# block 1

Block 1, routed metal, one color a layer:
Bar = 20 um.
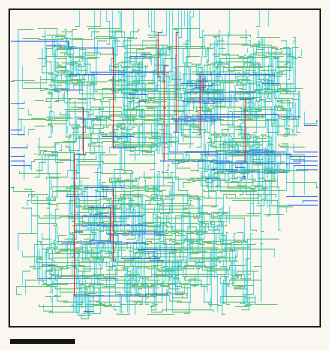

<file path="config.mk">
export PLATFORM = sky130hd
export DESIGN_NAME = time_set_ctrl_flat
export DESIGN_NICKNAME = d
export VERILOG_FILES = /design/src/rtl/time_set_ctrl_pkg.sv /design/src/rtl/time_set_ctrl_if.sv /design/src/rtl/time_set_ctrl_edge_detect.sv /design/src/rtl/time_set_ctrl.sv /design/src/flat_wrapper.sv
export SDC_FILE = /design/constraint.sdc
export NUM_CORES = 1
export LEC_CHECK = 0
export ABC_AREA = 1
export ABC_CLOCK_PERIOD_IN_PS = 3800
export CAP_MARGIN = 10
export CORE_AREA = 2 2 93 95
export CTS_BUF_LIST = sky130_fd_sc_hd__clkbuf_16
export CTS_CLUSTER_SIZE = 20
export DETAILED_ROUTE_END_ITERATION = 8
export DIE_AREA = 0 0 95 97
export GPL_ROUTABILITY_DRIVEN = 0
export PLACE_DENSITY = 0.79
export SLEW_MARGIN = 10
export SYNTH_ARGS = -nofsm -noshare
export SYNTH_HDL_FRONTEND = slang
export SYNTH_SLANG_ARGS = --single-unit
</file>
<file path="constraint.sdc">
create_clock -name clk -period 3.8 [get_ports clk]
set_clock_uncertainty 0.05 [all_clocks]
set_input_delay 0.38 -clock clk [delete_from_list [all_inputs] [get_ports clk]]
set_output_delay 0.38 -clock clk [all_outputs]
set_load 0.02 [all_outputs]
</file>
<file path="src/rtl/time_set_ctrl_pkg.sv">
// Shared types and constants for the watch time-setting controller.
// Optional seconds digits are enabled with the SECONDS_EN macro.
package time_set_pkg;

    typedef enum logic {
        IDLE = 1'b0,
        EDIT = 1'b1
    } state_t;

    localparam logic [2:0] CUR_H1 = 3'd0;
    localparam logic [2:0] CUR_H0 = 3'd1;
    localparam logic [2:0] CUR_M1 = 3'd2;
    localparam logic [2:0] CUR_M0 = 3'd3;
    localparam logic [2:0] CUR_S1 = 3'd4;
    localparam logic [2:0] CUR_S0 = 3'd5;
`ifdef SECONDS_EN
    localparam logic [2:0] CUR_LAST = CUR_S0;
`else
    localparam logic [2:0] CUR_LAST = CUR_M0;
`endif

    localparam logic [3:0] DIGIT_MIN    = 4'd0;
    localparam logic [3:0] TENS_MAX     = 4'd5;
    localparam logic [3:0] UNITS_MAX    = 4'd9;
    localparam logic [3:0] H1_MAX_24    = 4'd2;
    localparam logic [3:0] H1_MAX_12    = 4'd1;
    localparam logic [3:0] H0_MAX_24_H2 = 4'd3;
    localparam logic [3:0] H0_MAX_12_H1 = 4'd2;
    localparam logic [3:0] H0_MIN_12_H0 = 4'd1;

    typedef struct packed {
        logic [3:0] h1;
        logic [3:0] h0;
        logic [3:0] m1;
        logic [3:0] m0;
`ifdef SECONDS_EN
        logic [3:0] s1;
        logic [3:0] s0;
`endif
    } digits_t;

    function automatic logic [3:0] wrap_step(input logic [3:0] v, input logic [3:0] lo,
                                             input logic [3:0] hi, input logic inc);
        if (inc)
            return (v >= hi) ? lo : v + 4'd1;
        else
            return (v <= lo) ? hi : v - 4'd1;
    endfunction

    function automatic logic [3:0] h0_max(input logic [3:0] h1, input logic m24);
        if (m24)
            return (h1 == H1_MAX_24) ? H0_MAX_24_H2 : UNITS_MAX;
        else
            return (h1 == H1_MAX_12) ? H0_MAX_12_H1 : UNITS_MAX;
    endfunction

    function automatic logic [3:0] h0_min(input logic [3:0] h1, input logic m24);
        return (!m24 && h1 == DIGIT_MIN) ? H0_MIN_12_H0 : DIGIT_MIN;
    endfunction

endpackage

</file>
<file path="src/rtl/time_set_ctrl_if.sv">
// Front-panel and edit-register bundle for time_set_ctrl.
// SECONDS_EN adds the seconds digits.
interface time_set_ctrl_if;
    logic       start;
    logic       nextDigit;
    logic       up;
    logic       down;
    logic       mode24;
    logic [3:0] cur_h1, cur_h0, cur_m1, cur_m0;
    logic [3:0] h1, h0, m1, m0;
`ifdef SECONDS_EN
    logic [3:0] cur_s1, cur_s0;
    logic [3:0] s1, s0;
`endif
    logic       editing;
    logic [2:0] cursor;
    logic       blank;
    logic       commit;

    modport slave (
        input  start, nextDigit, up, down, mode24, cur_h1, cur_h0, cur_m1, cur_m0,
`ifdef SECONDS_EN
        input  cur_s1, cur_s0,
        output s1, s0,
`endif
        output h1, h0, m1, m0, editing, cursor, blank, commit
    );

    modport master (
        output start, nextDigit, up, down, mode24, cur_h1, cur_h0, cur_m1, cur_m0,
`ifdef SECONDS_EN
        output cur_s1, cur_s0,
        input  s1, s0,
`endif
        input  h1, h0, m1, m0, editing, cursor, blank, commit
    );
endinterface

</file>
<file path="src/rtl/time_set_ctrl_edge_detect.sv">
// Rising-edge detector for one debounced button level.
module edge_detect (
    input  logic clk,
    input  logic reset,
    input  logic level,
    output logic rise
);
    logic prev;

    always_ff @(posedge clk or posedge reset) begin
        if (reset)
            prev <= 1'b0;
        else
            prev <= level;
    end

    assign rise = level & ~prev;
endmodule

</file>
<file path="src/rtl/time_set_ctrl.sv">
// Time-setting controller: loads live time, edits digits with up/down, commits on exit.
// Define SECONDS_EN to add the seconds digits and cursor positions 4-5.
module time_set_ctrl
    import time_set_pkg::*;
#(
    parameter int unsigned BLINK_DIV    = 25_000_000,
    parameter int unsigned IDLE_TIMEOUT = 0
) (
    input  logic            clk,
    input  logic            reset,
    time_set_ctrl_if.slave  bus
);

    state_t      state, state_nx;
    digits_t     d;
    logic [2:0]  cursor;
    logic        blank;
    logic        commit;
    logic        m24_q;
    logic [31:0] blink_cnt;
    logic [31:0] idle_cnt;
    logic        start_e, next_e, up_e, down_e, any_edge, timeout;

    edge_detect u_ed_start (.clk(clk), .reset(reset), .level(bus.start),     .rise(start_e));
    edge_detect u_ed_next  (.clk(clk), .reset(reset), .level(bus.nextDigit), .rise(next_e));
    edge_detect u_ed_up    (.clk(clk), .reset(reset), .level(bus.up),        .rise(up_e));
    edge_detect u_ed_down  (.clk(clk), .reset(reset), .level(bus.down),      .rise(down_e));

    assign any_edge = start_e | next_e | up_e | down_e;
    assign timeout  = (IDLE_TIMEOUT != 0) && (state == EDIT) && !any_edge &&
                      (idle_cnt == IDLE_TIMEOUT - 1);

    function automatic digits_t load_cur();
        digits_t r;
        r.h1 = bus.cur_h1;
        r.h0 = bus.cur_h0;
        r.m1 = bus.cur_m1;
        r.m0 = bus.cur_m0;
`ifdef SECONDS_EN
        r.s1 = bus.cur_s1;
        r.s0 = bus.cur_s0;
`endif
        return r;
    endfunction

    // An H1 step re-normalises H0 in the same cycle so the hour is always legal.
    function automatic digits_t step_digit(input digits_t cur_d, input logic [2:0] sel,
                                           input logic inc, input logic m24);
        digits_t r;
        r = cur_d;
        case (sel)
            CUR_H1: begin
                r.h1 = wrap_step(cur_d.h1, DIGIT_MIN, m24 ? H1_MAX_24 : H1_MAX_12, inc);
                if (r.h0 > h0_max(r.h1, m24))
                    r.h0 = h0_max(r.h1, m24);
                if (r.h0 < h0_min(r.h1, m24))
                    r.h0 = h0_min(r.h1, m24);
            end
            CUR_H0: r.h0 = wrap_step(cur_d.h0, h0_min(cur_d.h1, m24), h0_max(cur_d.h1, m24), inc);
            CUR_M1: r.m1 = wrap_step(cur_d.m1, DIGIT_MIN, TENS_MAX, inc);
            CUR_M0: r.m0 = wrap_step(cur_d.m0, DIGIT_MIN, UNITS_MAX, inc);
`ifdef SECONDS_EN
            CUR_S1: r.s1 = wrap_step(cur_d.s1, DIGIT_MIN, TENS_MAX, inc);
            CUR_S0: r.s0 = wrap_step(cur_d.s0, DIGIT_MIN, UNITS_MAX, inc);
`endif
            default: ;
        endcase
        return r;
    endfunction

    always_ff @(posedge clk or posedge reset) begin
        if (reset)
            state <= IDLE;
        else
            state <= state_nx;
    end

    always_comb begin
        state_nx = state;
        case (state)
            IDLE: if (start_e) state_nx = EDIT;
            EDIT: if (start_e || timeout) state_nx = IDLE;
            default: state_nx = IDLE;
        endcase
    end

    always_comb begin
        bus.editing = (state == EDIT);
    end

    always_ff @(posedge clk or posedge reset) begin
        if (reset) begin
            d         <= '0;
            cursor    <= CUR_H1;
            blank     <= 1'b0;
            commit    <= 1'b0;
            m24_q     <= 1'b1;
            blink_cnt <= '0;
            idle_cnt  <= '0;
        end else begin
            commit <= 1'b0;
            if (state == IDLE) begin
                blank     <= 1'b0;
                blink_cnt <= '0;
                idle_cnt  <= '0;
                if (start_e) begin
                    d      <= load_cur();
                    m24_q  <= bus.mode24;
                    cursor <= CUR_H1;
                end
            end else if (any_edge) begin
                blank     <= 1'b0;
                blink_cnt <= '0;
                idle_cnt  <= '0;
                if (start_e)
                    commit <= 1'b1;
                else if (next_e)
                    cursor <= (cursor == CUR_LAST) ? CUR_H1 : cursor + 3'd1;
                else if (up_e && !down_e)
                    d <= step_digit(d, cursor, 1'b1, m24_q);
                else if (down_e && !up_e)
                    d <= step_digit(d, cursor, 1'b0, m24_q);
            end else if (timeout) begin
                d         <= load_cur();
                blank     <= 1'b0;
                blink_cnt <= '0;
                idle_cnt  <= '0;
            end else begin
                idle_cnt <= idle_cnt + 32'd1;
                if (blink_cnt == BLINK_DIV - 1) begin
                    blank     <= ~blank;
                    blink_cnt <= '0;
                end else begin
                    blink_cnt <= blink_cnt + 32'd1;
                end
            end
        end
    end

    assign bus.h1     = d.h1;
    assign bus.h0     = d.h0;
    assign bus.m1     = d.m1;
    assign bus.m0     = d.m0;
`ifdef SECONDS_EN
    assign bus.s1     = d.s1;
    assign bus.s0     = d.s0;
`endif
    assign bus.cursor = cursor;
    assign bus.blank  = blank;
    assign bus.commit = commit;

endmodule

</file>
<file path="src/flat_wrapper.sv">
// flat-port wrapper written by rule: the top's interface ports become plain ports
module time_set_ctrl_flat import time_set_pkg::*;
#(
    parameter int unsigned BLINK_DIV    = 25_000_000,
    parameter int unsigned IDLE_TIMEOUT = 0
)
  (clk, reset, bus_start, bus_nextDigit, bus_up, bus_down, bus_mode24, bus_cur_h1, bus_cur_h0, bus_cur_m1, bus_cur_m0, bus_h1, bus_h0, bus_m1, bus_m0, bus_editing, bus_cursor, bus_blank, bus_commit);
  time_set_ctrl_if bus_i ();
  input  logic clk;
  input  logic reset;
  input wire logic [$bits(bus_i.start)-1:0] bus_start;
  input wire logic [$bits(bus_i.nextDigit)-1:0] bus_nextDigit;
  input wire logic [$bits(bus_i.up)-1:0] bus_up;
  input wire logic [$bits(bus_i.down)-1:0] bus_down;
  input wire logic [$bits(bus_i.mode24)-1:0] bus_mode24;
  input wire logic [$bits(bus_i.cur_h1)-1:0] bus_cur_h1;
  input wire logic [$bits(bus_i.cur_h0)-1:0] bus_cur_h0;
  input wire logic [$bits(bus_i.cur_m1)-1:0] bus_cur_m1;
  input wire logic [$bits(bus_i.cur_m0)-1:0] bus_cur_m0;
  output wire logic [$bits(bus_i.h1)-1:0] bus_h1;
  output wire logic [$bits(bus_i.h0)-1:0] bus_h0;
  output wire logic [$bits(bus_i.m1)-1:0] bus_m1;
  output wire logic [$bits(bus_i.m0)-1:0] bus_m0;
  output wire logic [$bits(bus_i.editing)-1:0] bus_editing;
  output wire logic [$bits(bus_i.cursor)-1:0] bus_cursor;
  output wire logic [$bits(bus_i.blank)-1:0] bus_blank;
  output wire logic [$bits(bus_i.commit)-1:0] bus_commit;
  assign bus_i.start = bus_start;
  assign bus_i.nextDigit = bus_nextDigit;
  assign bus_i.up = bus_up;
  assign bus_i.down = bus_down;
  assign bus_i.mode24 = bus_mode24;
  assign bus_i.cur_h1 = bus_cur_h1;
  assign bus_i.cur_h0 = bus_cur_h0;
  assign bus_i.cur_m1 = bus_cur_m1;
  assign bus_i.cur_m0 = bus_cur_m0;
  assign bus_h1 = bus_i.h1;
  assign bus_h0 = bus_i.h0;
  assign bus_m1 = bus_i.m1;
  assign bus_m0 = bus_i.m0;
  assign bus_editing = bus_i.editing;
  assign bus_cursor = bus_i.cursor;
  assign bus_blank = bus_i.blank;
  assign bus_commit = bus_i.commit;
  time_set_ctrl #(.BLINK_DIV(BLINK_DIV), .IDLE_TIMEOUT(IDLE_TIMEOUT)) u_core (.clk(clk), .reset(reset), .bus(bus_i));
endmodule
</file>
# block 2

## src/rtl/ped_pkg.sv

```systemverilog
// Shared types and lamp decoding for the pedestrian crossing head.
package ped_pkg;

    typedef enum logic [2:0] {
        IDLE  = 3'd0,
        REQ   = 3'd1,
        WALK  = 3'd2,
        FLASH = 3'd3,
        CLEAR = 3'd4
    } ped_state_t;

    // Cars are stopped only on a clean red-only code; X or illegal codes are not stopped.
    function automatic logic lamps_stopped(input logic red, input logic orange, input logic green);
        return ((red & ~orange & ~green) === 1'b1);
    endfunction

endpackage

```

## src/rtl/ped_countdown.sv

```systemverilog
// Down-counter for the WALK/FLASH phases: clear beats load beats decrement, never wraps.
module ped_countdown #(
    parameter int CW = 4
) (
    input  logic          clk,
    input  logic          reset,
    input  logic          load,
    input  logic [CW-1:0] load_value,
    input  logic          en,
    input  logic          clr,
    output logic [CW-1:0] count,
    output logic          zero
);

    always_ff @(posedge clk) begin
        if (reset) begin
            count <= '0;
        end else if (clr) begin
            count <= '0;
        end else if (load) begin
            count <= load_value;
        end else if (en && (count != '0)) begin
            count <= count - 1'b1;
        end
    end

    assign zero = (count == '0);

endmodule

```

## src/rtl/ped_crossing.sv

```systemverilog
// Pedestrian crossing head driven from the car lamps; grants crossings only at the start of all-red.
module ped_crossing
    import ped_pkg::*;
#(
    parameter int WALK_TICKS  = 8,
    parameter int FLASH_TICKS = 4,
    parameter int CW          = 4
) (
    input  logic          clk,
    input  logic          reset,
    input  logic          tick,
    input  logic          red,
    input  logic          orange,
    input  logic          green,
    input  logic          ped_button,
    output logic          walk,
    output logic          dont_walk,
    output logic          wait_lamp,
    output logic [CW-1:0] countdown,
    output logic          abort
);

    ped_state_t    state, state_nxt;
    logic          pending, pending_nxt;
    logic          stopped, stopped_q, stop_rise;
    logic          walk_nxt, dont_walk_nxt, wait_nxt, abort_nxt;
    logic          cd_load, cd_clr, cd_en, cd_zero;
    logic [CW-1:0] cd_load_value;

    assign stopped   = lamps_stopped(red, orange, green);
    assign stop_rise = stopped & ~stopped_q;

    always_comb begin
        state_nxt     = state;
        pending_nxt   = pending;
        walk_nxt      = walk;
        dont_walk_nxt = dont_walk;
        wait_nxt      = wait_lamp;
        abort_nxt     = 1'b0;
        cd_load       = 1'b0;
        cd_clr        = 1'b0;
        cd_en         = 1'b0;
        cd_load_value = '0;
        case (state)
            IDLE: begin
                walk_nxt      = 1'b0;
                dont_walk_nxt = 1'b1;
                if (ped_button) begin
                    state_nxt = REQ;
                    wait_nxt  = 1'b1;
                end
            end
            REQ: begin
                if (stop_rise) begin
                    state_nxt     = WALK;
                    cd_load       = 1'b1;
                    cd_load_value = CW'(WALK_TICKS - 1);
                    wait_nxt      = 1'b0;
                    walk_nxt      = 1'b1;
                    dont_walk_nxt = 1'b0;
                end
            end
            WALK: begin
                if (ped_button) pending_nxt = 1'b1;
                if (!stopped) begin
                    // Abort outranks the tick: counter is cleared, not decremented.
                    state_nxt     = CLEAR;
                    abort_nxt     = 1'b1;
                    walk_nxt      = 1'b0;
                    dont_walk_nxt = 1'b1;
                    cd_clr        = 1'b1;
                end else if (tick) begin
                    if (cd_zero) begin
                        state_nxt     = FLASH;
                        cd_load       = 1'b1;
                        cd_load_value = CW'(FLASH_TICKS - 1);
                        walk_nxt      = 1'b0;
                        dont_walk_nxt = 1'b1;
                    end else begin
                        cd_en = 1'b1;
                    end
                end
            end
            FLASH: begin
                if (ped_button) pending_nxt = 1'b1;
                if (!stopped) begin
                    state_nxt     = CLEAR;
                    abort_nxt     = 1'b1;
                    walk_nxt      = 1'b0;
                    dont_walk_nxt = 1'b1;
                    cd_clr        = 1'b1;
                end else if (tick) begin
                    if (cd_zero) begin
                        state_nxt     = CLEAR;
                        dont_walk_nxt = 1'b1;
                    end else begin
                        dont_walk_nxt = ~dont_walk;
                        cd_en         = 1'b1;
                    end
                end
            end
            CLEAR: begin
                walk_nxt      = 1'b0;
                dont_walk_nxt = 1'b1;
                if (ped_button) pending_nxt = 1'b1;
                if (!stopped) begin
                    // A press on the exit cycle still counts as a queued request.
                    state_nxt   = (pending | ped_button) ? REQ : IDLE;
                    wait_nxt    = pending | ped_button;
                    pending_nxt = 1'b0;
                end
            end
            default: begin
                state_nxt     = IDLE;
                walk_nxt      = 1'b0;
                dont_walk_nxt = 1'b1;
                wait_nxt      = 1'b0;
                pending_nxt   = 1'b0;
                cd_clr        = 1'b1;
            end
        endcase
    end

    always_ff @(posedge clk) begin
        if (reset) begin
            state     <= IDLE;
            pending   <= 1'b0;
            stopped_q <= 1'b0;
            walk      <= 1'b0;
            dont_walk <= 1'b1;
            wait_lamp <= 1'b0;
            abort     <= 1'b0;
        end else begin
            state     <= state_nxt;
            pending   <= pending_nxt;
            stopped_q <= stopped;
            walk      <= walk_nxt;
            dont_walk <= dont_walk_nxt;
            wait_lamp <= wait_nxt;
            abort     <= abort_nxt;
        end
    end

    ped_countdown #(.CW(CW)) u_countdown (
        .clk        (clk),
        .reset      (reset),
        .load       (cd_load),
        .load_value (cd_load_value),
        .en         (cd_en),
        .clr        (cd_clr),
        .count      (countdown),
        .zero       (cd_zero)
    );

endmodule

```

## config.mk

```make
export PLATFORM = sky130hd
export DESIGN_NAME = ped_crossing
export DESIGN_NICKNAME = d
export VERILOG_FILES = /design/src/rtl/ped_pkg.sv /design/src/rtl/ped_countdown.sv /design/src/rtl/ped_crossing.sv
export SDC_FILE = /design/constraint.sdc
export NUM_CORES = 1
export LEC_CHECK = 0
export ABC_AREA = 1
export CORE_ASPECT_RATIO = 0.7
export CORE_MARGIN = 5
export CORE_UTILIZATION = 40
export DETAILED_ROUTE_END_ITERATION = 8
export PLACE_DENSITY = 0.66
export SYNTH_ARGS = -nofsm -noshare
export SYNTH_HDL_FRONTEND = slang
export SYNTH_HIERARCHICAL = 1
export SYNTH_SLANG_ARGS = --single-unit
export TNS_END_PERCENT = 30
```

## constraint.sdc

```tcl
create_clock -name clk -period 2.2 [get_ports clk]
set_input_delay 0.44 -clock clk [delete_from_list [all_inputs] [get_ports clk]]
set_output_delay 0.44 -clock clk [all_outputs]
set_load 0.03 [all_outputs]
```

# block 3

[config.mk]
export PLATFORM = sky130hd
export DESIGN_NAME = serial_pattern_detector
export DESIGN_NICKNAME = d
export VERILOG_FILES = /design/src/rtl/serial_pattern_detector.sv
export SDC_FILE = /design/constraint.sdc
export NUM_CORES = 1
export LEC_CHECK = 0
export CORE_ASPECT_RATIO = 1.1
export CORE_UTILIZATION = 30
export CTS_CLUSTER_SIZE = 40
export DETAILED_ROUTE_END_ITERATION = 7
export GPL_TIMING_DRIVEN = 0
export MAX_ROUTING_LAYER = met4
export PLACE_DENSITY = 0.49
export SETUP_SLACK_MARGIN = 0.4
export SLEW_MARGIN = 5
export SYNTH_ARGS = -nofsm -noshare
export SYNTH_HDL_FRONTEND = slang
export SYNTH_SLANG_ARGS = --single-unit
export TNS_END_PERCENT = 10
[constraint.sdc]
create_clock -name clk -period 2.9 [get_ports clk]
set_input_delay 0.58 -clock clk [delete_from_list [all_inputs] [get_ports clk]]
set_output_delay 0.58 -clock clk [all_outputs]
set_load 0.01 [all_outputs]
[src/rtl/serial_pattern_detector.sv]
// -----------------------------------------------------------------------------
// serial_pattern_detector
//
// Detects an N-bit programmable pattern in a validity-qualified serial bit
// stream. The pattern and a per-bit don't-care mask are shifted in MSB first
// while prgm_en is held high. Once N bits are captured the detector arms and
// the pattern stays locked until prgm_en is dropped and raised again.
//
// Parameters:
//   N      pattern length in bits (2..32)
//   CNT_W  width of the saturating match counter
//
// Ports:
//   clk        system clock, rising edge
//   clr        asynchronous active-low reset
//   prgm_en    program enable; high while pattern/mask bits are presented
//   prgm       serial pattern bit, MSB first
//   msk        serial mask bit, MSB first (1 = don't-care)
//   sig        serial data bit under test
//   sig_vld    qualifies sig; a bit is consumed only when high
//   overlap    1 = overlapping matches, 0 = non-overlapping
//   out        registered one-cycle match pulse
//   armed      high while a complete pattern is loaded and detection is active
//   match_cnt  saturating count of matches since last reset or program
// -----------------------------------------------------------------------------
module serial_pattern_detector #(
  parameter int N     = 8,
  parameter int CNT_W = 8
) (
  input  logic             clk,
  input  logic             clr,
  input  logic             prgm_en,
  input  logic             prgm,
  input  logic             msk,
  input  logic             sig,
  input  logic             sig_vld,
  input  logic             overlap,
  output logic             out,
  output logic             armed,
  output logic [CNT_W-1:0] match_cnt
);

  // Counter wide enough to hold the value N itself.
  localparam int              LW      = $clog2(N + 1);
  localparam logic [LW-1:0]   N_CNT   = LW'(N);
  localparam logic [LW-1:0]   LAST    = LW'(N - 1);
  localparam logic [CNT_W-1:0] CNT_MAX = '1;

  typedef enum logic [1:0] {
    IDLE  = 2'd0,
    LOAD  = 2'd1,
    ARMED = 2'd2
  } state_t;

  state_t           state_reg, state_next;
  logic [N-1:0]     pat_reg, pat_next;
  logic [N-1:0]     mask_reg, mask_next;
  // Only the newest N-1 history bits need storing: the compare window is
  // always those bits plus the bit arriving on the current edge.
  logic [N-2:0]     hist_reg, hist_next;
  logic [LW-1:0]    load_cnt_reg, load_cnt_next;
  logic [LW-1:0]    fill_cnt_reg, fill_cnt_next;
  logic [CNT_W-1:0] match_cnt_reg, match_cnt_next;
  logic             out_reg, out_next;
  logic             prgm_en_d_reg;

  logic             prgm_rise;
  logic             start_load;
  logic [N-1:0]     window;
  logic [N-1:0]     bit_ok;
  logic             pattern_hit;
  logic [LW-1:0]    fill_inc;
  logic [CNT_W-1:0] match_cnt_inc;

  // A reload from ARMED needs a fresh prgm_en assertion, so the tail of the
  // assertion that completed the load cannot overwrite the locked pattern.
  assign prgm_rise  = prgm_en & ~prgm_en_d_reg;
  assign start_load = ((state_reg == IDLE)  & prgm_en) |
                      ((state_reg == ARMED) & prgm_rise);

  // Window under test on this edge: stored history plus the incoming bit.
  assign window = {hist_reg, sig};

  generate
    for (genvar gi = 0; gi < N; gi++) begin : g_cmp
      assign bit_ok[gi] = mask_reg[gi] | (window[gi] == pat_reg[gi]);
    end
  endgenerate

  assign pattern_hit = &bit_ok;

  assign fill_inc      = (fill_cnt_reg == N_CNT) ? N_CNT : fill_cnt_reg + LW'(1);
  assign match_cnt_inc = (match_cnt_reg == CNT_MAX) ? CNT_MAX
                                                    : match_cnt_reg + CNT_W'(1);

  // ---------------------------------------------------------------------------
  // Next-state / datapath logic
  // ---------------------------------------------------------------------------
  always_comb begin
    state_next     = state_reg;
    pat_next       = pat_reg;
    mask_next      = mask_reg;
    hist_next      = hist_reg;
    load_cnt_next  = load_cnt_reg;
    fill_cnt_next  = fill_cnt_reg;
    match_cnt_next = match_cnt_reg;
    out_next       = 1'b0;

    if (start_load) begin
      // Entering LOAD captures the first bit and discards all detection state.
      // This path also takes priority over a completing data bit in ARMED.
      state_next     = LOAD;
      pat_next       = {pat_reg[N-2:0], prgm};
      mask_next      = {mask_reg[N-2:0], msk};
      load_cnt_next  = LW'(1);
      hist_next      = '0;
      fill_cnt_next  = '0;
      match_cnt_next = '0;
    end else begin
      case (state_reg)
        IDLE: begin
          state_next = IDLE;
        end

        LOAD: begin
          if (prgm_en) begin
            pat_next      = {pat_reg[N-2:0], prgm};
            mask_next     = {mask_reg[N-2:0], msk};
            load_cnt_next = load_cnt_reg + LW'(1);
            if (load_cnt_reg == LAST) begin
              state_next = ARMED;
            end
          end else begin
            // Aborted load: partial pattern is abandoned.
            state_next    = IDLE;
            load_cnt_next = '0;
          end
        end

        ARMED: begin
          if (sig_vld) begin
            hist_next     = window[N-2:0];
            fill_cnt_next = fill_inc;
            if ((fill_inc == N_CNT) && pattern_hit) begin
              out_next       = 1'b1;
              match_cnt_next = match_cnt_inc;
              // Non-overlapping mode needs N fresh bits before the next match.
              if (!overlap) begin
                fill_cnt_next = '0;
              end
            end
          end
        end

        default: begin
          state_next = IDLE;
        end
      endcase
    end
  end

  // ---------------------------------------------------------------------------
  // State registers
  // ---------------------------------------------------------------------------
  always_ff @(posedge clk or negedge clr) begin
    if (!clr) begin
      state_reg     <= IDLE;
      pat_reg       <= '0;
      mask_reg      <= '0;
      hist_reg      <= '0;
      load_cnt_reg  <= '0;
      fill_cnt_reg  <= '0;
      match_cnt_reg <= '0;
      out_reg       <= 1'b0;
      prgm_en_d_reg <= 1'b0;
    end else begin
      state_reg     <= state_next;
      pat_reg       <= pat_next;
      mask_reg      <= mask_next;
      hist_reg      <= hist_next;
      load_cnt_reg  <= load_cnt_next;
      fill_cnt_reg  <= fill_cnt_next;
      match_cnt_reg <= match_cnt_next;
      out_reg       <= out_next;
      prgm_en_d_reg <= prgm_en;
    end
  end

  assign out       = out_reg;
  assign armed     = (state_reg == ARMED);
  assign match_cnt = match_cnt_reg;

endmodule

Block 1, logic cells by family:
Bar = 20 um.
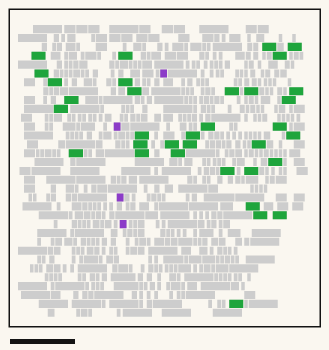
green -> fa/ha/maj cells  # cells 34
purple -> and/or cells  # cells 4
most used logic cell in the final layout: nand2_1
multi-input gate share of total cell area: 50.2%

About 'routed metal, one color a layer' of block 1:
blue -> M3  # wire length 807 um
cyan -> M2  # wire length 5490 um
red -> M4  # wire length 235 um
green -> M1  # wire length 5420 um
drt wl/cell: 14.4 um
gr usage total: 27.5%
Post-Route WL: 11.9 mm
Via Count: 4648

==> metrics.csv, block 1 <==
metric,value,unit
outcome,completed,
p_comb,0.00198,W
via_per_inst,5.61,
ys_types,41,
rsz0062_at_grt,no,
cts.sinks,59,
die_width,95,um
dieHeight,97,um
power_density,669,nW/um^2
synthArstFlopShare,100,%
rrSetupSlack,0.66,ns
seq_area,1480,sq um
layout_top_cells,"nand2_1 (165), inv_1 (102), nor2_1 (81)",
clk_pin_slew,0.06,ns
worst_slew_pin_slew,0.766,ns
wl_met2,5.49,mm
warning_count,40,
inverters,104,
ys_seq_elements,59,
path_buffers,5,
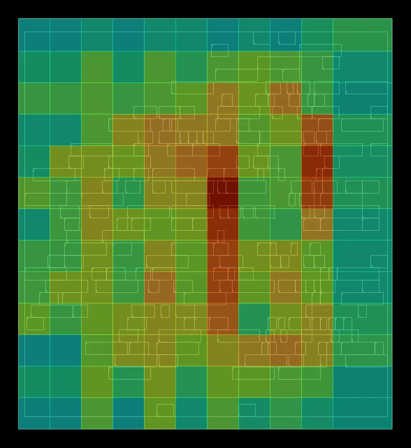
Block 3: routing congestion
layer with the highest usage: met2
Util after Layout: 37.1%
drt wl/cell: 14.4 um
GR Util met3: 3.65%

==> metrics.csv, block 3 <==
metric,value,unit
outcome,completed,
cp-start-kind,input pin,
final_max_slew_viol_count,0,
first_pass_iters,4,
tap-cell-count,82,
ys_sh_aoi,17.5,%
layout-drive-gt1-share,20.1,%
post_cts_resized,0,
area_growth,18.0,%
ctsRootBufferMaster,clkbuf_8,
pg_clk,0.000407,W
grt_max_degree,31,
syn_inst,178,
required,3.09,ns
fillers,674,
ys_seq_elements,43,
hold_violations,0,
max_freq,0.448,GHz
row_count,31,
logic_gates,120,
mostFrequentLayoutCell,dfrtp_1,
ios,18,
synth.area.top_cells,"dfrtp_1 (51%), mux2_2 (8.5%), a22o_1 (5.0%), xnor2_1 (3.3%), ha_1 (2.4%)",
synth_stat.cells,178,
rrSetupSlack,0.81,ns
critical_path.top_delay_family,buffers and inverters,
grt_usage,12.6,%
core_region_area,6710,sq um
r2r_end,match_cnt[1],
timing.hold.ws,0.167,ns
seq_power,0.000733,W
xor_area_share,4.51,%
drt-total-wl,4.12,mm
path_depth,6,
switching_power,0.000407,W
dp_hpwl,2.96,mm
n_all_buffers,25,
grt_pass1_vias,1436,
largest_class,sequential cells,
fin_crit,2.23,ns
p_comb,0.000236,W
reg2reg_depth,7,
setup_viol,0,
io_buffers,17,
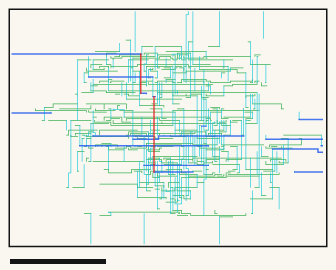
Block 2: routed metal, one color a layer
Bar = 20 um.
blue -> M3  # wire length 168 um
green -> M1  # wire length 1110 um
red -> M4  # wire length 23.8 um
cyan -> M2  # wire length 805 um
drt wl/cell: 11.2 um
gr usage total: 14.7%

==> metrics.csv, block 2 <==
metric,value,unit
cp-start-kind,input pin,
row_count,14,
tap-cell-count,24,
via_per_inst,4.87,
holdPathEnd,wait_lamp,
wl_met3,168,um
maxPowerGroup,combinational logic,
grt_pass1_vias,800,
topCombFamilyByArea,simple AND/OR/NAND/NOR gates,
outcome,completed,
mostFrequentLayoutCell,nand2_1,
reg.largest.list,"u_countdown/count: 4 flops, state: 3 flops",
ys_sh_aoi,9.10,%
area_growth,27.6,%
nonClkBufAreaFrac,16.1,%
clock_latency,0.29,ns
cts.sinks,13,
ctsHoldBuffers,0,
use_met3,5.53,%
pre_cts_ws,-0.0192,ns
leakage,0.510,nW

==> gallery <==
Sequential cells grouped by signal name.
Bar = 20 um. Other sequential cells in the stronger gray, the rest of the logic in the fainter gray.
panel A
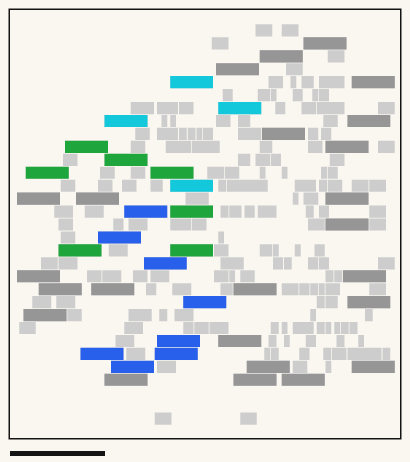
panel B
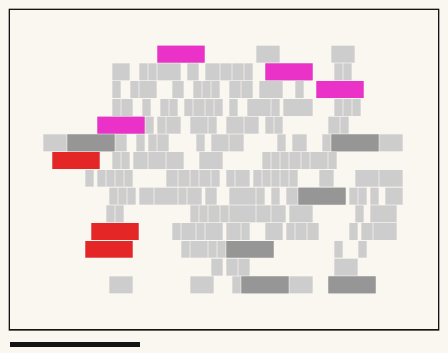
panel C
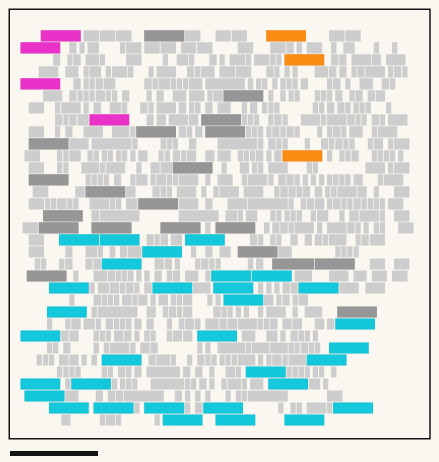
block 3: panel A
block 2: panel B
block 1: panel C
The one with the most sequential cells is panel C.
The one with the fewest sequential cells is panel B.

Key to panel B:
red -> `state`  # flops 3
magenta -> `u_countdown/count`  # flops 4


# block 4

Block 4, sequential cells grouped by signal name:
Bar = 20 um. Other sequential cells in the stronger gray, the rest of the logic in the fainter gray.
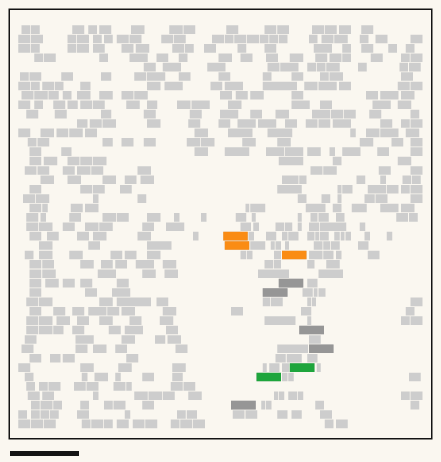

<file path="config.mk">
export PLATFORM = sky130hd
export DESIGN_NAME = mem_arbiter
export DESIGN_NICKNAME = d
export VERILOG_FILES = /design/src/rtl/mem_arbiter.sv
export SDC_FILE = /design/constraint.sdc
export NUM_CORES = 1
export LEC_CHECK = 0
export ABC_CLOCK_PERIOD_IN_PS = 3400
export CAP_MARGIN = 10
export CORE_AREA = 2 2 120 122
export CTS_CLUSTER_SIZE = 20
export DETAILED_ROUTE_END_ITERATION = 10
export DIE_AREA = 0 0 122 124
export GPL_TIMING_DRIVEN = 0
export HOLD_SLACK_MARGIN = 0.08
export PLACE_DENSITY_LB_ADDON = 0.1
export SYNTH_ARGS = -nofsm -noshare
export SYNTH_HDL_FRONTEND = slang
export SYNTH_SLANG_ARGS = --single-unit
export TNS_END_PERCENT = 20
</file>
<file path="constraint.sdc">
create_clock -name clk -period 3.4 [get_ports clk]
set_input_delay 1.02 -clock clk [delete_from_list [all_inputs] [get_ports clk]]
set_output_delay 1.02 -clock clk [all_outputs]
set_load 0.01 [all_outputs]
</file>
<file path="src/rtl/mem_arbiter.sv">
// Two-requester arbiter for a shared word-addressed memory port: data side has
// priority with an anti-starvation streak limit, and read responses are routed via an owner FIFO.
`timescale 1ns/1ps

module mem_arbiter #(
    parameter int CPU_WIDTH      = 32,
    parameter int WORD_ADDR_BITS = 30,
    parameter int MAX_STREAK     = 4,
    parameter int OUTSTANDING    = 2
) (
    input  logic                      clk,
    input  logic                      reset,
    input  logic                      ic_req_valid,
    output logic                      ic_req_ready,
    input  logic [WORD_ADDR_BITS-1:0] ic_req_addr,
    input  logic [CPU_WIDTH-1:0]      ic_req_data,
    input  logic [3:0]                ic_req_write,
    output logic                      ic_resp_valid,
    output logic [CPU_WIDTH-1:0]      ic_resp_data,
    input  logic                      dc_req_valid,
    output logic                      dc_req_ready,
    input  logic [WORD_ADDR_BITS-1:0] dc_req_addr,
    input  logic [CPU_WIDTH-1:0]      dc_req_data,
    input  logic [3:0]                dc_req_write,
    output logic                      dc_resp_valid,
    output logic [CPU_WIDTH-1:0]      dc_resp_data,
    output logic                      mem_req_valid,
    input  logic                      mem_req_ready,
    output logic [WORD_ADDR_BITS-1:0] mem_req_addr,
    output logic [CPU_WIDTH-1:0]      mem_req_data,
    output logic [3:0]                mem_req_write,
    input  logic                      mem_resp_valid,
    input  logic [CPU_WIDTH-1:0]      mem_resp_data,
    output logic                      arb_err
);

    localparam int PW = (OUTSTANDING > 1) ? $clog2(OUTSTANDING) : 1;
    localparam int CW = PW + 1;
    localparam int SW = $clog2(MAX_STREAK + 1);
    localparam logic [CW-1:0] FULL       = CW'(OUTSTANDING);
    localparam logic [SW-1:0] STREAK_MAX = SW'(MAX_STREAK);

    typedef enum logic [1:0] {
        GNT_NONE,
        GNT_IC,
        GNT_DC
    } grant_e;

    grant_e                 grant;
    logic                   ic_elig, dc_elig, slot_free;
    logic                   accept, push, pop, fifo_empty, head;

    logic [CW-1:0]          count_q, count_d;
    logic [PW-1:0]          wr_ptr_q, wr_ptr_d, rd_ptr_q, rd_ptr_d;
    logic [OUTSTANDING-1:0] owner_q, owner_d;
    logic [SW-1:0]          streak_q, streak_d;
    logic                   arb_err_q, arb_err_d;

    // A read needs a free owner slot; a pop in the same cycle does not count as free.
    always_comb begin
        slot_free = count_q < FULL;
        ic_elig   = ic_req_valid && ((ic_req_write != 4'b0) || slot_free);
        dc_elig   = dc_req_valid && ((dc_req_write != 4'b0) || slot_free);
        grant     = GNT_NONE;
        if (ic_elig && dc_elig) begin
            grant = (streak_q == STREAK_MAX) ? GNT_IC : GNT_DC;
        end else if (dc_elig) begin
            grant = GNT_DC;
        end else if (ic_elig) begin
            grant = GNT_IC;
        end
    end

    always_comb begin
        mem_req_valid = !reset && (grant != GNT_NONE);
        mem_req_addr  = dc_req_addr;
        mem_req_data  = dc_req_data;
        mem_req_write = dc_req_write;
        if (grant == GNT_IC) begin
            mem_req_addr  = ic_req_addr;
            mem_req_data  = ic_req_data;
            mem_req_write = ic_req_write;
        end
        ic_req_ready  = !reset && (grant == GNT_IC) && mem_req_ready;
        dc_req_ready  = !reset && (grant == GNT_DC) && mem_req_ready;
        accept        = mem_req_valid && mem_req_ready;
        push          = accept && (mem_req_write == 4'b0);
        fifo_empty    = (count_q == '0);
        pop           = mem_resp_valid && !fifo_empty;
        head          = owner_q[rd_ptr_q];
        ic_resp_valid = !reset && pop && !head;
        dc_resp_valid = !reset && pop && head;
        ic_resp_data  = mem_resp_data;
        dc_resp_data  = mem_resp_data;
        arb_err       = arb_err_q;
    end

    always_comb begin
        streak_d = streak_q;
        if (accept && (grant == GNT_DC) && ic_req_valid) begin
            if (streak_q != STREAK_MAX) begin
                streak_d = streak_q + SW'(1);
            end
        end else if ((accept && (grant == GNT_IC)) || !ic_req_valid) begin
            streak_d = '0;
        end

        owner_d  = owner_q;
        wr_ptr_d = wr_ptr_q;
        rd_ptr_d = rd_ptr_q;
        count_d  = count_q;
        if (push) begin
            owner_d[wr_ptr_q] = (grant == GNT_DC);
            wr_ptr_d          = wr_ptr_q + PW'(1);
        end
        if (pop) begin
            rd_ptr_d = rd_ptr_q + PW'(1);
        end
        if (push && !pop) begin
            count_d = count_q + CW'(1);
        end else if (pop && !push) begin
            count_d = count_q - CW'(1);
        end

        // A response with nothing outstanding is dropped and flagged until reset.
        arb_err_d = arb_err_q || (mem_resp_valid && fifo_empty);
    end

    always_ff @(posedge clk) begin
        if (reset) begin
            count_q   <= '0;
            wr_ptr_q  <= '0;
            rd_ptr_q  <= '0;
            owner_q   <= '0;
            streak_q  <= '0;
            arb_err_q <= 1'b0;
        end else begin
            count_q   <= count_d;
            wr_ptr_q  <= wr_ptr_d;
            rd_ptr_q  <= rd_ptr_d;
            owner_q   <= owner_d;
            streak_q  <= streak_d;
            arb_err_q <= arb_err_d;
        end
    end

endmodule

</file>
# block 5

===== config.mk =====
export PLATFORM = sky130hd
export DESIGN_NAME = seq_signed_divider_flat
export DESIGN_NICKNAME = d
export VERILOG_FILES = /design/src/rtl/div_pkg.sv /design/src/rtl/seq_signed_divider_if.sv /design/src/rtl/div_step.sv /design/src/rtl/seq_signed_divider.sv /design/src/flat_wrapper.sv
export SDC_FILE = /design/constraint.sdc
export NUM_CORES = 1
export LEC_CHECK = 0
export CORE_MARGIN = 2
export CORE_UTILIZATION = 61
export DETAILED_ROUTE_END_ITERATION = 12
export PLACE_DENSITY_LB_ADDON = 0.08
export SYNTH_ARGS = -nofsm -noshare
export SYNTH_HDL_FRONTEND = slang
export SYNTH_SLANG_ARGS = --single-unit

===== constraint.sdc =====
create_clock -name clk -period 10.8 [get_ports clk]
set_input_delay 2.7 -clock clk [delete_from_list [all_inputs] [get_ports clk]]
set_output_delay 2.7 -clock clk [all_outputs]
set_load 0.01 [all_outputs]

===== src/rtl/div_pkg.sv =====
// -----------------------------------------------------------------------------
// div_pkg -- shared types and constants for the sequential signed divider.
//
// Contents:
//   state_t           FSM states (IDLE, BUSY, FIX)
//   DIV_N             default operand width
//   DIV_BITS_PER_ITER quotient bits retired per BUSY cycle (1, or 2 with
//                     DIV_RADIX4_EN defined)
//   div_iters()       BUSY iteration count for a given operand width
//   DZ_QUOTIENT       quotient reported on divide-by-zero (all ones, i.e. -1)
//
// Build option: DIV_RADIX4_EN selects two quotient bits per cycle.
// -----------------------------------------------------------------------------
package div_pkg;

    typedef enum logic [1:0] {
        IDLE = 2'd0,
        BUSY = 2'd1,
        FIX  = 2'd2
    } state_t;

    localparam int DIV_N = 32;

`ifdef DIV_RADIX4_EN
    localparam int DIV_BITS_PER_ITER = 2;
`else
    localparam int DIV_BITS_PER_ITER = 1;
`endif

    function automatic int div_iters(input int n);
        return n / DIV_BITS_PER_ITER;
    endfunction

    localparam int DIV_ITERS = div_iters(DIV_N);

    localparam logic signed [DIV_N-1:0] DZ_QUOTIENT = '1;

endpackage


===== src/rtl/seq_signed_divider_if.sv =====
// -----------------------------------------------------------------------------
// seq_signed_divider_if -- start/done handshake and operand/result bus of the
// sequential signed divider.
//
// Signals:
//   start        request, sampled by the divider only while idle
//   dividend     signed dividend, captured when start is accepted
//   divisor      signed divisor, captured when start is accepted
//   busy         high from the accepting edge until done
//   done         one-cycle pulse, results valid
//   quotient     signed quotient, held until the next result
//   remainder    signed remainder (sign of dividend), held
//   div_by_zero  set with done when divisor was zero, held
//
// Modports: master (requester) drives operands/start, slave (divider) drives
// the results.
// -----------------------------------------------------------------------------
interface seq_signed_divider_if
    import div_pkg::*;
#(
    parameter int N = DIV_N
);
    logic                start;
    logic signed [N-1:0] dividend;
    logic signed [N-1:0] divisor;
    logic                busy;
    logic                done;
    logic signed [N-1:0] quotient;
    logic signed [N-1:0] remainder;
    logic                div_by_zero;

    modport master (
        output start, dividend, divisor,
        input  busy, done, quotient, remainder, div_by_zero
    );

    modport slave (
        input  start, dividend, divisor,
        output busy, done, quotient, remainder, div_by_zero
    );
endinterface


===== src/rtl/div_step.sv =====
// -----------------------------------------------------------------------------
// div_step -- one restoring-division step: shift the partial remainder left by
// one bringing in the next dividend bit, trial-subtract |divisor|, and keep the
// difference when it is non-negative.
//
// Ports:
//   rem_i  [N:0]    partial remainder in
//   bit_i           next dividend bit (MSB first)
//   dvs_i  [N-1:0]  divisor magnitude
//   rem_o  [N:0]    partial remainder out
//   q_o             quotient bit produced by this step
// -----------------------------------------------------------------------------
module div_step #(
    parameter int N = 32
) (
    input  logic [N:0]   rem_i,
    input  logic         bit_i,
    input  logic [N-1:0] dvs_i,
    output logic [N:0]   rem_o,
    output logic         q_o
);
    logic [N:0]   shifted;
    logic [N+1:0] diff;

    assign shifted = {rem_i[N-1:0], bit_i};
    assign diff    = {1'b0, shifted} - {2'b00, dvs_i};

    // rem_i[N] set means the true shifted value exceeds 2^N, which is always
    // >= |divisor|; the kept difference is then exact modulo 2^(N+1).
    assign q_o   = rem_i[N] | ~diff[N+1];
    assign rem_o = q_o ? diff[N:0] : shifted;
endmodule


===== src/rtl/seq_signed_divider.sv =====
// -----------------------------------------------------------------------------
// seq_signed_divider -- sequential signed N/N integer divider.
// Restoring division on operand magnitudes, one quotient bit per cycle
// (two with DIV_RADIX4_EN defined, N must then be even), followed by a single
// sign-correction cycle. Divide by zero skips straight to the fix cycle and
// reports quotient = -1, remainder = dividend, div_by_zero = 1.
//
// Ports:
//   clk  rising-edge clock
//   rst  synchronous active-high reset (aborts any running operation)
//   bus  seq_signed_divider_if.slave: start/dividend/divisor in,
//        busy/done/quotient/remainder/div_by_zero out
//
// Build option: DIV_RADIX4_EN (two cascaded div_step stages per cycle).
// -----------------------------------------------------------------------------
module seq_signed_divider
    import div_pkg::*;
#(
    parameter int N = DIV_N
) (
    input  logic                 clk,
    input  logic                 rst,
    seq_signed_divider_if.slave  bus
);
    localparam int ITERS = div_iters(N);
    localparam int CNT_W = $clog2(ITERS + 1);

    state_t              state_q, state_d;
    logic [CNT_W-1:0]    cnt_q, cnt_d;
    logic [N:0]          rem_q, rem_d;
    logic [N-1:0]        q_q, q_d;
    logic [N-1:0]        dvs_q, dvs_d;
    logic                sd_q, sd_d;
    logic                sq_q, sq_d;
    logic                dz_q, dz_d;
    logic                done_q, done_d;
    logic                dzo_q, dzo_d;
    logic signed [N-1:0] quot_q, quot_d;
    logic signed [N-1:0] rmd_q, rmd_d;

    logic [N-1:0]        abs_dvd, abs_dvs;
    logic [N:0]          rem_s1, rem_nx;
    logic                qb1;
    logic [N-1:0]        q_nx;

    // Magnitudes as unsigned N-bit values: |-2^(N-1)| = 2^(N-1) is representable.
    assign abs_dvd = bus.dividend[N-1] ? -bus.dividend : bus.dividend;
    assign abs_dvs = bus.divisor[N-1]  ? -bus.divisor  : bus.divisor;

    // The working quotient register doubles as the dividend shift register:
    // its MSB feeds the next step while quotient bits enter at the LSB.
    div_step #(.N(N)) u_step1 (
        .rem_i (rem_q),
        .bit_i (q_q[N-1]),
        .dvs_i (dvs_q),
        .rem_o (rem_s1),
        .q_o   (qb1)
    );

`ifdef DIV_RADIX4_EN
    logic [N:0] rem_s2;
    logic       qb2;

    div_step #(.N(N)) u_step2 (
        .rem_i (rem_s1),
        .bit_i (q_q[N-2]),
        .dvs_i (dvs_q),
        .rem_o (rem_s2),
        .q_o   (qb2)
    );

    assign rem_nx = rem_s2;
    assign q_nx   = {q_q[N-3:0], qb1, qb2};
`else
    assign rem_nx = rem_s1;
    assign q_nx   = {q_q[N-2:0], qb1};
`endif

    always_comb begin
        state_d = state_q;
        cnt_d   = cnt_q;
        rem_d   = rem_q;
        q_d     = q_q;
        dvs_d   = dvs_q;
        sd_d    = sd_q;
        sq_d    = sq_q;
        dz_d    = dz_q;
        done_d  = 1'b0;
        dzo_d   = dzo_q;
        quot_d  = quot_q;
        rmd_d   = rmd_q;

        case (state_q)
            IDLE: begin
                if (bus.start) begin
                    dvs_d = abs_dvs;
                    sd_d  = bus.dividend[N-1];
                    sq_d  = bus.divisor[N-1];
                    cnt_d = '0;
                    if (bus.divisor == '0) begin
                        // Park |dividend| in the remainder so the fix cycle
                        // restores the original dividend with its sign.
                        rem_d   = {1'b0, abs_dvd};
                        q_d     = '0;
                        dz_d    = 1'b1;
                        state_d = FIX;
                    end else begin
                        rem_d   = '0;
                        q_d     = abs_dvd;
                        dz_d    = 1'b0;
                        state_d = BUSY;
                    end
                end
            end
            BUSY: begin
                rem_d = rem_nx;
                q_d   = q_nx;
                cnt_d = cnt_q + 1'b1;
                if (cnt_q == CNT_W'(ITERS - 1)) begin
                    state_d = FIX;
                end
            end
            FIX: begin
                if (dz_q) begin
                    quot_d = N'(DZ_QUOTIENT);
                end else begin
                    quot_d = (sd_q ^ sq_q) ? -q_q : q_q;
                end
                rmd_d   = sd_q ? -rem_q[N-1:0] : rem_q[N-1:0];
                dzo_d   = dz_q;
                done_d  = 1'b1;
                state_d = IDLE;
            end
            default: begin
                state_d = IDLE;
            end
        endcase
    end

    always_ff @(posedge clk) begin
        if (rst) begin
            state_q <= IDLE;
            cnt_q   <= '0;
            rem_q   <= '0;
            q_q     <= '0;
            dvs_q   <= '0;
            sd_q    <= 1'b0;
            sq_q    <= 1'b0;
            dz_q    <= 1'b0;
            done_q  <= 1'b0;
            dzo_q   <= 1'b0;
            quot_q  <= '0;
            rmd_q   <= '0;
        end else begin
            state_q <= state_d;
            cnt_q   <= cnt_d;
            rem_q   <= rem_d;
            q_q     <= q_d;
            dvs_q   <= dvs_d;
            sd_q    <= sd_d;
            sq_q    <= sq_d;
            dz_q    <= dz_d;
            done_q  <= done_d;
            dzo_q   <= dzo_d;
            quot_q  <= quot_d;
            rmd_q   <= rmd_d;
        end
    end

    assign bus.busy        = (state_q != IDLE);
    assign bus.done        = done_q;
    assign bus.quotient    = quot_q;
    assign bus.remainder   = rmd_q;
    assign bus.div_by_zero = dzo_q;
endmodule

===== src/flat_wrapper.sv =====
// flat-port wrapper written by rule: the top's interface ports become plain ports
module seq_signed_divider_flat import div_pkg::*;
#(
    parameter int N = DIV_N
)
  (clk, rst, bus_start, bus_dividend, bus_divisor, bus_busy, bus_done, bus_quotient, bus_remainder, bus_div_by_zero);
  seq_signed_divider_if #(.N(N)) bus_i ();
  input  logic clk;
  input  logic rst;
  input wire logic [$bits(bus_i.start)-1:0] bus_start;
  input wire logic [$bits(bus_i.dividend)-1:0] bus_dividend;
  input wire logic [$bits(bus_i.divisor)-1:0] bus_divisor;
  output wire logic [$bits(bus_i.busy)-1:0] bus_busy;
  output wire logic [$bits(bus_i.done)-1:0] bus_done;
  output wire logic [$bits(bus_i.quotient)-1:0] bus_quotient;
  output wire logic [$bits(bus_i.remainder)-1:0] bus_remainder;
  output wire logic [$bits(bus_i.div_by_zero)-1:0] bus_div_by_zero;
  assign bus_i.start = bus_start;
  assign bus_i.dividend = bus_dividend;
  assign bus_i.divisor = bus_divisor;
  assign bus_busy = bus_i.busy;
  assign bus_done = bus_i.done;
  assign bus_quotient = bus_i.quotient;
  assign bus_remainder = bus_i.remainder;
  assign bus_div_by_zero = bus_i.div_by_zero;
  seq_signed_divider #(.N(N)) u_core (.clk(clk), .rst(rst), .bus(bus_i));
endmodule

# block 6

[config.mk]
export PLATFORM = sky130hd
export DESIGN_NAME = timer_ctrl
export DESIGN_NICKNAME = d
export VERILOG_FILES = /design/src/rtl/timer_ctrl_pkg.sv /design/src/rtl/timer_prescaler.sv /design/src/rtl/timer_ctrl.sv
export SDC_FILE = /design/constraint.sdc
export NUM_CORES = 1
export LEC_CHECK = 0
export CAP_MARGIN = 15
export CORE_MARGIN = 2
export CORE_UTILIZATION = 59
export DETAILED_ROUTE_END_ITERATION = 8
export PLACE_DENSITY_LB_ADDON = 0.12
export SLEW_MARGIN = 20
export SYNTH_ARGS = -nofsm -noshare
export SYNTH_HDL_FRONTEND = slang
export SYNTH_SLANG_ARGS = --single-unit
[constraint.sdc]
create_clock -name clk -period 3.5 [get_ports clk]
set_input_delay 0.35 -clock clk [delete_from_list [all_inputs] [get_ports clk]]
set_output_delay 0.35 -clock clk [all_outputs]
set_load 0.02 [all_outputs]
[src/rtl/timer_ctrl_pkg.sv]
// Shared definitions for the timer block.
// Register map, CTRL bit positions and FSM encoding.
package timer_ctrl_pkg;

  localparam logic [1:0] ADDR_CTRL     = 2'd0;
  localparam logic [1:0] ADDR_PRESCALE = 2'd1;
  localparam logic [1:0] ADDR_RELOAD   = 2'd2;
  localparam logic [1:0] ADDR_STATUS   = 2'd3;

  localparam int CTRL_EN       = 0;
  localparam int CTRL_PERIODIC = 1;
  localparam int CTRL_IE       = 2;

  localparam logic [1:0] ST_IDLE = 2'd0;
  localparam logic [1:0] ST_RUN  = 2'd1;
  localparam logic [1:0] ST_DONE = 2'd2;

endpackage

[src/rtl/timer_prescaler.sv]
// Prescaler: one tick per (limit+1) enabled cycles.
// The limit is latched on restart and at each wrap.
module timer_prescaler (
  input  logic        clk,
  input  logic        rst_n,
  input  logic        en,
  input  logic        restart,
  input  logic [31:0] limit,
  output logic        tick,
  output logic        tick_out
);

  logic [31:0] cnt_q, cnt_d;
  logic [31:0] lim_q, lim_d;
  logic        tout_q, tout_d;

  assign tick     = en && (cnt_q == lim_q);
  assign tick_out = tout_q;

  // Next-state: restart clears, wrap reloads limit and toggles output.
  always_comb begin
    cnt_d  = cnt_q;
    lim_d  = lim_q;
    tout_d = tout_q;
    if (restart) begin
      cnt_d = '0;
      lim_d = limit;
    end else if (tick) begin
      cnt_d  = '0;
      lim_d  = limit;
      tout_d = ~tout_q;
    end else if (en) begin
      cnt_d = cnt_q + 32'd1;
    end
  end

  // Prescaler state registers.
  always_ff @(posedge clk or negedge rst_n) begin
    if (!rst_n) begin
      cnt_q  <= '0;
      lim_q  <= '0;
      tout_q <= 1'b0;
    end else begin
      cnt_q  <= cnt_d;
      lim_q  <= lim_d;
      tout_q <= tout_d;
    end
  end

endmodule

[src/rtl/timer_ctrl.sv]
// Programmable timer: register file, FSM and main down-counter.
// Prescaler lives in timer_prescaler.
module timer_ctrl
  import timer_ctrl_pkg::*;
#(
  parameter logic [31:0] DEFAULT_PRESCALE = 32'd25000000,
  parameter logic [31:0] DEFAULT_RELOAD   = 32'd0
) (
  input  logic        clk,
  input  logic        rst_n,
  input  logic [1:0]  bus_addr,
  input  logic        bus_we,
  input  logic        bus_re,
  input  logic [31:0] bus_wdata,
  output logic [31:0] bus_rdata,
  output logic        irq,
  input  logic        irq_ack,
  output logic        tick_out
);

  logic [1:0]  state_q, state_d;
  logic [2:0]  ctrl_q, ctrl_d;
  logic [31:0] presc_q, presc_d;
  logic [31:0] reload_q, reload_d;
  logic [31:0] count_q, count_d;
  logic        pend_q, pend_d;
  logic [31:0] rdata_q, rdata_d;

  logic wr_ctrl, wr_presc, wr_reload, wr_status;
  logic run, tick, restart, expire, clr;

  assign wr_ctrl   = bus_we && (bus_addr == ADDR_CTRL);
  assign wr_presc  = bus_we && (bus_addr == ADDR_PRESCALE);
  assign wr_reload = bus_we && (bus_addr == ADDR_RELOAD);
  assign wr_status = bus_we && (bus_addr == ADDR_STATUS);

  assign run     = (state_q == ST_RUN);
  assign restart = wr_ctrl && bus_wdata[CTRL_EN] && !run;
  assign expire  = tick && (count_q == 32'd0);
  assign clr     = irq_ack || (wr_status && bus_wdata[0]);

  assign irq       = pend_q && ctrl_q[CTRL_IE];
  assign bus_rdata = rdata_q;

  timer_prescaler u_presc (
    .clk      (clk),
    .rst_n    (rst_n),
    .en       (run),
    .restart  (restart),
    .limit    (presc_q),
    .tick     (tick),
    .tick_out (tick_out)
  );

  // FSM and CTRL: software writes win over a same-cycle one-shot expiry.
  always_comb begin
    state_d = state_q;
    ctrl_d  = ctrl_q;
    if (run && expire && !ctrl_q[CTRL_PERIODIC]) begin
      state_d         = ST_DONE;
      ctrl_d[CTRL_EN] = 1'b0;
    end
    if (wr_ctrl) begin
      ctrl_d  = bus_wdata[2:0];
      state_d = bus_wdata[CTRL_EN] ? ST_RUN : ST_IDLE;
    end
  end

  // Main counter, pending flag and config registers.
  always_comb begin
    presc_d  = wr_presc ? bus_wdata : presc_q;
    reload_d = wr_reload ? bus_wdata : reload_q;
    count_d  = count_q;
    if (restart) begin
      count_d = reload_q;
    end else if (tick) begin
      if (count_q != 32'd0) begin
        count_d = count_q - 32'd1;
      end else if (ctrl_q[CTRL_PERIODIC]) begin
        count_d = reload_q;
      end
    end
    pend_d = pend_q;
    if (expire) begin
      pend_d = 1'b1;
    end else if (clr) begin
      pend_d = 1'b0;
    end
  end

  // Registered read port; returns pre-write values.
  always_comb begin
    rdata_d = rdata_q;
    if (bus_re) begin
      case (bus_addr)
        ADDR_CTRL:     rdata_d = {29'd0, ctrl_q};
        ADDR_PRESCALE: rdata_d = presc_q;
        ADDR_RELOAD:   rdata_d = reload_q;
        default:       rdata_d = {count_q[30:0], pend_q};
      endcase
    end
  end

  // State registers.
  always_ff @(posedge clk or negedge rst_n) begin
    if (!rst_n) begin
      state_q  <= ST_IDLE;
      ctrl_q   <= '0;
      presc_q  <= DEFAULT_PRESCALE;
      reload_q <= DEFAULT_RELOAD;
      count_q  <= '0;
      pend_q   <= 1'b0;
      rdata_q  <= '0;
    end else begin
      state_q  <= state_d;
      ctrl_q   <= ctrl_d;
      presc_q  <= presc_d;
      reload_q <= reload_d;
      count_q  <= count_d;
      pend_q   <= pend_d;
      rdata_q  <= rdata_d;
    end
  end

endmodule
# block 7

### src/rtl/cpu_defs.sv
// Constants shared by the PC, F/D register and CP0 blocks: CP0 exception codes and the
// architectural reset and handler addresses.
package cpu_defs;

   typedef logic [4:0] exccode_t;

   // EXC_NONE shares the encoding of Int because an interrupt never travels down the pipe
   // as a per-instruction code; CP0 raises it directly.
   localparam exccode_t EXC_NONE = 5'd0;
   localparam exccode_t EXC_MOD  = 5'd1;
   localparam exccode_t EXC_TLBL = 5'd2;
   localparam exccode_t EXC_TLBS = 5'd3;
   localparam exccode_t EXC_ADEL = 5'd4;
   localparam exccode_t EXC_ADES = 5'd5;
   localparam exccode_t EXC_IBE  = 5'd6;
   localparam exccode_t EXC_DBE  = 5'd7;
   localparam exccode_t EXC_SYS  = 5'd8;
   localparam exccode_t EXC_BP   = 5'd9;
   localparam exccode_t EXC_RI   = 5'd10;
   localparam exccode_t EXC_CPU  = 5'd11;
   localparam exccode_t EXC_OV   = 5'd12;

   localparam logic [31:0] RESET_PC   = 32'h0000_3000;
   localparam logic [31:0] HANDLER_PC = 32'h0000_4180;

endpackage

### src/rtl/fetch_decode_reg_if.sv
// F-side inputs and D-side outputs of the F/D pipeline register.
interface fetch_decode_reg_if;
   import cpu_defs::exccode_t;

   logic        req;
   logic        stall;
   logic [31:0] instr_f;
   logic [31:0] pc_f;
   logic        adel_f;
   logic        bd_f;

   logic [31:0] instr_d;
   logic [31:0] pc_d;
   exccode_t    exccode_d;
   logic        bd_d;
   logic        valid_d;

   modport master (
      output req, stall, instr_f, pc_f, adel_f, bd_f,
      input  instr_d, pc_d, exccode_d, bd_d, valid_d
   );

   modport slave (
      input  req, stall, instr_f, pc_f, adel_f, bd_f,
      output instr_d, pc_d, exccode_d, bd_d, valid_d
   );
endinterface

### src/rtl/fetch_decode_reg_sat_counter.sv
// Saturating up-counter with synchronous active-high reset; holds at all-ones.
module sat_counter #(
   parameter int W = 32
) (
   input  logic         clk,
   input  logic         reset,
   input  logic         inc,
   output logic [W-1:0] count
);

   always_ff @(posedge clk) begin
      if (reset) begin
         count <= '0;
      end else if (inc && (count != {W{1'b1}})) begin
         count <= count + 1'b1;
      end
   end

endmodule

### src/rtl/fetch_decode_reg.sv
// F/D pipeline register: one-cycle F-to-D latch with flush, stall and address-error
// squashing, plus saturating fetch/stall/flush cycle counters.
module fetch_decode_reg #(
   parameter logic [31:0] RESET_PC   = cpu_defs::RESET_PC,
   parameter logic [31:0] HANDLER_PC = cpu_defs::HANDLER_PC,
   parameter int          CNT_W      = 32
) (
   input  logic               clk,
   input  logic               reset,
   fetch_decode_reg_if.slave  fd,
   output logic [CNT_W-1:0]   cnt_fetch,
   output logic [CNT_W-1:0]   cnt_stall,
   output logic [CNT_W-1:0]   cnt_flush
);
   import cpu_defs::EXC_NONE;
   import cpu_defs::EXC_ADEL;

   logic flush;
   logic hold;
   logic load;

   // Case-equality so an unknown req never flushes, matching the PC stage.
   assign flush = (fd.req === 1'b1);
   assign hold  = !flush && fd.stall;
   assign load  = !flush && !fd.stall;

   always_ff @(posedge clk) begin
      if (reset) begin
         fd.instr_d   <= 32'h0;
         fd.pc_d      <= RESET_PC;
         fd.exccode_d <= EXC_NONE;
         fd.bd_d      <= 1'b0;
         fd.valid_d   <= 1'b0;
      end else if (flush) begin
         fd.instr_d   <= 32'h0;
         fd.pc_d      <= HANDLER_PC;
         fd.exccode_d <= EXC_NONE;
         fd.bd_d      <= 1'b0;
         fd.valid_d   <= 1'b0;
      end else if (load) begin
         fd.pc_d    <= fd.pc_f;
         fd.bd_d    <= fd.bd_f;
         fd.valid_d <= 1'b1;
         // A word fetched from a bad address must never reach the decoder.
         if (fd.adel_f) begin
            fd.instr_d   <= 32'h0;
            fd.exccode_d <= EXC_ADEL;
         end else begin
            fd.instr_d   <= fd.instr_f;
            fd.exccode_d <= EXC_NONE;
         end
      end
   end

   sat_counter #(.W(CNT_W)) u_cnt_fetch (
      .clk   (clk),
      .reset (reset),
      .inc   (load),
      .count (cnt_fetch)
   );

   sat_counter #(.W(CNT_W)) u_cnt_stall (
      .clk   (clk),
      .reset (reset),
      .inc   (hold),
      .count (cnt_stall)
   );

   sat_counter #(.W(CNT_W)) u_cnt_flush (
      .clk   (clk),
      .reset (reset),
      .inc   (flush),
      .count (cnt_flush)
   );

endmodule

### src/flat_wrapper.sv
// flat-port wrapper written by rule: the top's interface ports become plain ports
module fetch_decode_reg_flat import cpu_defs::EXC_NONE; import cpu_defs::EXC_ADEL;
#(
   parameter logic [31:0] RESET_PC   = cpu_defs::RESET_PC,
   parameter logic [31:0] HANDLER_PC = cpu_defs::HANDLER_PC,
   parameter int          CNT_W      = 32
)
  (clk, reset, cnt_fetch, cnt_stall, cnt_flush, fd_req, fd_stall, fd_instr_f, fd_pc_f, fd_adel_f, fd_bd_f, fd_instr_d, fd_pc_d, fd_exccode_d, fd_bd_d, fd_valid_d);
  fetch_decode_reg_if fd_i ();
  input  logic clk;
  input  logic reset;
  output logic [CNT_W-1:0] cnt_fetch;
  output logic [CNT_W-1:0] cnt_stall;
  output logic [CNT_W-1:0] cnt_flush;
  input wire logic [$bits(fd_i.req)-1:0] fd_req;
  input wire logic [$bits(fd_i.stall)-1:0] fd_stall;
  input wire logic [$bits(fd_i.instr_f)-1:0] fd_instr_f;
  input wire logic [$bits(fd_i.pc_f)-1:0] fd_pc_f;
  input wire logic [$bits(fd_i.adel_f)-1:0] fd_adel_f;
  input wire logic [$bits(fd_i.bd_f)-1:0] fd_bd_f;
  output wire logic [$bits(fd_i.instr_d)-1:0] fd_instr_d;
  output wire logic [$bits(fd_i.pc_d)-1:0] fd_pc_d;
  output wire logic [$bits(fd_i.exccode_d)-1:0] fd_exccode_d;
  output wire logic [$bits(fd_i.bd_d)-1:0] fd_bd_d;
  output wire logic [$bits(fd_i.valid_d)-1:0] fd_valid_d;
  assign fd_i.req = fd_req;
  assign fd_i.stall = fd_stall;
  assign fd_i.instr_f = fd_instr_f;
  assign fd_i.pc_f = fd_pc_f;
  assign fd_i.adel_f = fd_adel_f;
  assign fd_i.bd_f = fd_bd_f;
  assign fd_instr_d = fd_i.instr_d;
  assign fd_pc_d = fd_i.pc_d;
  assign fd_exccode_d = fd_i.exccode_d;
  assign fd_bd_d = fd_i.bd_d;
  assign fd_valid_d = fd_i.valid_d;
  fetch_decode_reg #(.RESET_PC(RESET_PC), .HANDLER_PC(HANDLER_PC), .CNT_W(CNT_W)) u_core (.clk(clk), .reset(reset), .fd(fd_i), .cnt_fetch(cnt_fetch), .cnt_stall(cnt_stall), .cnt_flush(cnt_flush));
endmodule
### config.mk
export PLATFORM = sky130hd
export DESIGN_NAME = fetch_decode_reg_flat
export DESIGN_NICKNAME = d
export VERILOG_FILES = /design/src/rtl/cpu_defs.sv /design/src/rtl/fetch_decode_reg_if.sv /design/src/rtl/fetch_decode_reg_sat_counter.sv /design/src/rtl/fetch_decode_reg.sv /design/src/flat_wrapper.sv
export SDC_FILE = /design/constraint.sdc
export NUM_CORES = 1
export LEC_CHECK = 0
export ABC_AREA = 1
export CAP_MARGIN = 20
export CELL_PAD_IN_SITES_DETAIL_PLACEMENT = 1
export CELL_PAD_IN_SITES_GLOBAL_PLACEMENT = 1
export CORE_UTILIZATION = 31
export CTS_CLUSTER_SIZE = 14
export DETAILED_ROUTE_END_ITERATION = 8
export PLACE_DENSITY_LB_ADDON = 0.1
export SETUP_SLACK_MARGIN = 0.3
export SYNTH_ARGS = -nofsm -noshare
export SYNTH_HDL_FRONTEND = slang
export SYNTH_HIERARCHICAL = 1
export SYNTH_SLANG_ARGS = --single-unit
### constraint.sdc
create_clock -name clk -period 1.5 [get_ports clk]
set_input_delay 0.3 -clock clk [delete_from_list [all_inputs] [get_ports clk]]
set_output_delay 0.3 -clock clk [all_outputs]
set_load 0.02 [all_outputs]
Block 4, logic cells by family:
Bar = 20 um.
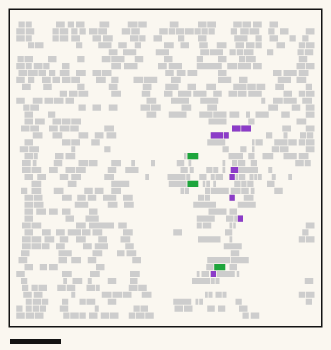
purple -> and/or cells  # cells 9
green -> fa/ha/maj cells  # cells 3
most used logic cell in the final layout: clkdlybuf4s50_1
Post-Layout Cell Count: 691

Notes on 'sequential cells grouped by signal name' of block 4 above:
green -> `count_q`  # flops 2
orange -> `streak_q`  # flops 3
Util after Layout: 38.9%
Register Area: 200 sq um
flop share of the area: 3.75%
P_seq: 0.000141 W

==> metrics.csv, block 4 <==
metric,value,unit
violations,setup timing,
first_pass_iters,4,
dieArea,15100,sq um
crit_path_end_kind,primary output,
initial_core_util,14.5,%
top_layer,met4,
p_int,0.000742,W
xor_area_share,1.76,%
path_buffers,6,
pg_clk,0.000200,W
netlist_area,1990,sq um
crit_arrival,2.87,ns
setup_viol,67,
ys_seq_share,10.0,%
outcome,finished with violations,
num_vias,2625,
criticalPathCategory,in -> out,
grt_max_degree,11,
comb_share,24.7,%
worst_slack,-0.493,ns
top_cells_by_count,"buf_4 (64), mux2_2 (47), dfxtp_1 (10), mux2_4 (10)",
worstPathCellList,buf_6 -> or4b_4 -> o21ai_4 -> nor2_4 -> buf_12 -> buf_12 -> buf_12 -> buf_16 -> mux2_4 -> buf_6,
drcViolationCount,0,
fin_setup_tns,-26.45,ns
cts_tree,yes,
critical_path.top_delay_family,buffers and inverters,
timing.hold.ws,0.470,ns
cts_buffers,3,
fin_crit,3.89,ns
io_buffers,273,
hold_path_startpoint,owner_q[0],
min_path_cells,2,
synth_stat.cells,220,
use_met3,6.46,%
wl_met2,6.22,mm
via_per_inst,3.80,
logic_gates,130,
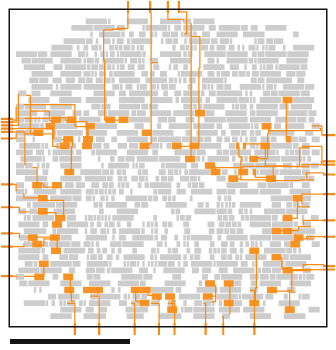
Block 6: nets reached from selected ports
Bar = 50 um.
orange -> `bus_wdata`  # bits 32, direction input, edge 11 left, 9 right, 8 bottom, 4 top, end cells 69, wire 1230 um
input/output buffers: 72
# IOs: 73

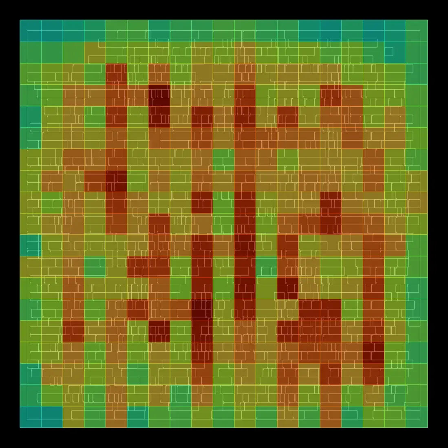
Block 6: routing congestion
met2 usage: 45.7%
layer with the highest usage: met2
drt wl/cell: 20.9 um
GR Util met3: 5.36%
met1 Usage GRT: 40.3%

==> metrics.csv, block 6 <==
metric,value,unit
drt_iter0_drc,550,
switching_power,0.00206,W
synth_stat.cells,868,
pg_clk,0.00219,W
grt_overflow,0,
clock_latency,0.44,ns
grt_max_degree,102,
power_density,618,nW/um^2
grt_pass1_wl,39.2,mm
timing.hold.ws,-0.0272,ns
reg2reg_depth,7,
outcome,finished with violations,
dpl_cell_area,10600,sq um
synth_top_cell_by_area,dfrtp_1,
comb_share,38.8,%
ys_sh_adder,0.393,%
top_cells_by_count,"dfrtp_1 (186), mux2_2 (127), nor2_1 (102)",
violations,hold timing,
tap-cell-count,216,
endpoint,count_q[7],
ys_sh_aoi,10.3,%
wl_met3,1.19,mm
hold_violations,11,
edf_count,0,
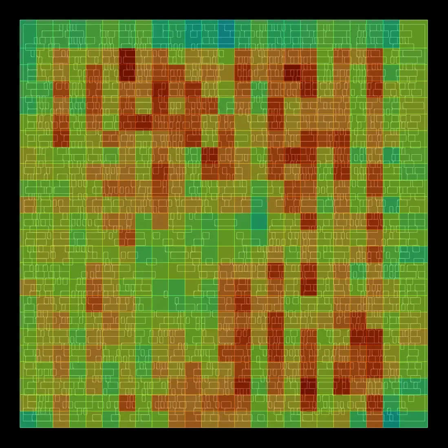
Block 7: routing congestion
met2 usage: 41.2%
drt wl/cell: 17.1 um
met1 Usage GRT: 27.3%

==> metrics.csv, block 7 <==
metric,value,unit
timing.hold.ws,0.286,ns
ys_area,8790,sq um
violations,setup timing,
worst_slack,-0.107,ns
synth.most_common_cell,nand2_1,
pwr-share-clk,43.7,%
leakage,6.82,nW
endpoint,u_core/u_cnt_fetch/count[14],
worstPathCellList,nand2_1 -> nor2_2 -> nand2_4 -> nor2_8 -> nand2_8 -> clkbuf_16 -> a21oi_2 -> nor2_1,
outcome,finished with violations,
setup_viol,79,
netlist_area,8790,sq um
path_depth,8,
htreeDepth,4,
cp-start-kind,flop,
seq_area_share,23.3,%
path_buffers,1,
xor_area_share,0,%
seq_area,3630,sq um
dpl_cell_area,12900,sq um
top_layer,met4,
ys_sh_aoi,6.74,%
grt_overflow,0,
fin_setup_tns,-3.02,ns
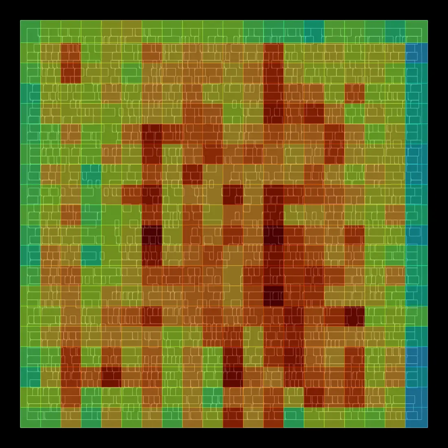
Block 5: routing congestion
drt wl/cell: 18.8 um
layer with the highest usage: met2
GR Util met3: 5.73%

==> metrics.csv, block 5 <==
metric,value,unit
grt_usage,33.5,%
criticalPathCategory,in -> reg,
drcViolationCount,0,
seq_power,0.000740,W
p_comb,0.000687,W
p_comb_share,33.1,%
ys_seq_share,31.5,%
warning_count,28,
clk_pin_slew,0.06,ns
grt_pass1_wl,52.6,mm
inverters,54,
outcome,completed,
seq_area_share,26.7,%
swShare,36.2,%
htreeDepth,4,
cts_max_path_buffers,2,
seq_area,3480,sq um
power_density,159,nW/um^2
drt_iter0_drc,1220,
tap-cell-count,229,
seqPwrFrac,35.7,%
pwr-share-clk,31.2,%
cp-start-kind,input pin,
reg2reg_depth,12,
mostFrequentLayoutCell,dfxtp_1,
cts_buffers,17,
syn_avg_cell_area,7.75,sq um
n_all_buffers,146,
slowest_stage,nor2_1,
pg_clk,0.000648,W
fin_setup_tns,0,ns
via_per_inst,6.35,
num_vias,11000,
drv_cap,0,
ys_sh_adder,4.36,%
nonClkBufAreaFrac,10.9,%
synthArstFlopShare,0,%
layout-drive-gt1-share,4.79,%
layout.cells.non_filler,1732,
cts_tree,yes,
ios,134,
critical_path.top_delay_family,simple AND/OR/NAND/NOR gates,
synth.area.top_cells,"dfxtp_1 (31%), xor2_1 (6.3%), a211oi_1 (5.3%), xnor2_1 (5.1%), a21oi_1 (4.6%)",
timing.final.crit_share,59.1,%
nets,1596,

==> notes/layouts.md <==
Pictures saved along the way, in no particular order.

Layout detail.
picture 1
Bar = 5 um. Window x 75 to 95, y 109 to 129 um. Cells in gray, sequential cells in the stronger gray; small squares are vias.
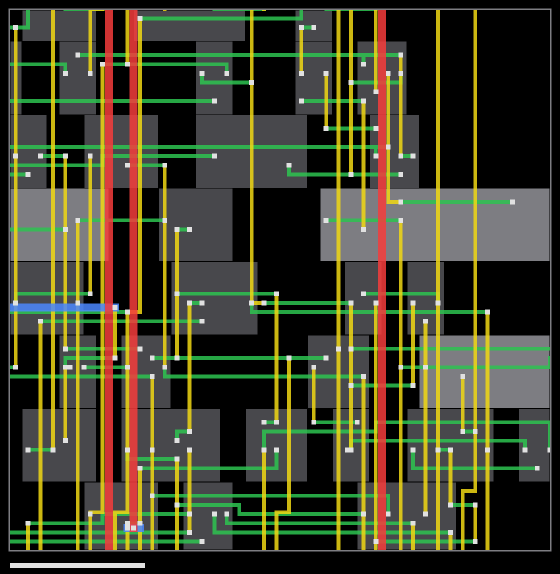
picture 2
Bar = 5 um. Window x 59 to 79, y 87 to 107 um. Cells in gray, sequential cells in the stronger gray; small squares are vias.
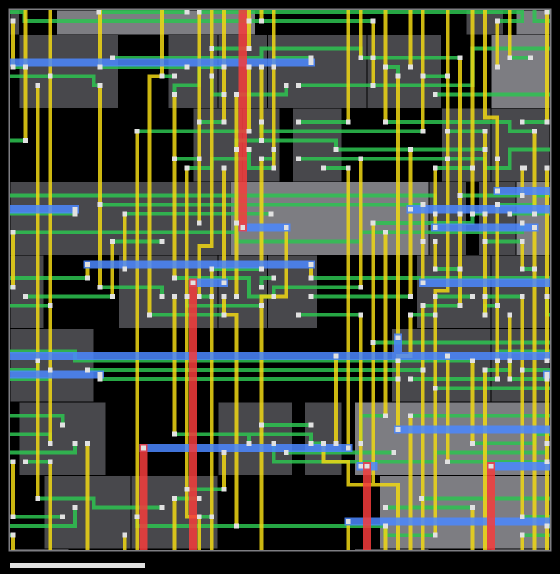
picture 3
Bar = 5 um. Window x 56 to 76, y 82 to 102 um. Cells in gray, sequential cells in the stronger gray; small squares are vias.
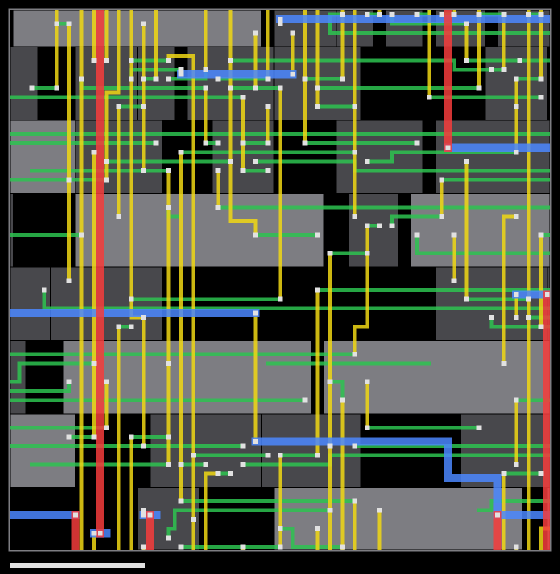
picture 4
Bar = 5 um. Window x 51 to 71, y 77 to 97 um. Cells in gray, sequential cells in the stronger gray; small squares are vias.
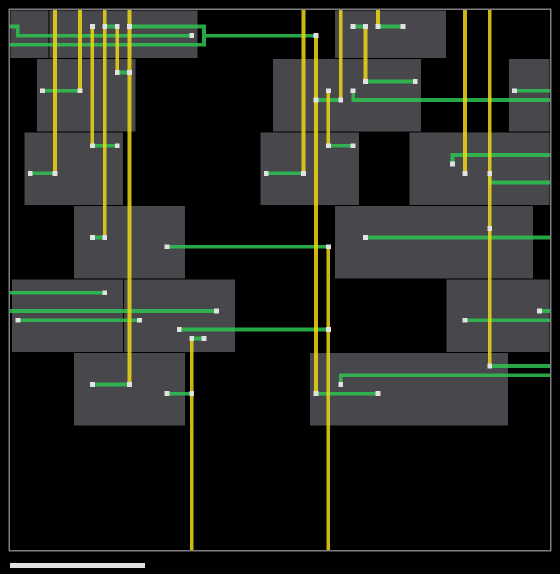
- block 4 = picture 4
- block 7 = picture 1
- block 5 = picture 2
- block 6 = picture 3
- largest die: picture 1


# block 8

Block 8, routed metal, one color a layer:
Bar = 20 um.
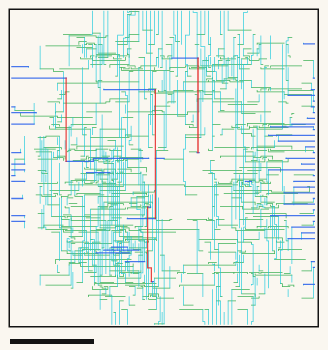

**config.mk**
```make
export PLATFORM = sky130hd
export DESIGN_NAME = axi_wdata_drain
export DESIGN_NICKNAME = d
export VERILOG_FILES = /design/src/rtl/axi_wdata_drain.sv
export SDC_FILE = /design/constraint.sdc
export NUM_CORES = 1
export LEC_CHECK = 0
export CAP_MARGIN = 20
export CORE_AREA = 2 2 71 73
export CTS_CLUSTER_DIAMETER = 100
export DETAILED_ROUTE_END_ITERATION = 16
export DIE_AREA = 0 0 73 75
export PLACE_DENSITY = 0.87
export SETUP_SLACK_MARGIN = 0.05
export SLEW_MARGIN = 10
export SYNTH_ARGS = -nofsm -noshare
export SYNTH_HDL_FRONTEND = slang
export SYNTH_SLANG_ARGS = --single-unit
```
**constraint.sdc**
```tcl
create_clock -name clk -period 3.72 [get_ports clk]
set_input_delay 0.744 -clock clk [delete_from_list [all_inputs] [get_ports clk]]
set_output_delay 0.744 -clock clk [all_outputs]
set_load 0.1 [all_outputs]
```
**src/rtl/axi_wdata_drain.sv**
```systemverilog
// Drains a first-word-fall-through write-data FIFO onto an AXI4 W channel, one burst per command, with WLAST.
// Define AXI_WDATA_DRAIN_TIMEOUT_EN to build the sticky W-channel stall timeout flag; otherwise timeout_err is tied low.
module axi_wdata_drain #(
    parameter int DATA_WIDTH     = 32,
    parameter int LEN_WIDTH      = 8,
    parameter int TIMEOUT_CYCLES = 256
) (
    input  logic                      clk,
    input  logic                      clr,
    input  logic                      cmd_valid,
    input  logic [LEN_WIDTH-1:0]      cmd_len,
    output logic                      cmd_ready,
    input  logic                      fifo_empty,
    input  logic [DATA_WIDTH-1:0]     fifo_head,
    output logic                      fifo_read_en,
    output logic                      wvalid,
    input  logic                      wready,
    output logic [DATA_WIDTH-1:0]     wdata,
    output logic [DATA_WIDTH/8-1:0]   wstrb,
    output logic                      wlast,
    output logic                      busy,
    output logic                      timeout_err
);

    typedef enum logic [0:0] {
        ST_IDLE = 1'b0,
        ST_SEND = 1'b1
    } state_t;

    // One extra bit so an all-ones cmd_len counts 2^LEN_WIDTH beats without wrapping.
    localparam int CNT_W = LEN_WIDTH + 1;

    if ((TIMEOUT_CYCLES < 2) || ((DATA_WIDTH % 8) != 0)) begin : g_param_check
        $error("axi_wdata_drain: TIMEOUT_CYCLES must be >= 2 and DATA_WIDTH a multiple of 8");
    end

    state_t                  state_r;
    state_t                  state_s;
    logic [CNT_W-1:0]        load_cnt_r;
    logic                    wvalid_r;
    logic                    wlast_r;
    logic [DATA_WIDTH-1:0]   wdata_r;
    logic                    load_s;
    logic                    beat_done_s;
    logic                    cmd_take_s;

    assign cmd_take_s  = (state_r == ST_IDLE) && cmd_valid;
    assign beat_done_s = wvalid_r && wready;
    assign load_s      = (state_r == ST_SEND) && (load_cnt_r != {CNT_W{1'b0}}) &&
                         !fifo_empty && (!wvalid_r || wready);

    assign cmd_ready    = (state_r == ST_IDLE);
    assign busy         = (state_r == ST_SEND);
    assign fifo_read_en = load_s;
    assign wvalid       = wvalid_r;
    assign wdata        = wdata_r;
    assign wlast        = wlast_r;
    assign wstrb        = {(DATA_WIDTH/8){1'b1}};

    // Next-state logic: a burst ends on the handshake of the beat carrying WLAST.
    always_comb begin
        state_s = state_r;
        case (state_r)
            ST_IDLE: begin
                if (cmd_valid) begin
                    state_s = ST_SEND;
                end else begin
                    state_s = ST_IDLE;
                end
            end
            ST_SEND: begin
                if (beat_done_s && wlast_r) begin
                    state_s = ST_IDLE;
                end else begin
                    state_s = ST_SEND;
                end
            end
            default: state_s = ST_IDLE;
        endcase
    end

    // State register.
    always_ff @(posedge clk or posedge clr) begin
        if (clr) begin
            state_r <= ST_IDLE;
        end else begin
            state_r <= state_s;
        end
    end

    // Beat counter and W output register; a loaded beat is held until its handshake.
    always_ff @(posedge clk or posedge clr) begin
        if (clr) begin
            load_cnt_r <= {CNT_W{1'b0}};
            wvalid_r   <= 1'b0;
            wlast_r    <= 1'b0;
            wdata_r    <= {DATA_WIDTH{1'b0}};
        end else begin
            if (cmd_take_s) begin
                load_cnt_r <= {1'b0, cmd_len} + {{LEN_WIDTH{1'b0}}, 1'b1};
            end else if (load_s) begin
                load_cnt_r <= load_cnt_r - {{LEN_WIDTH{1'b0}}, 1'b1};
            end
            if (load_s) begin
                wdata_r  <= fifo_head;
                wvalid_r <= 1'b1;
                wlast_r  <= (load_cnt_r == {{LEN_WIDTH{1'b0}}, 1'b1});
            end else if (beat_done_s) begin
                wvalid_r <= 1'b0;
                wlast_r  <= 1'b0;
            end
        end
    end

`ifdef AXI_WDATA_DRAIN_TIMEOUT_EN
    localparam int STALL_W = $clog2(TIMEOUT_CYCLES);
    localparam logic [STALL_W-1:0] STALL_MAX = STALL_W'(TIMEOUT_CYCLES - 1);

    logic [STALL_W-1:0] stall_cnt_r;
    logic               timeout_err_r;
    logic               stall_s;

    assign stall_s     = wvalid_r && !wready;
    assign timeout_err = timeout_err_r;

    // Consecutive-stall counter; the flag fires on the TIMEOUT_CYCLES-th stall cycle and stays set.
    always_ff @(posedge clk or posedge clr) begin
        if (clr) begin
            stall_cnt_r   <= {STALL_W{1'b0}};
            timeout_err_r <= 1'b0;
        end else begin
            if (!stall_s) begin
                stall_cnt_r <= {STALL_W{1'b0}};
            end else if (stall_cnt_r != STALL_MAX) begin
                stall_cnt_r <= stall_cnt_r + {{(STALL_W-1){1'b0}}, 1'b1};
            end
            if (stall_s && (stall_cnt_r == STALL_MAX)) begin
                timeout_err_r <= 1'b1;
            end
        end
    end
`else
    assign timeout_err = 1'b0;
`endif

endmodule

```
# block 9

--- src/rtl/mem_arb_pkg.sv ---
// mem_arb_pkg: shared types and constants for the memory arbiter.
//   MEM_COMMAND   - command encoding toward the memory model
//   I_ADDR_PACKET - valid + block tag (address bits above the 8-byte block offset)
//   WB_ENTRY      - one write-buffer slot: valid, block tag, block data
//   ARB_SEL       - which candidate the arbiter picked this cycle
//   pkt_to_addr   - block tag -> block-aligned byte address
package mem_arb_pkg;

   localparam int MEM_ARB_WB_DEPTH = 4;
   localparam int ADDR_W           = 32;
   localparam int BTAG_W           = 13;
   localparam int MEM_TAG_W        = 4;

   typedef logic [ADDR_W-1:0]    ADDR;
   typedef logic [63:0]          MEM_BLOCK;
   typedef logic [MEM_TAG_W-1:0] MEM_TAG;

   typedef enum logic [1:0] {
      MEM_NONE  = 2'd0,
      MEM_LOAD  = 2'd1,
      MEM_STORE = 2'd2
   } MEM_COMMAND;

   typedef struct packed {
      logic              valid;
      logic [BTAG_W-1:0] tag;
   } I_ADDR_PACKET;

   typedef struct packed {
      logic              valid;
      logic [BTAG_W-1:0] tag;
      MEM_BLOCK          data;
   } WB_ENTRY;

   typedef enum logic [1:0] {
      SEL_NONE  = 2'd0,
      SEL_STORE = 2'd1,
      SEL_DLOAD = 2'd2,
      SEL_ILOAD = 2'd3
   } ARB_SEL;

   function automatic ADDR pkt_to_addr(input logic [BTAG_W-1:0] tag);
      return {{(ADDR_W-BTAG_W-3){1'b0}}, tag, 3'b000};
   endfunction

endpackage

--- src/rtl/wb_fifo.sv ---
// wb_fifo: circular write buffer for dcache dirty writebacks.
//   clock, reset      - rising edge, synchronous active-high reset
//   push_i            - write tag/data into the tail slot
//   push_tag_i/_data_i- writeback contents
//   pop_i             - retire the head slot
//   full_o, empty_o   - occupancy flags
//   count_o           - occupancy, clog2(DEPTH)+1 bits
//   head_o            - oldest entry
//   entries_o         - every slot, for address comparison by the owner
//   drop_o            - a push was refused this cycle (full and no pop)
module wb_fifo
   import mem_arb_pkg::*;
#(
   parameter  int DEPTH = MEM_ARB_WB_DEPTH,
   localparam int PTR_W = $clog2(DEPTH),
   localparam int CNT_W = PTR_W + 1
) (
   input  logic                  clock,
   input  logic                  reset,
   input  logic                  push_i,
   input  logic [BTAG_W-1:0]     push_tag_i,
   input  MEM_BLOCK              push_data_i,
   input  logic                  pop_i,
   output logic                  full_o,
   output logic                  empty_o,
   output logic [CNT_W-1:0]      count_o,
   output WB_ENTRY               head_o,
   output WB_ENTRY [DEPTH-1:0]   entries_o,
   output logic                  drop_o
);

   logic [PTR_W-1:0]    head_q, head_d, tail_q, tail_d;
   logic [CNT_W-1:0]    count_q, count_d;
   WB_ENTRY [DEPTH-1:0] mem_q, mem_d;
   logic                do_pop, do_push;

   assign full_o    = (count_q == CNT_W'(DEPTH));
   assign empty_o   = (count_q == '0);
   assign count_o   = count_q;
   assign head_o    = mem_q[head_q];
   assign entries_o = mem_q;

   always_comb begin
      do_pop  = pop_i && !empty_o;
      // At full a simultaneous pop frees the slot the tail is about to reuse.
      do_push = push_i && (!full_o || do_pop);
      drop_o  = push_i && !do_push;
      head_d  = head_q;
      tail_d  = tail_q;
      count_d = count_q;
      mem_d   = mem_q;
      if (do_pop) begin
         mem_d[head_q].valid = 1'b0;
         head_d              = head_q + 1'b1;
      end
      if (do_push) begin
         mem_d[tail_q].valid = 1'b1;
         mem_d[tail_q].tag   = push_tag_i;
         mem_d[tail_q].data  = push_data_i;
         tail_d              = tail_q + 1'b1;
      end
      case ({do_push, do_pop})
         2'b10:   count_d = count_q + 1'b1;
         2'b01:   count_d = count_q - 1'b1;
         default: count_d = count_q;
      endcase
   end

   always_ff @(posedge clock) begin
      if (reset) begin
         head_q  <= '0;
         tail_q  <= '0;
         count_q <= '0;
         mem_q   <= '0;
      end else begin
         head_q  <= head_d;
         tail_q  <= tail_d;
         count_q <= count_d;
         mem_q   <= mem_d;
      end
   end

endmodule

--- src/rtl/mem_arbiter.sv ---
// mem_arbiter: picks one memory command per cycle among buffered dcache
// writebacks, dcache reads and icache reads.
//   clock, reset                 - rising edge, synchronous active-high reset
//   icache_req_addr / _accepted  - icache read request and same-cycle accept
//   dcache_req_addr / _accepted  - dcache read request and same-cycle accept
//   dcache_write_valid/addr/data - unhandshaked writeback, absorbed by wb_fifo
//   proc2mem_command/addr/data   - command to memory (idle: NONE, 0, 0)
//   mem2proc_transaction_tag     - same-cycle memory reply, 0 = rejected
//   current_req_tag              - memory tag of an issued load, else 0
//   wb_full, wb_overflow         - buffer full; sticky dropped-writeback flag
// Build option MEM_ARB_RAW_CHECK_EN: reads go first, with dcache reads blocked
// on an address match against the buffer or the incoming writeback. Without
// it the buffer always drains first and no address comparators exist.
module mem_arbiter
   import mem_arb_pkg::*;
#(
   parameter int WB_DEPTH = MEM_ARB_WB_DEPTH
) (
   input  logic         clock,
   input  logic         reset,
   input  I_ADDR_PACKET icache_req_addr,
   output logic         icache_req_accepted,
   input  I_ADDR_PACKET dcache_req_addr,
   output logic         dcache_req_accepted,
   input  logic         dcache_write_valid,
   input  I_ADDR_PACKET dcache_write_addr,
   input  MEM_BLOCK     dcache_write_data,
   output MEM_TAG       current_req_tag,
   output MEM_COMMAND   proc2mem_command,
   output ADDR          proc2mem_addr,
   output MEM_BLOCK     proc2mem_data,
   input  MEM_TAG       mem2proc_transaction_tag,
   output logic         wb_full,
   output logic         wb_overflow
);

   localparam int CNT_W = $clog2(WB_DEPTH) + 1;

   logic                   wb_full_int, wb_empty, wb_drop, wb_pop, wb_push;
   logic [CNT_W-1:0]       wb_count;
   WB_ENTRY                wb_head;
   WB_ENTRY [WB_DEPTH-1:0] wb_entries;
   ARB_SEL                 sel;
   logic                   accept;
   logic                   wb_overflow_q, wb_overflow_d;
   logic                   unused_bits;

   wb_fifo #(.DEPTH(WB_DEPTH)) u_wb_fifo (
      .clock       (clock),
      .reset       (reset),
      .push_i      (wb_push),
      .push_tag_i  (dcache_write_addr.tag),
      .push_data_i (dcache_write_data),
      .pop_i       (wb_pop),
      .full_o      (wb_full_int),
      .empty_o     (wb_empty),
      .count_o     (wb_count),
      .head_o      (wb_head),
      .entries_o   (wb_entries),
      .drop_o      (wb_drop)
   );

`ifdef MEM_ARB_RAW_CHECK_EN
   logic raw_hit;

   // A dcache read must not overtake a pending store to its own block,
   // including one arriving this very cycle.
   always_comb begin
      raw_hit = dcache_write_valid && (dcache_write_addr.tag == dcache_req_addr.tag);
      for (int i = 0; i < WB_DEPTH; i++) begin
         if (wb_entries[i].valid && (wb_entries[i].tag == dcache_req_addr.tag))
            raw_hit = 1'b1;
      end
   end

   always_comb begin
      sel = SEL_NONE;
      if (!reset) begin
         if (wb_full_int)
            sel = SEL_STORE;
         else if (dcache_req_addr.valid && !raw_hit)
            sel = SEL_DLOAD;
         else if (dcache_req_addr.valid && !wb_empty)
            sel = SEL_STORE;      // blocked dcache read yields its slot to the head store
         else if (icache_req_addr.valid)
            sel = SEL_ILOAD;
         else if (!wb_empty)
            sel = SEL_STORE;
      end
   end

   assign unused_bits = ^{wb_count, wb_head.valid, dcache_write_addr.valid};
`else
   // Store-first: any buffered store to the read's block drains ahead of it.
   // A writeback arriving this cycle is not in the buffer yet, so a dcache
   // read is held off whenever one arrives.
   always_comb begin
      sel = SEL_NONE;
      if (!reset) begin
         if (!wb_empty)
            sel = SEL_STORE;
         else if (dcache_req_addr.valid && !dcache_write_valid)
            sel = SEL_DLOAD;
         else if (icache_req_addr.valid)
            sel = SEL_ILOAD;
      end
   end

   assign unused_bits = ^{wb_count, wb_head.valid, wb_entries, dcache_write_addr.valid};
`endif

   assign accept  = (mem2proc_transaction_tag != '0);
   assign wb_pop  = (sel == SEL_STORE) && accept;
   assign wb_push = dcache_write_valid && !reset;

   always_comb begin
      proc2mem_command = MEM_NONE;
      proc2mem_addr    = '0;
      proc2mem_data    = '0;
      current_req_tag  = '0;
      case (sel)
         SEL_STORE: begin
            proc2mem_command = MEM_STORE;
            proc2mem_addr    = pkt_to_addr(wb_head.tag);
            proc2mem_data    = wb_head.data;
         end
         SEL_DLOAD: begin
            proc2mem_command = MEM_LOAD;
            proc2mem_addr    = pkt_to_addr(dcache_req_addr.tag);
            current_req_tag  = mem2proc_transaction_tag;
         end
         SEL_ILOAD: begin
            proc2mem_command = MEM_LOAD;
            proc2mem_addr    = pkt_to_addr(icache_req_addr.tag);
            current_req_tag  = mem2proc_transaction_tag;
         end
         default: ;
      endcase
   end

   assign dcache_req_accepted = (sel == SEL_DLOAD) && accept;
   assign icache_req_accepted = (sel == SEL_ILOAD) && accept;

   assign wb_overflow_d = wb_overflow_q || wb_drop;

   always_ff @(posedge clock) begin
      if (reset) wb_overflow_q <= 1'b0;
      else       wb_overflow_q <= wb_overflow_d;
   end

   assign wb_overflow = wb_overflow_q;
   assign wb_full     = wb_full_int;

endmodule

--- config.mk ---
export PLATFORM = sky130hd
export DESIGN_NAME = mem_arbiter
export DESIGN_NICKNAME = d
export VERILOG_FILES = /design/src/rtl/mem_arb_pkg.sv /design/src/rtl/wb_fifo.sv /design/src/rtl/mem_arbiter.sv
export SDC_FILE = /design/constraint.sdc
export NUM_CORES = 1
export LEC_CHECK = 0
export CORE_AREA = 2 2 285 146
export DETAILED_ROUTE_END_ITERATION = 16
export DIE_AREA = 0 0 287 148
export GPL_TIMING_DRIVEN = 0
export HOLD_SLACK_MARGIN = 0.06
export SYNTH_ARGS = -nofsm -noshare
export SYNTH_HDL_FRONTEND = slang
export SYNTH_SLANG_ARGS = --single-unit
--- constraint.sdc ---
create_clock -name clock -period 2.5 [get_ports clock]
set_input_delay 0.5 -clock clock [delete_from_list [all_inputs] [get_ports clock]]
set_output_delay 0.5 -clock clock [all_outputs]
set_load 0.02 [all_outputs]
# block 10

==> src/rtl/defs.sv <==
// rtl/defs.sv - shared row count and row/address types for sort_mem
package defs;

  localparam int NUM_ROWS = 4;
  localparam int ROW_W    = $clog2(NUM_ROWS);

  // One spare address bit so that out-of-range sorter addresses are representable.
  typedef logic [ROW_W:0] t_addr;
  typedef logic [7:0]     t_data;

endpackage

==> src/rtl/sort_mem.sv <==
// rtl/sort_mem.sv - row buffer that loads a stream, lends itself to an external sorter, then dumps
module sort_mem
  import defs::*;
(
  input  logic  clk,
  input  logic  rst,
  input  logic  cmd_go,
  output logic  busy,
  input  logic  in_valid,
  output logic  in_ready,
  input  t_data in_data,
  output logic  out_valid,
  input  logic  out_ready,
  output t_data out_data,
  output logic  out_last,
  output logic  srt_start,
  input  logic  srt_done,
  input  t_addr srt_rd_addr,
  output t_data srt_rd_data,
  input  logic  srt_wr_en,
  input  t_addr srt_wr_addr,
  input  t_data srt_wr_data
);

  typedef enum logic [2:0] {IDLE, LOAD, KICK, SORT, DUMP} state_t;

  localparam t_addr LAST_ROW  = t_addr'(NUM_ROWS - 1);
  localparam t_addr ROW_LIMIT = t_addr'(NUM_ROWS);

  state_t state, state_nx;
  t_addr  load_ptr, dump_ptr;
  t_data  mem [NUM_ROWS];

  logic             load_hs, dump_hs, sort_wr;
  logic             mem_we;
  logic [ROW_W-1:0] mem_wrow;
  t_data            mem_wdata;

  function automatic logic in_range(input t_addr a);
    return a < ROW_LIMIT;
  endfunction

  assign load_hs = (state == LOAD) && in_valid;
  assign dump_hs = (state == DUMP) && out_ready;
  assign sort_wr = (state == SORT) && srt_wr_en;

  always_comb begin
    state_nx = state;
    case (state)
      IDLE: if (cmd_go) state_nx = LOAD;
      LOAD: if (load_hs && load_ptr == LAST_ROW) state_nx = KICK;
      KICK: state_nx = SORT;
      SORT: if (srt_done) state_nx = DUMP;
      DUMP: if (dump_hs && dump_ptr == LAST_ROW) state_nx = IDLE;
      default: state_nx = IDLE;
    endcase
  end

  always_ff @(posedge clk or posedge rst) begin
    if (rst) begin
      state    <= IDLE;
      load_ptr <= '0;
      dump_ptr <= '0;
    end else begin
      state <= state_nx;
      if (state == IDLE && state_nx == LOAD)
        load_ptr <= '0;
      else if (load_hs)
        load_ptr <= load_ptr + 1'b1;
      if (state == SORT && state_nx == DUMP)
        dump_ptr <= '0;
      else if (dump_hs)
        dump_ptr <= dump_ptr + 1'b1;
    end
  end

  // Loader and sorter never share a state, so a plain priority mux gives the single write port.
  always_comb begin
    mem_we    = 1'b0;
    mem_wrow  = load_ptr[ROW_W-1:0];
    mem_wdata = in_data;
    if (load_hs) begin
      mem_we = in_range(load_ptr);
    end else if (sort_wr) begin
      mem_we    = in_range(srt_wr_addr);
      mem_wrow  = srt_wr_addr[ROW_W-1:0];
      mem_wdata = srt_wr_data;
    end
  end

  // Contents are deliberately left unreset; only writes are held off during reset.
  always_ff @(posedge clk) begin
    if (mem_we && !rst)
      mem[mem_wrow] <= mem_wdata;
  end

  assign busy      = (state != IDLE);
  assign in_ready  = (state == LOAD);
  assign srt_start = (state == KICK);
  assign out_valid = (state == DUMP);
  assign out_last  = out_valid && (dump_ptr == LAST_ROW);

  // Reads see the array before this cycle's write lands, giving read-old-value behaviour.
  always_comb begin
    out_data = '0;
    if (out_valid && in_range(dump_ptr))
      out_data = mem[dump_ptr[ROW_W-1:0]];
  end

  always_comb begin
    srt_rd_data = '0;
    if (state == SORT && in_range(srt_rd_addr))
      srt_rd_data = mem[srt_rd_addr[ROW_W-1:0]];
  end

endmodule

==> config.mk <==
export PLATFORM = sky130hd
export DESIGN_NAME = sort_mem
export DESIGN_NICKNAME = d
export VERILOG_FILES = /design/src/rtl/defs.sv /design/src/rtl/sort_mem.sv
export SDC_FILE = /design/constraint.sdc
export NUM_CORES = 1
export LEC_CHECK = 0
export CORE_MARGIN = 5
export CORE_UTILIZATION = 30
export DETAILED_ROUTE_END_ITERATION = 16
export PLACE_DENSITY_LB_ADDON = 0.05
export SLEW_MARGIN = 20
export SYNTH_ARGS = -nofsm -noshare
export SYNTH_HDL_FRONTEND = slang
export SYNTH_SLANG_ARGS = --single-unit
==> constraint.sdc <==
create_clock -name clk -period 4 [get_ports clk]
set_input_delay 0.4 -clock clk [delete_from_list [all_inputs] [get_ports clk]]
set_output_delay 0.4 -clock clk [all_outputs]
set_load 0.01 [all_outputs]
# block 11

==> src/rtl/mac_cfg_pkg.sv <==
// rtl/mac_cfg_pkg.sv - register map, command_config layout and FSM encoding for mac_cfg_slave
package mac_cfg_pkg;

  localparam logic [7:0] ADDR_REV         = 8'h00;
  localparam logic [7:0] ADDR_SCRATCH     = 8'h01;
  localparam logic [7:0] ADDR_CMD_CFG     = 8'h02;
  localparam logic [7:0] ADDR_TX_CMD_STAT = 8'h3A;
  localparam logic [7:0] ADDR_RX_CMD_STAT = 8'h3B;
  localparam logic [7:0] ADDR_PHY_STATUS  = 8'h81;

  localparam logic [31:0] REV_VALUE     = 32'h0000_0901;
  localparam logic [31:0] CMD_CFG_WMASK = 32'h0002_227B;

  localparam int CFG_TX_ENA    = 0;
  localparam int CFG_RX_ENA    = 1;
  localparam int CFG_ETH_SPEED = 3;
  localparam int CFG_PROMIS_EN = 4;
  localparam int CFG_SW_RESET  = 13;

  localparam int PHY_LINK_A = 2;
  localparam int PHY_LINK_B = 5;

  typedef enum logic [1:0] {
    ST_IDLE  = 2'd0,
    ST_STALL = 2'd1,
    ST_ACK   = 2'd2,
    ST_SWRST = 2'd3
  } state_t;

  // The link indication is mirrored into two status bits; everything else reads 0.
  function automatic logic [31:0] phy_status_word(input logic link);
    logic [31:0] w;
    w             = 32'h0;
    w[PHY_LINK_A] = link;
    w[PHY_LINK_B] = link;
    return w;
  endfunction

endpackage

==> src/rtl/mac_cfg_slave_sync2.sv <==
// rtl/mac_cfg_slave_sync2.sv - two-flop synchronizer for asynchronous single-bit inputs
module sync2 (
  input  logic clk,
  input  logic nRST,
  input  logic i_d,
  output logic o_q
);

  logic r_meta;
  logic r_sync;

  // First flop may go metastable; second flop gives a settled copy.
  always_ff @(posedge clk) begin
    if (!nRST) begin
      r_meta <= 1'b0;
      r_sync <= 1'b0;
    end else begin
      r_meta <= i_d;
      r_sync <= r_meta;
    end
  end

  assign o_q = r_sync;

endmodule

==> src/rtl/mac_cfg_slave.sv <==
// rtl/mac_cfg_slave.sv - Avalon-MM configuration slave with wait states and soft reset
import mac_cfg_pkg::*;

module mac_cfg_slave #(
  parameter int WAIT_STATES  = 2,
  parameter int SWRST_CYCLES = 64
) (
  input  logic        clk,
  input  logic        nRST,
  input  logic        read,
  input  logic        write,
  input  logic [7:0]  addr,
  input  logic [31:0] writedata,
  input  logic        link_up,
  output logic [31:0] readdata,
  output logic        waitrequest,
  output logic        tx_ena,
  output logic        rx_ena,
  output logic        eth_speed,
  output logic        promis_en,
  output logic        swrst_busy
);

  localparam logic [3:0] WAIT_LAST  = 4'((WAIT_STATES == 0) ? 0 : WAIT_STATES - 1);
  localparam logic [9:0] SWRST_LAST = 10'(SWRST_CYCLES - 1);

  state_t      r_state;
  state_t      w_next;
  logic [3:0]  r_wait_cnt;
  logic [9:0]  r_swrst_cnt;
  logic [7:0]  r_addr;
  logic [31:0] r_wdata;
  logic        r_is_wr;
  logic        r_ack_d;
  logic [31:0] r_scratch;
  logic [31:0] r_cfg;
  logic [31:0] r_tx_cmd;
  logic [31:0] r_rx_cmd;
  logic        w_link;
  logic        w_accept;
  logic        w_swrst_req;
  logic [31:0] w_rdata;

  sync2 u_link_sync (
    .clk  (clk),
    .nRST (nRST),
    .i_d  (link_up),
    .o_q  (w_link)
  );

  // A request is taken only in IDLE, and never in the cycle straight after an acknowledge.
  assign w_accept    = (r_state == ST_IDLE) && (read || write) && !r_ack_d;
  assign w_swrst_req = r_is_wr && (r_addr == ADDR_CMD_CFG) && r_wdata[CFG_SW_RESET];

  // State register.
  always_ff @(posedge clk) begin
    if (!nRST) r_state <= ST_IDLE;
    else       r_state <= w_next;
  end

  // Next-state decode.
  always_comb begin
    w_next = r_state;
    case (r_state)
      ST_IDLE:  if (w_accept) w_next = (WAIT_STATES == 0) ? ST_ACK : ST_STALL;
      ST_STALL: if (r_wait_cnt == WAIT_LAST) w_next = ST_ACK;
      ST_ACK:   w_next = w_swrst_req ? ST_SWRST : ST_IDLE;
      ST_SWRST: if (r_swrst_cnt == SWRST_LAST) w_next = ST_IDLE;
      default:  w_next = ST_IDLE;
    endcase
  end

  // Request latch, wait-state counter and soft-reset counter.
  always_ff @(posedge clk) begin
    if (!nRST) begin
      r_addr      <= '0;
      r_wdata     <= '0;
      r_is_wr     <= 1'b0;
      r_wait_cnt  <= '0;
      r_swrst_cnt <= '0;
      r_ack_d     <= 1'b0;
    end else begin
      r_ack_d <= (r_state == ST_ACK);
      case (r_state)
        ST_IDLE: begin
          if (w_accept) begin
            r_addr     <= addr;
            r_wdata    <= writedata;
            r_is_wr    <= write;
            r_wait_cnt <= '0;
          end
        end
        ST_STALL: begin
          if (r_wait_cnt != WAIT_LAST) r_wait_cnt <= r_wait_cnt + 4'd1;
        end
        ST_ACK: begin
          r_swrst_cnt <= '0;
        end
        ST_SWRST: begin
          // Saturates at terminal count instead of wrapping.
          if (r_swrst_cnt != SWRST_LAST) r_swrst_cnt <= r_swrst_cnt + 10'd1;
        end
        default: ;
      endcase
    end
  end

  // Register file: writes commit at the end of ACK; soft-reset exit clears the self-clearing bit.
  always_ff @(posedge clk) begin
    if (!nRST) begin
      r_scratch <= '0;
      r_cfg     <= '0;
      r_tx_cmd  <= '0;
      r_rx_cmd  <= '0;
    end else if (r_state == ST_ACK && r_is_wr) begin
      case (r_addr)
        ADDR_SCRATCH:     r_scratch <= r_wdata;
        ADDR_CMD_CFG:     r_cfg     <= r_wdata & CMD_CFG_WMASK;
        ADDR_TX_CMD_STAT: r_tx_cmd  <= r_wdata;
        ADDR_RX_CMD_STAT: r_rx_cmd  <= r_wdata;
        default: ;
      endcase
    end else if (r_state == ST_SWRST && r_swrst_cnt == SWRST_LAST) begin
      r_cfg[CFG_SW_RESET] <= 1'b0;
    end
  end

  // Read mux; data only leaves the block in the acknowledge cycle of a pure read.
  always_comb begin
    w_rdata = 32'h0;
    case (r_addr)
      ADDR_REV:         w_rdata = REV_VALUE;
      ADDR_SCRATCH:     w_rdata = r_scratch;
      ADDR_CMD_CFG:     w_rdata = r_cfg;
      ADDR_TX_CMD_STAT: w_rdata = r_tx_cmd;
      ADDR_RX_CMD_STAT: w_rdata = r_rx_cmd;
      ADDR_PHY_STATUS:  w_rdata = phy_status_word(w_link);
      default:          w_rdata = 32'h0;
    endcase
    readdata = (r_state == ST_ACK && !r_is_wr) ? w_rdata : 32'h0;
  end

  assign waitrequest = (r_state != ST_ACK);
  assign swrst_busy  = (r_state == ST_SWRST);
  assign tx_ena      = r_cfg[CFG_TX_ENA] & ~swrst_busy;
  assign rx_ena      = r_cfg[CFG_RX_ENA] & ~swrst_busy;
  assign eth_speed   = r_cfg[CFG_ETH_SPEED];
  assign promis_en   = r_cfg[CFG_PROMIS_EN];

endmodule

==> config.mk <==
export PLATFORM = sky130hd
export DESIGN_NAME = mac_cfg_slave
export DESIGN_NICKNAME = d
export VERILOG_FILES = /design/src/rtl/mac_cfg_pkg.sv /design/src/rtl/mac_cfg_slave_sync2.sv /design/src/rtl/mac_cfg_slave.sv
export SDC_FILE = /design/constraint.sdc
export NUM_CORES = 1
export LEC_CHECK = 0
export CAP_MARGIN = 25
export CORE_MARGIN = 1.5
export CORE_UTILIZATION = 55
export CTS_CLUSTER_DIAMETER = 200
export DETAILED_ROUTE_END_ITERATION = 6
export HOLD_SLACK_MARGIN = 0.06
export PLACE_DENSITY = 0.77
export SKIP_CTS_REPAIR_TIMING = 1
export SLEW_MARGIN = 10
export SYNTH_ARGS = -nofsm -noshare
export SYNTH_HDL_FRONTEND = slang
export SYNTH_SLANG_ARGS = --single-unit
==> constraint.sdc <==
create_clock -name clk -period 2.5 [get_ports clk]
set_input_delay 0.25 -clock clk [delete_from_list [all_inputs] [get_ports clk]]
set_output_delay 0.25 -clock clk [all_outputs]
set_load 0.1 [all_outputs]
Block 9, layout detail:
Bar = 5 um. Window x 134 to 154, y 94 to 114 um. Cells in gray, sequential cells in the stronger gray; small squares are vias.
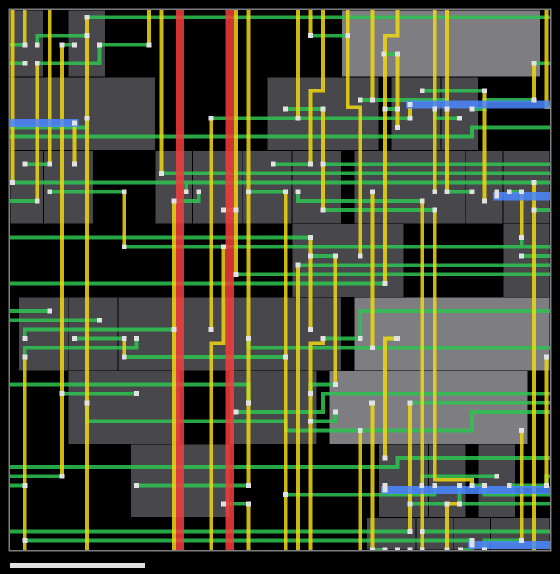
blue -> M3
green -> M1
red -> M4
yellow -> M2
cells with their middle in the window = 28
netlist names of flops here include = `u_wb_fifo.entries_o` (3)
most frequent = buf_2 (7), buf_6 (6), nand2_1 (5)
sequential cells in the window = 3

==> metrics.csv, block 9 <==
metric,value,unit
p_comb_share,31.0,%
nClkBuffers,39,
ios,219,
layout-drive-gt1-share,23.4,%
layout_top_cells,"nand2_1 (644), dfxtp_1 (311), a21oi_1 (310)",
worst_slack,-0.312,ns
max_freq,0.356,GHz
violations,setup timing,
antenna_found_initial,1,
fin_crit,2.81,ns
synth.area.top_cells,"dfxtp_1 (46%), nand2_1 (17%), mux4_2 (13%), a21oi_1 (11%), and2_1 (3.1%)",
ys_seq_share,45.7,%
grt_util_met2,33.9,%
outcome,finished with violations,
synth-main-ff-cell,dfxtp_1,
setup_viol,84,
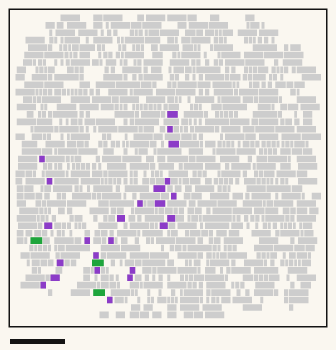
Block 11: logic cells by family
Bar = 20 um.
purple -> and/or cells  # cells 24
green -> fa/ha/maj cells  # cells 3
most used logic cell in the final layout: nand2_1
Post-Layout Cell Count: 1129
multi-input gate share of total cell area: 39.2%

==> metrics.csv, block 11 <==
metric,value,unit
fillers,906,
flops,165,
yosysTopAreaCellShare,47.2,%
worstHoldPathType,in -> reg,
drv_cap,0,
area_growth,32.8,%
drt_iter0_drc,572,
top_layer,met4,
tap-cell-count,172,
initial_core_util,55.9,%
violations,setup timing,
worst_slew_pin_slew,0.767,ns
htreeDepth,4,
switching_power,0.00237,W
cts_tree,yes,
grt_pass1_vias,6259,
criticalPathCategory,reg -> out,
worst_slack,-0.270,ns
layout_top_cells,"nand2_1 (207), dfxtp_1 (162), a21oi_1 (87)",
hold_violations,0,
leakage,3.18,nW
ys_area,7000,sq um
nClkBuffers,23,
reg2reg_depth,6,
peakVddDrop,0.557,mV
p_total,0.00737,W
setup_viol,32,
cp-startpoint,r_addr[6],
outcome,finished with violations,
inverters,7,
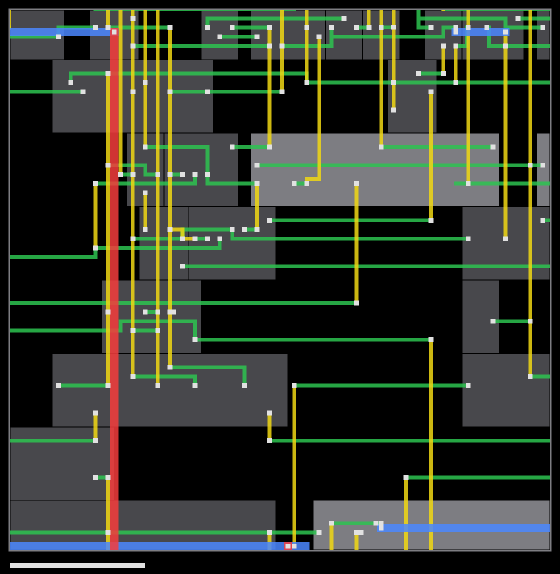
Block 10: layout detail
Bar = 5 um. Window x 38 to 58, y 58 to 78 um. Cells in gray, sequential cells in the stronger gray; small squares are vias.
red -> M4
yellow -> M2
green -> M1
blue -> M3
netlist names of flops here include = `mem` (1), `state` (1)
most frequent = nand2_1 (4), clkbuf_8 (2)
cells with their middle in the window = 23
sequential cells in the window = 2

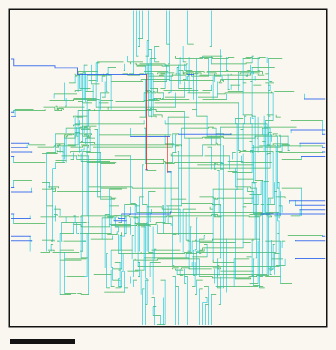
Block 10: routed metal, one color a layer
Bar = 20 um.
red -> M4  # wire length 40.1 um
cyan -> M2  # wire length 2630 um
green -> M1  # wire length 2250 um
blue -> M3  # wire length 241 um
gr usage total: 11.1%
Via Count: 1482
drt wl/cell: 16.5 um

==> metrics.csv, block 10 <==
metric,value,unit
outcome,completed,
path_buffers,2,
logic_gates,111,
seqPwrFrac,46.6,%
synth.area.top_cells,"edfxtp_1 (42%), mux4_2 (16%), dfrtp_1 (9.9%), nand2_1 (4.8%), and3_1 (2.2%)",
seq_area_share,40.7,%
synth_stat.cells,166,
clk_pin_slew,0.08,ns
critical_path.top_delay_family,buffers and inverters,
p_comb_share,28.7,%
synth_top_cell_by_area,edfxtp_1,
leakage,1.02,nW
synth-main-ff-cell,edfxtp_1,
timing.hold.ws,0.437,ns
crit_path_end_kind,primary output,
grt_max_degree,15,
htreeDepth,2,
skew,0.00599,ns
grt_util_met2,19.2,%
drv_cap,0,
largest_reg_flops,32,
cp-start-kind,input pin,
use_met3,2.95,%
grt_pass1_wl,8.15,mm
gp_congestion,0.728,
ys_sh_adder,2.21,%
setup_viol,0,
worstPathMaxFanout,8,
edf_count,32,
n_all_buffers,49,
flops,41,
slowest_delay,0.83,ns
syn_inst,166,
path_depth,4,
cp-startpoint,srt_rd_addr[0],
clock_cell_area_share,3.65,%
post_cts_buffers,0,
worst_slack,1.17,ns
ant_nets,0,
ys_sh_aoi,4.52,%
final_core_util,40.0,%
placed_cells,304,
core_region_area,7290,sq um
ys_types,36,
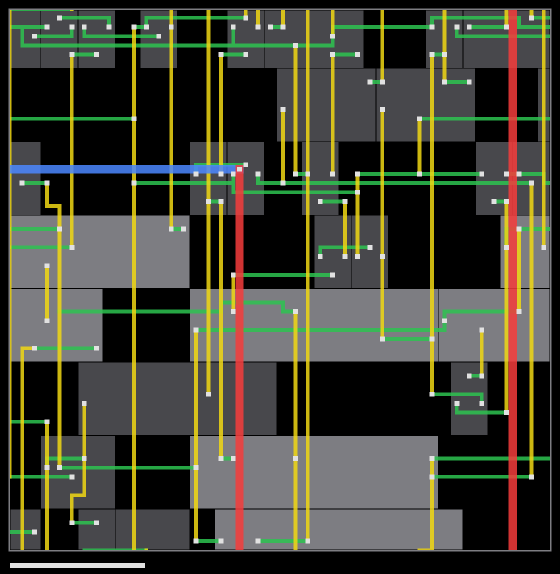
Block 8: layout detail
Bar = 5 um. Window x 26 to 46, y 42 to 62 um. Cells in gray, sequential cells in the stronger gray; small squares are vias.
red -> M4
yellow -> M2
green -> M1
blue -> M3
most frequent = nand2_1 (12), clkdlybuf4s50_1 (4), dfrtp_1 (4)
cells with their middle in the window = 24
netlist names of flops here include = `wdata` (4)
sequential cells in the window = 4

About 'routed metal, one color a layer' of block 8:
blue -> M3  # wire length 252 um
green -> M1  # wire length 1940 um
red -> M4  # wire length 91.4 um
cyan -> M2  # wire length 2370 um
Via Count: 1824
gr usage total: 18.1%
drt wl/cell: 12.5 um

==> metrics.csv, block 8 <==
metric,value,unit
crit_path_end_kind,primary output,
initial_core_util,44.6,%
grt_max_degree,39,
grt_use_met1,21.2,%
nClkBuffers,6,
timing.hold.ws,0.475,ns
cts_buffers,5,
post_cts_resized,0,
ys_seq_share,53.0,%
hold_path_startpoint,wdata[31],
r2r_start,load_cnt_r[0],
worstPathMaxFanout,6,
first_pass_iters,4,
critical_path.top_delay_family,buffers and inverters,
top_layer,met4,
ant_nets,0,
slowest_stage,clkdlybuf4s50_1,
maxPowerGroup,combinational logic,
row_count,25,
inverters,5,
outcome,completed,
largest_reg_flops,32,
layout-drive-gt1-share,4.72,%
relSlewSlack,34.2,%
ys_seq_elements,44,
seqPwrFrac,32.5,%
pg_clk,0.000349,W
nonClkBufAreaFrac,27.9,%
wl_met2,2.37,mm
dieHeight,75,um
fin_setup_tns,0,ns
tap-cell-count,54,
switching_power,0.00108,W
min_path_cells,2,


==> layout pictures side by side <==
Routing congestion.
(a)
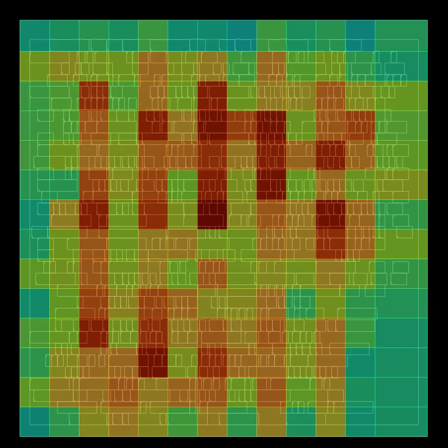
(b)
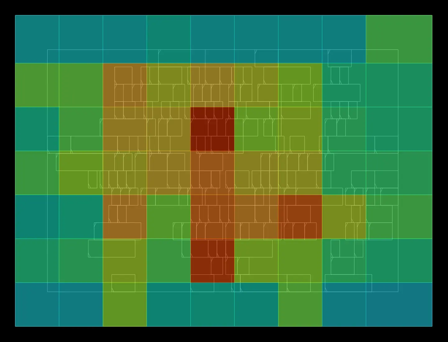
(c)
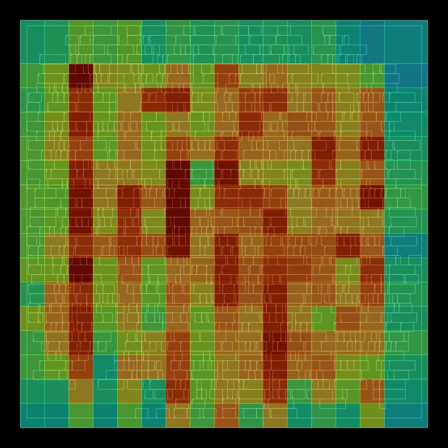
(d)
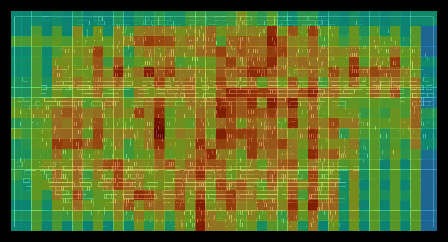
(e)
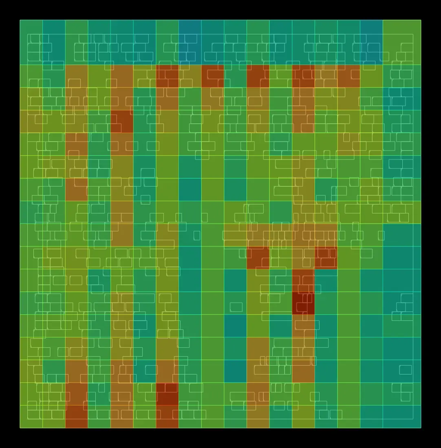
(f)
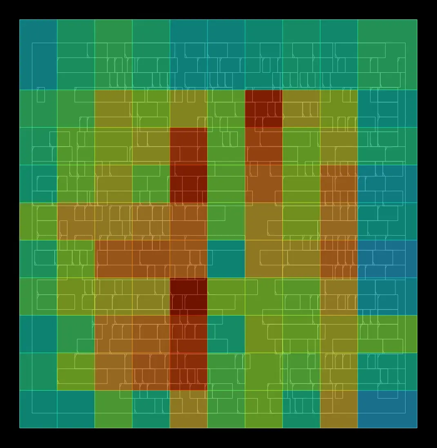
- lowest utilization: (e)
- most wire per cell: (d)
| from | picture |
|---|---|
| block 2 | (b) |
| block 9 | (d) |
| block 11 | (c) |
| block 8 | (f) |
| block 1 | (a) |
| block 4 | (e) |


==> screenshots <==
Logic cells by family.
image #1
Bar = 20 um.
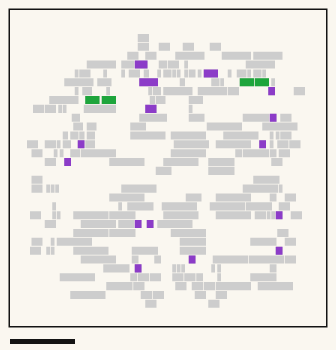
image #2
Bar = 50 um.
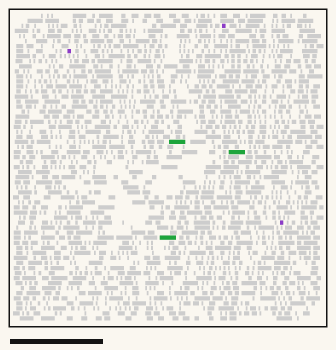
image #3
Bar = 20 um.
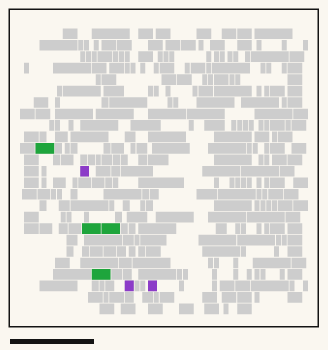
image #4
Bar = 20 um.
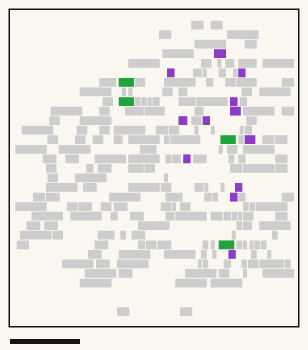
image #5
Bar = 20 um.
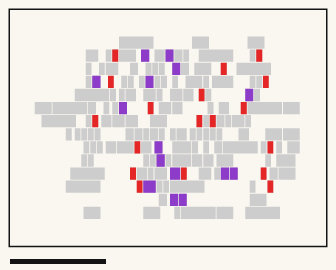
image #6
Bar = 100 um.
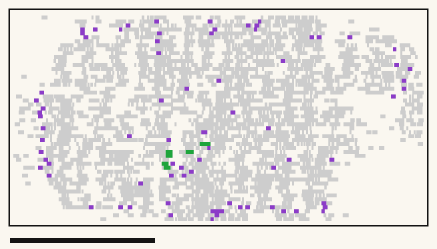
Image #2 comes from block 7.
Image #4 comes from block 3.
Image #5 comes from block 2.
Image #6 comes from block 9.
Image #1 comes from block 10.
Image #3 comes from block 8.
Of these, fewest cells: image #5
Of these, most cells: image #6

Power is estimated from default activity; no workload was simulated.
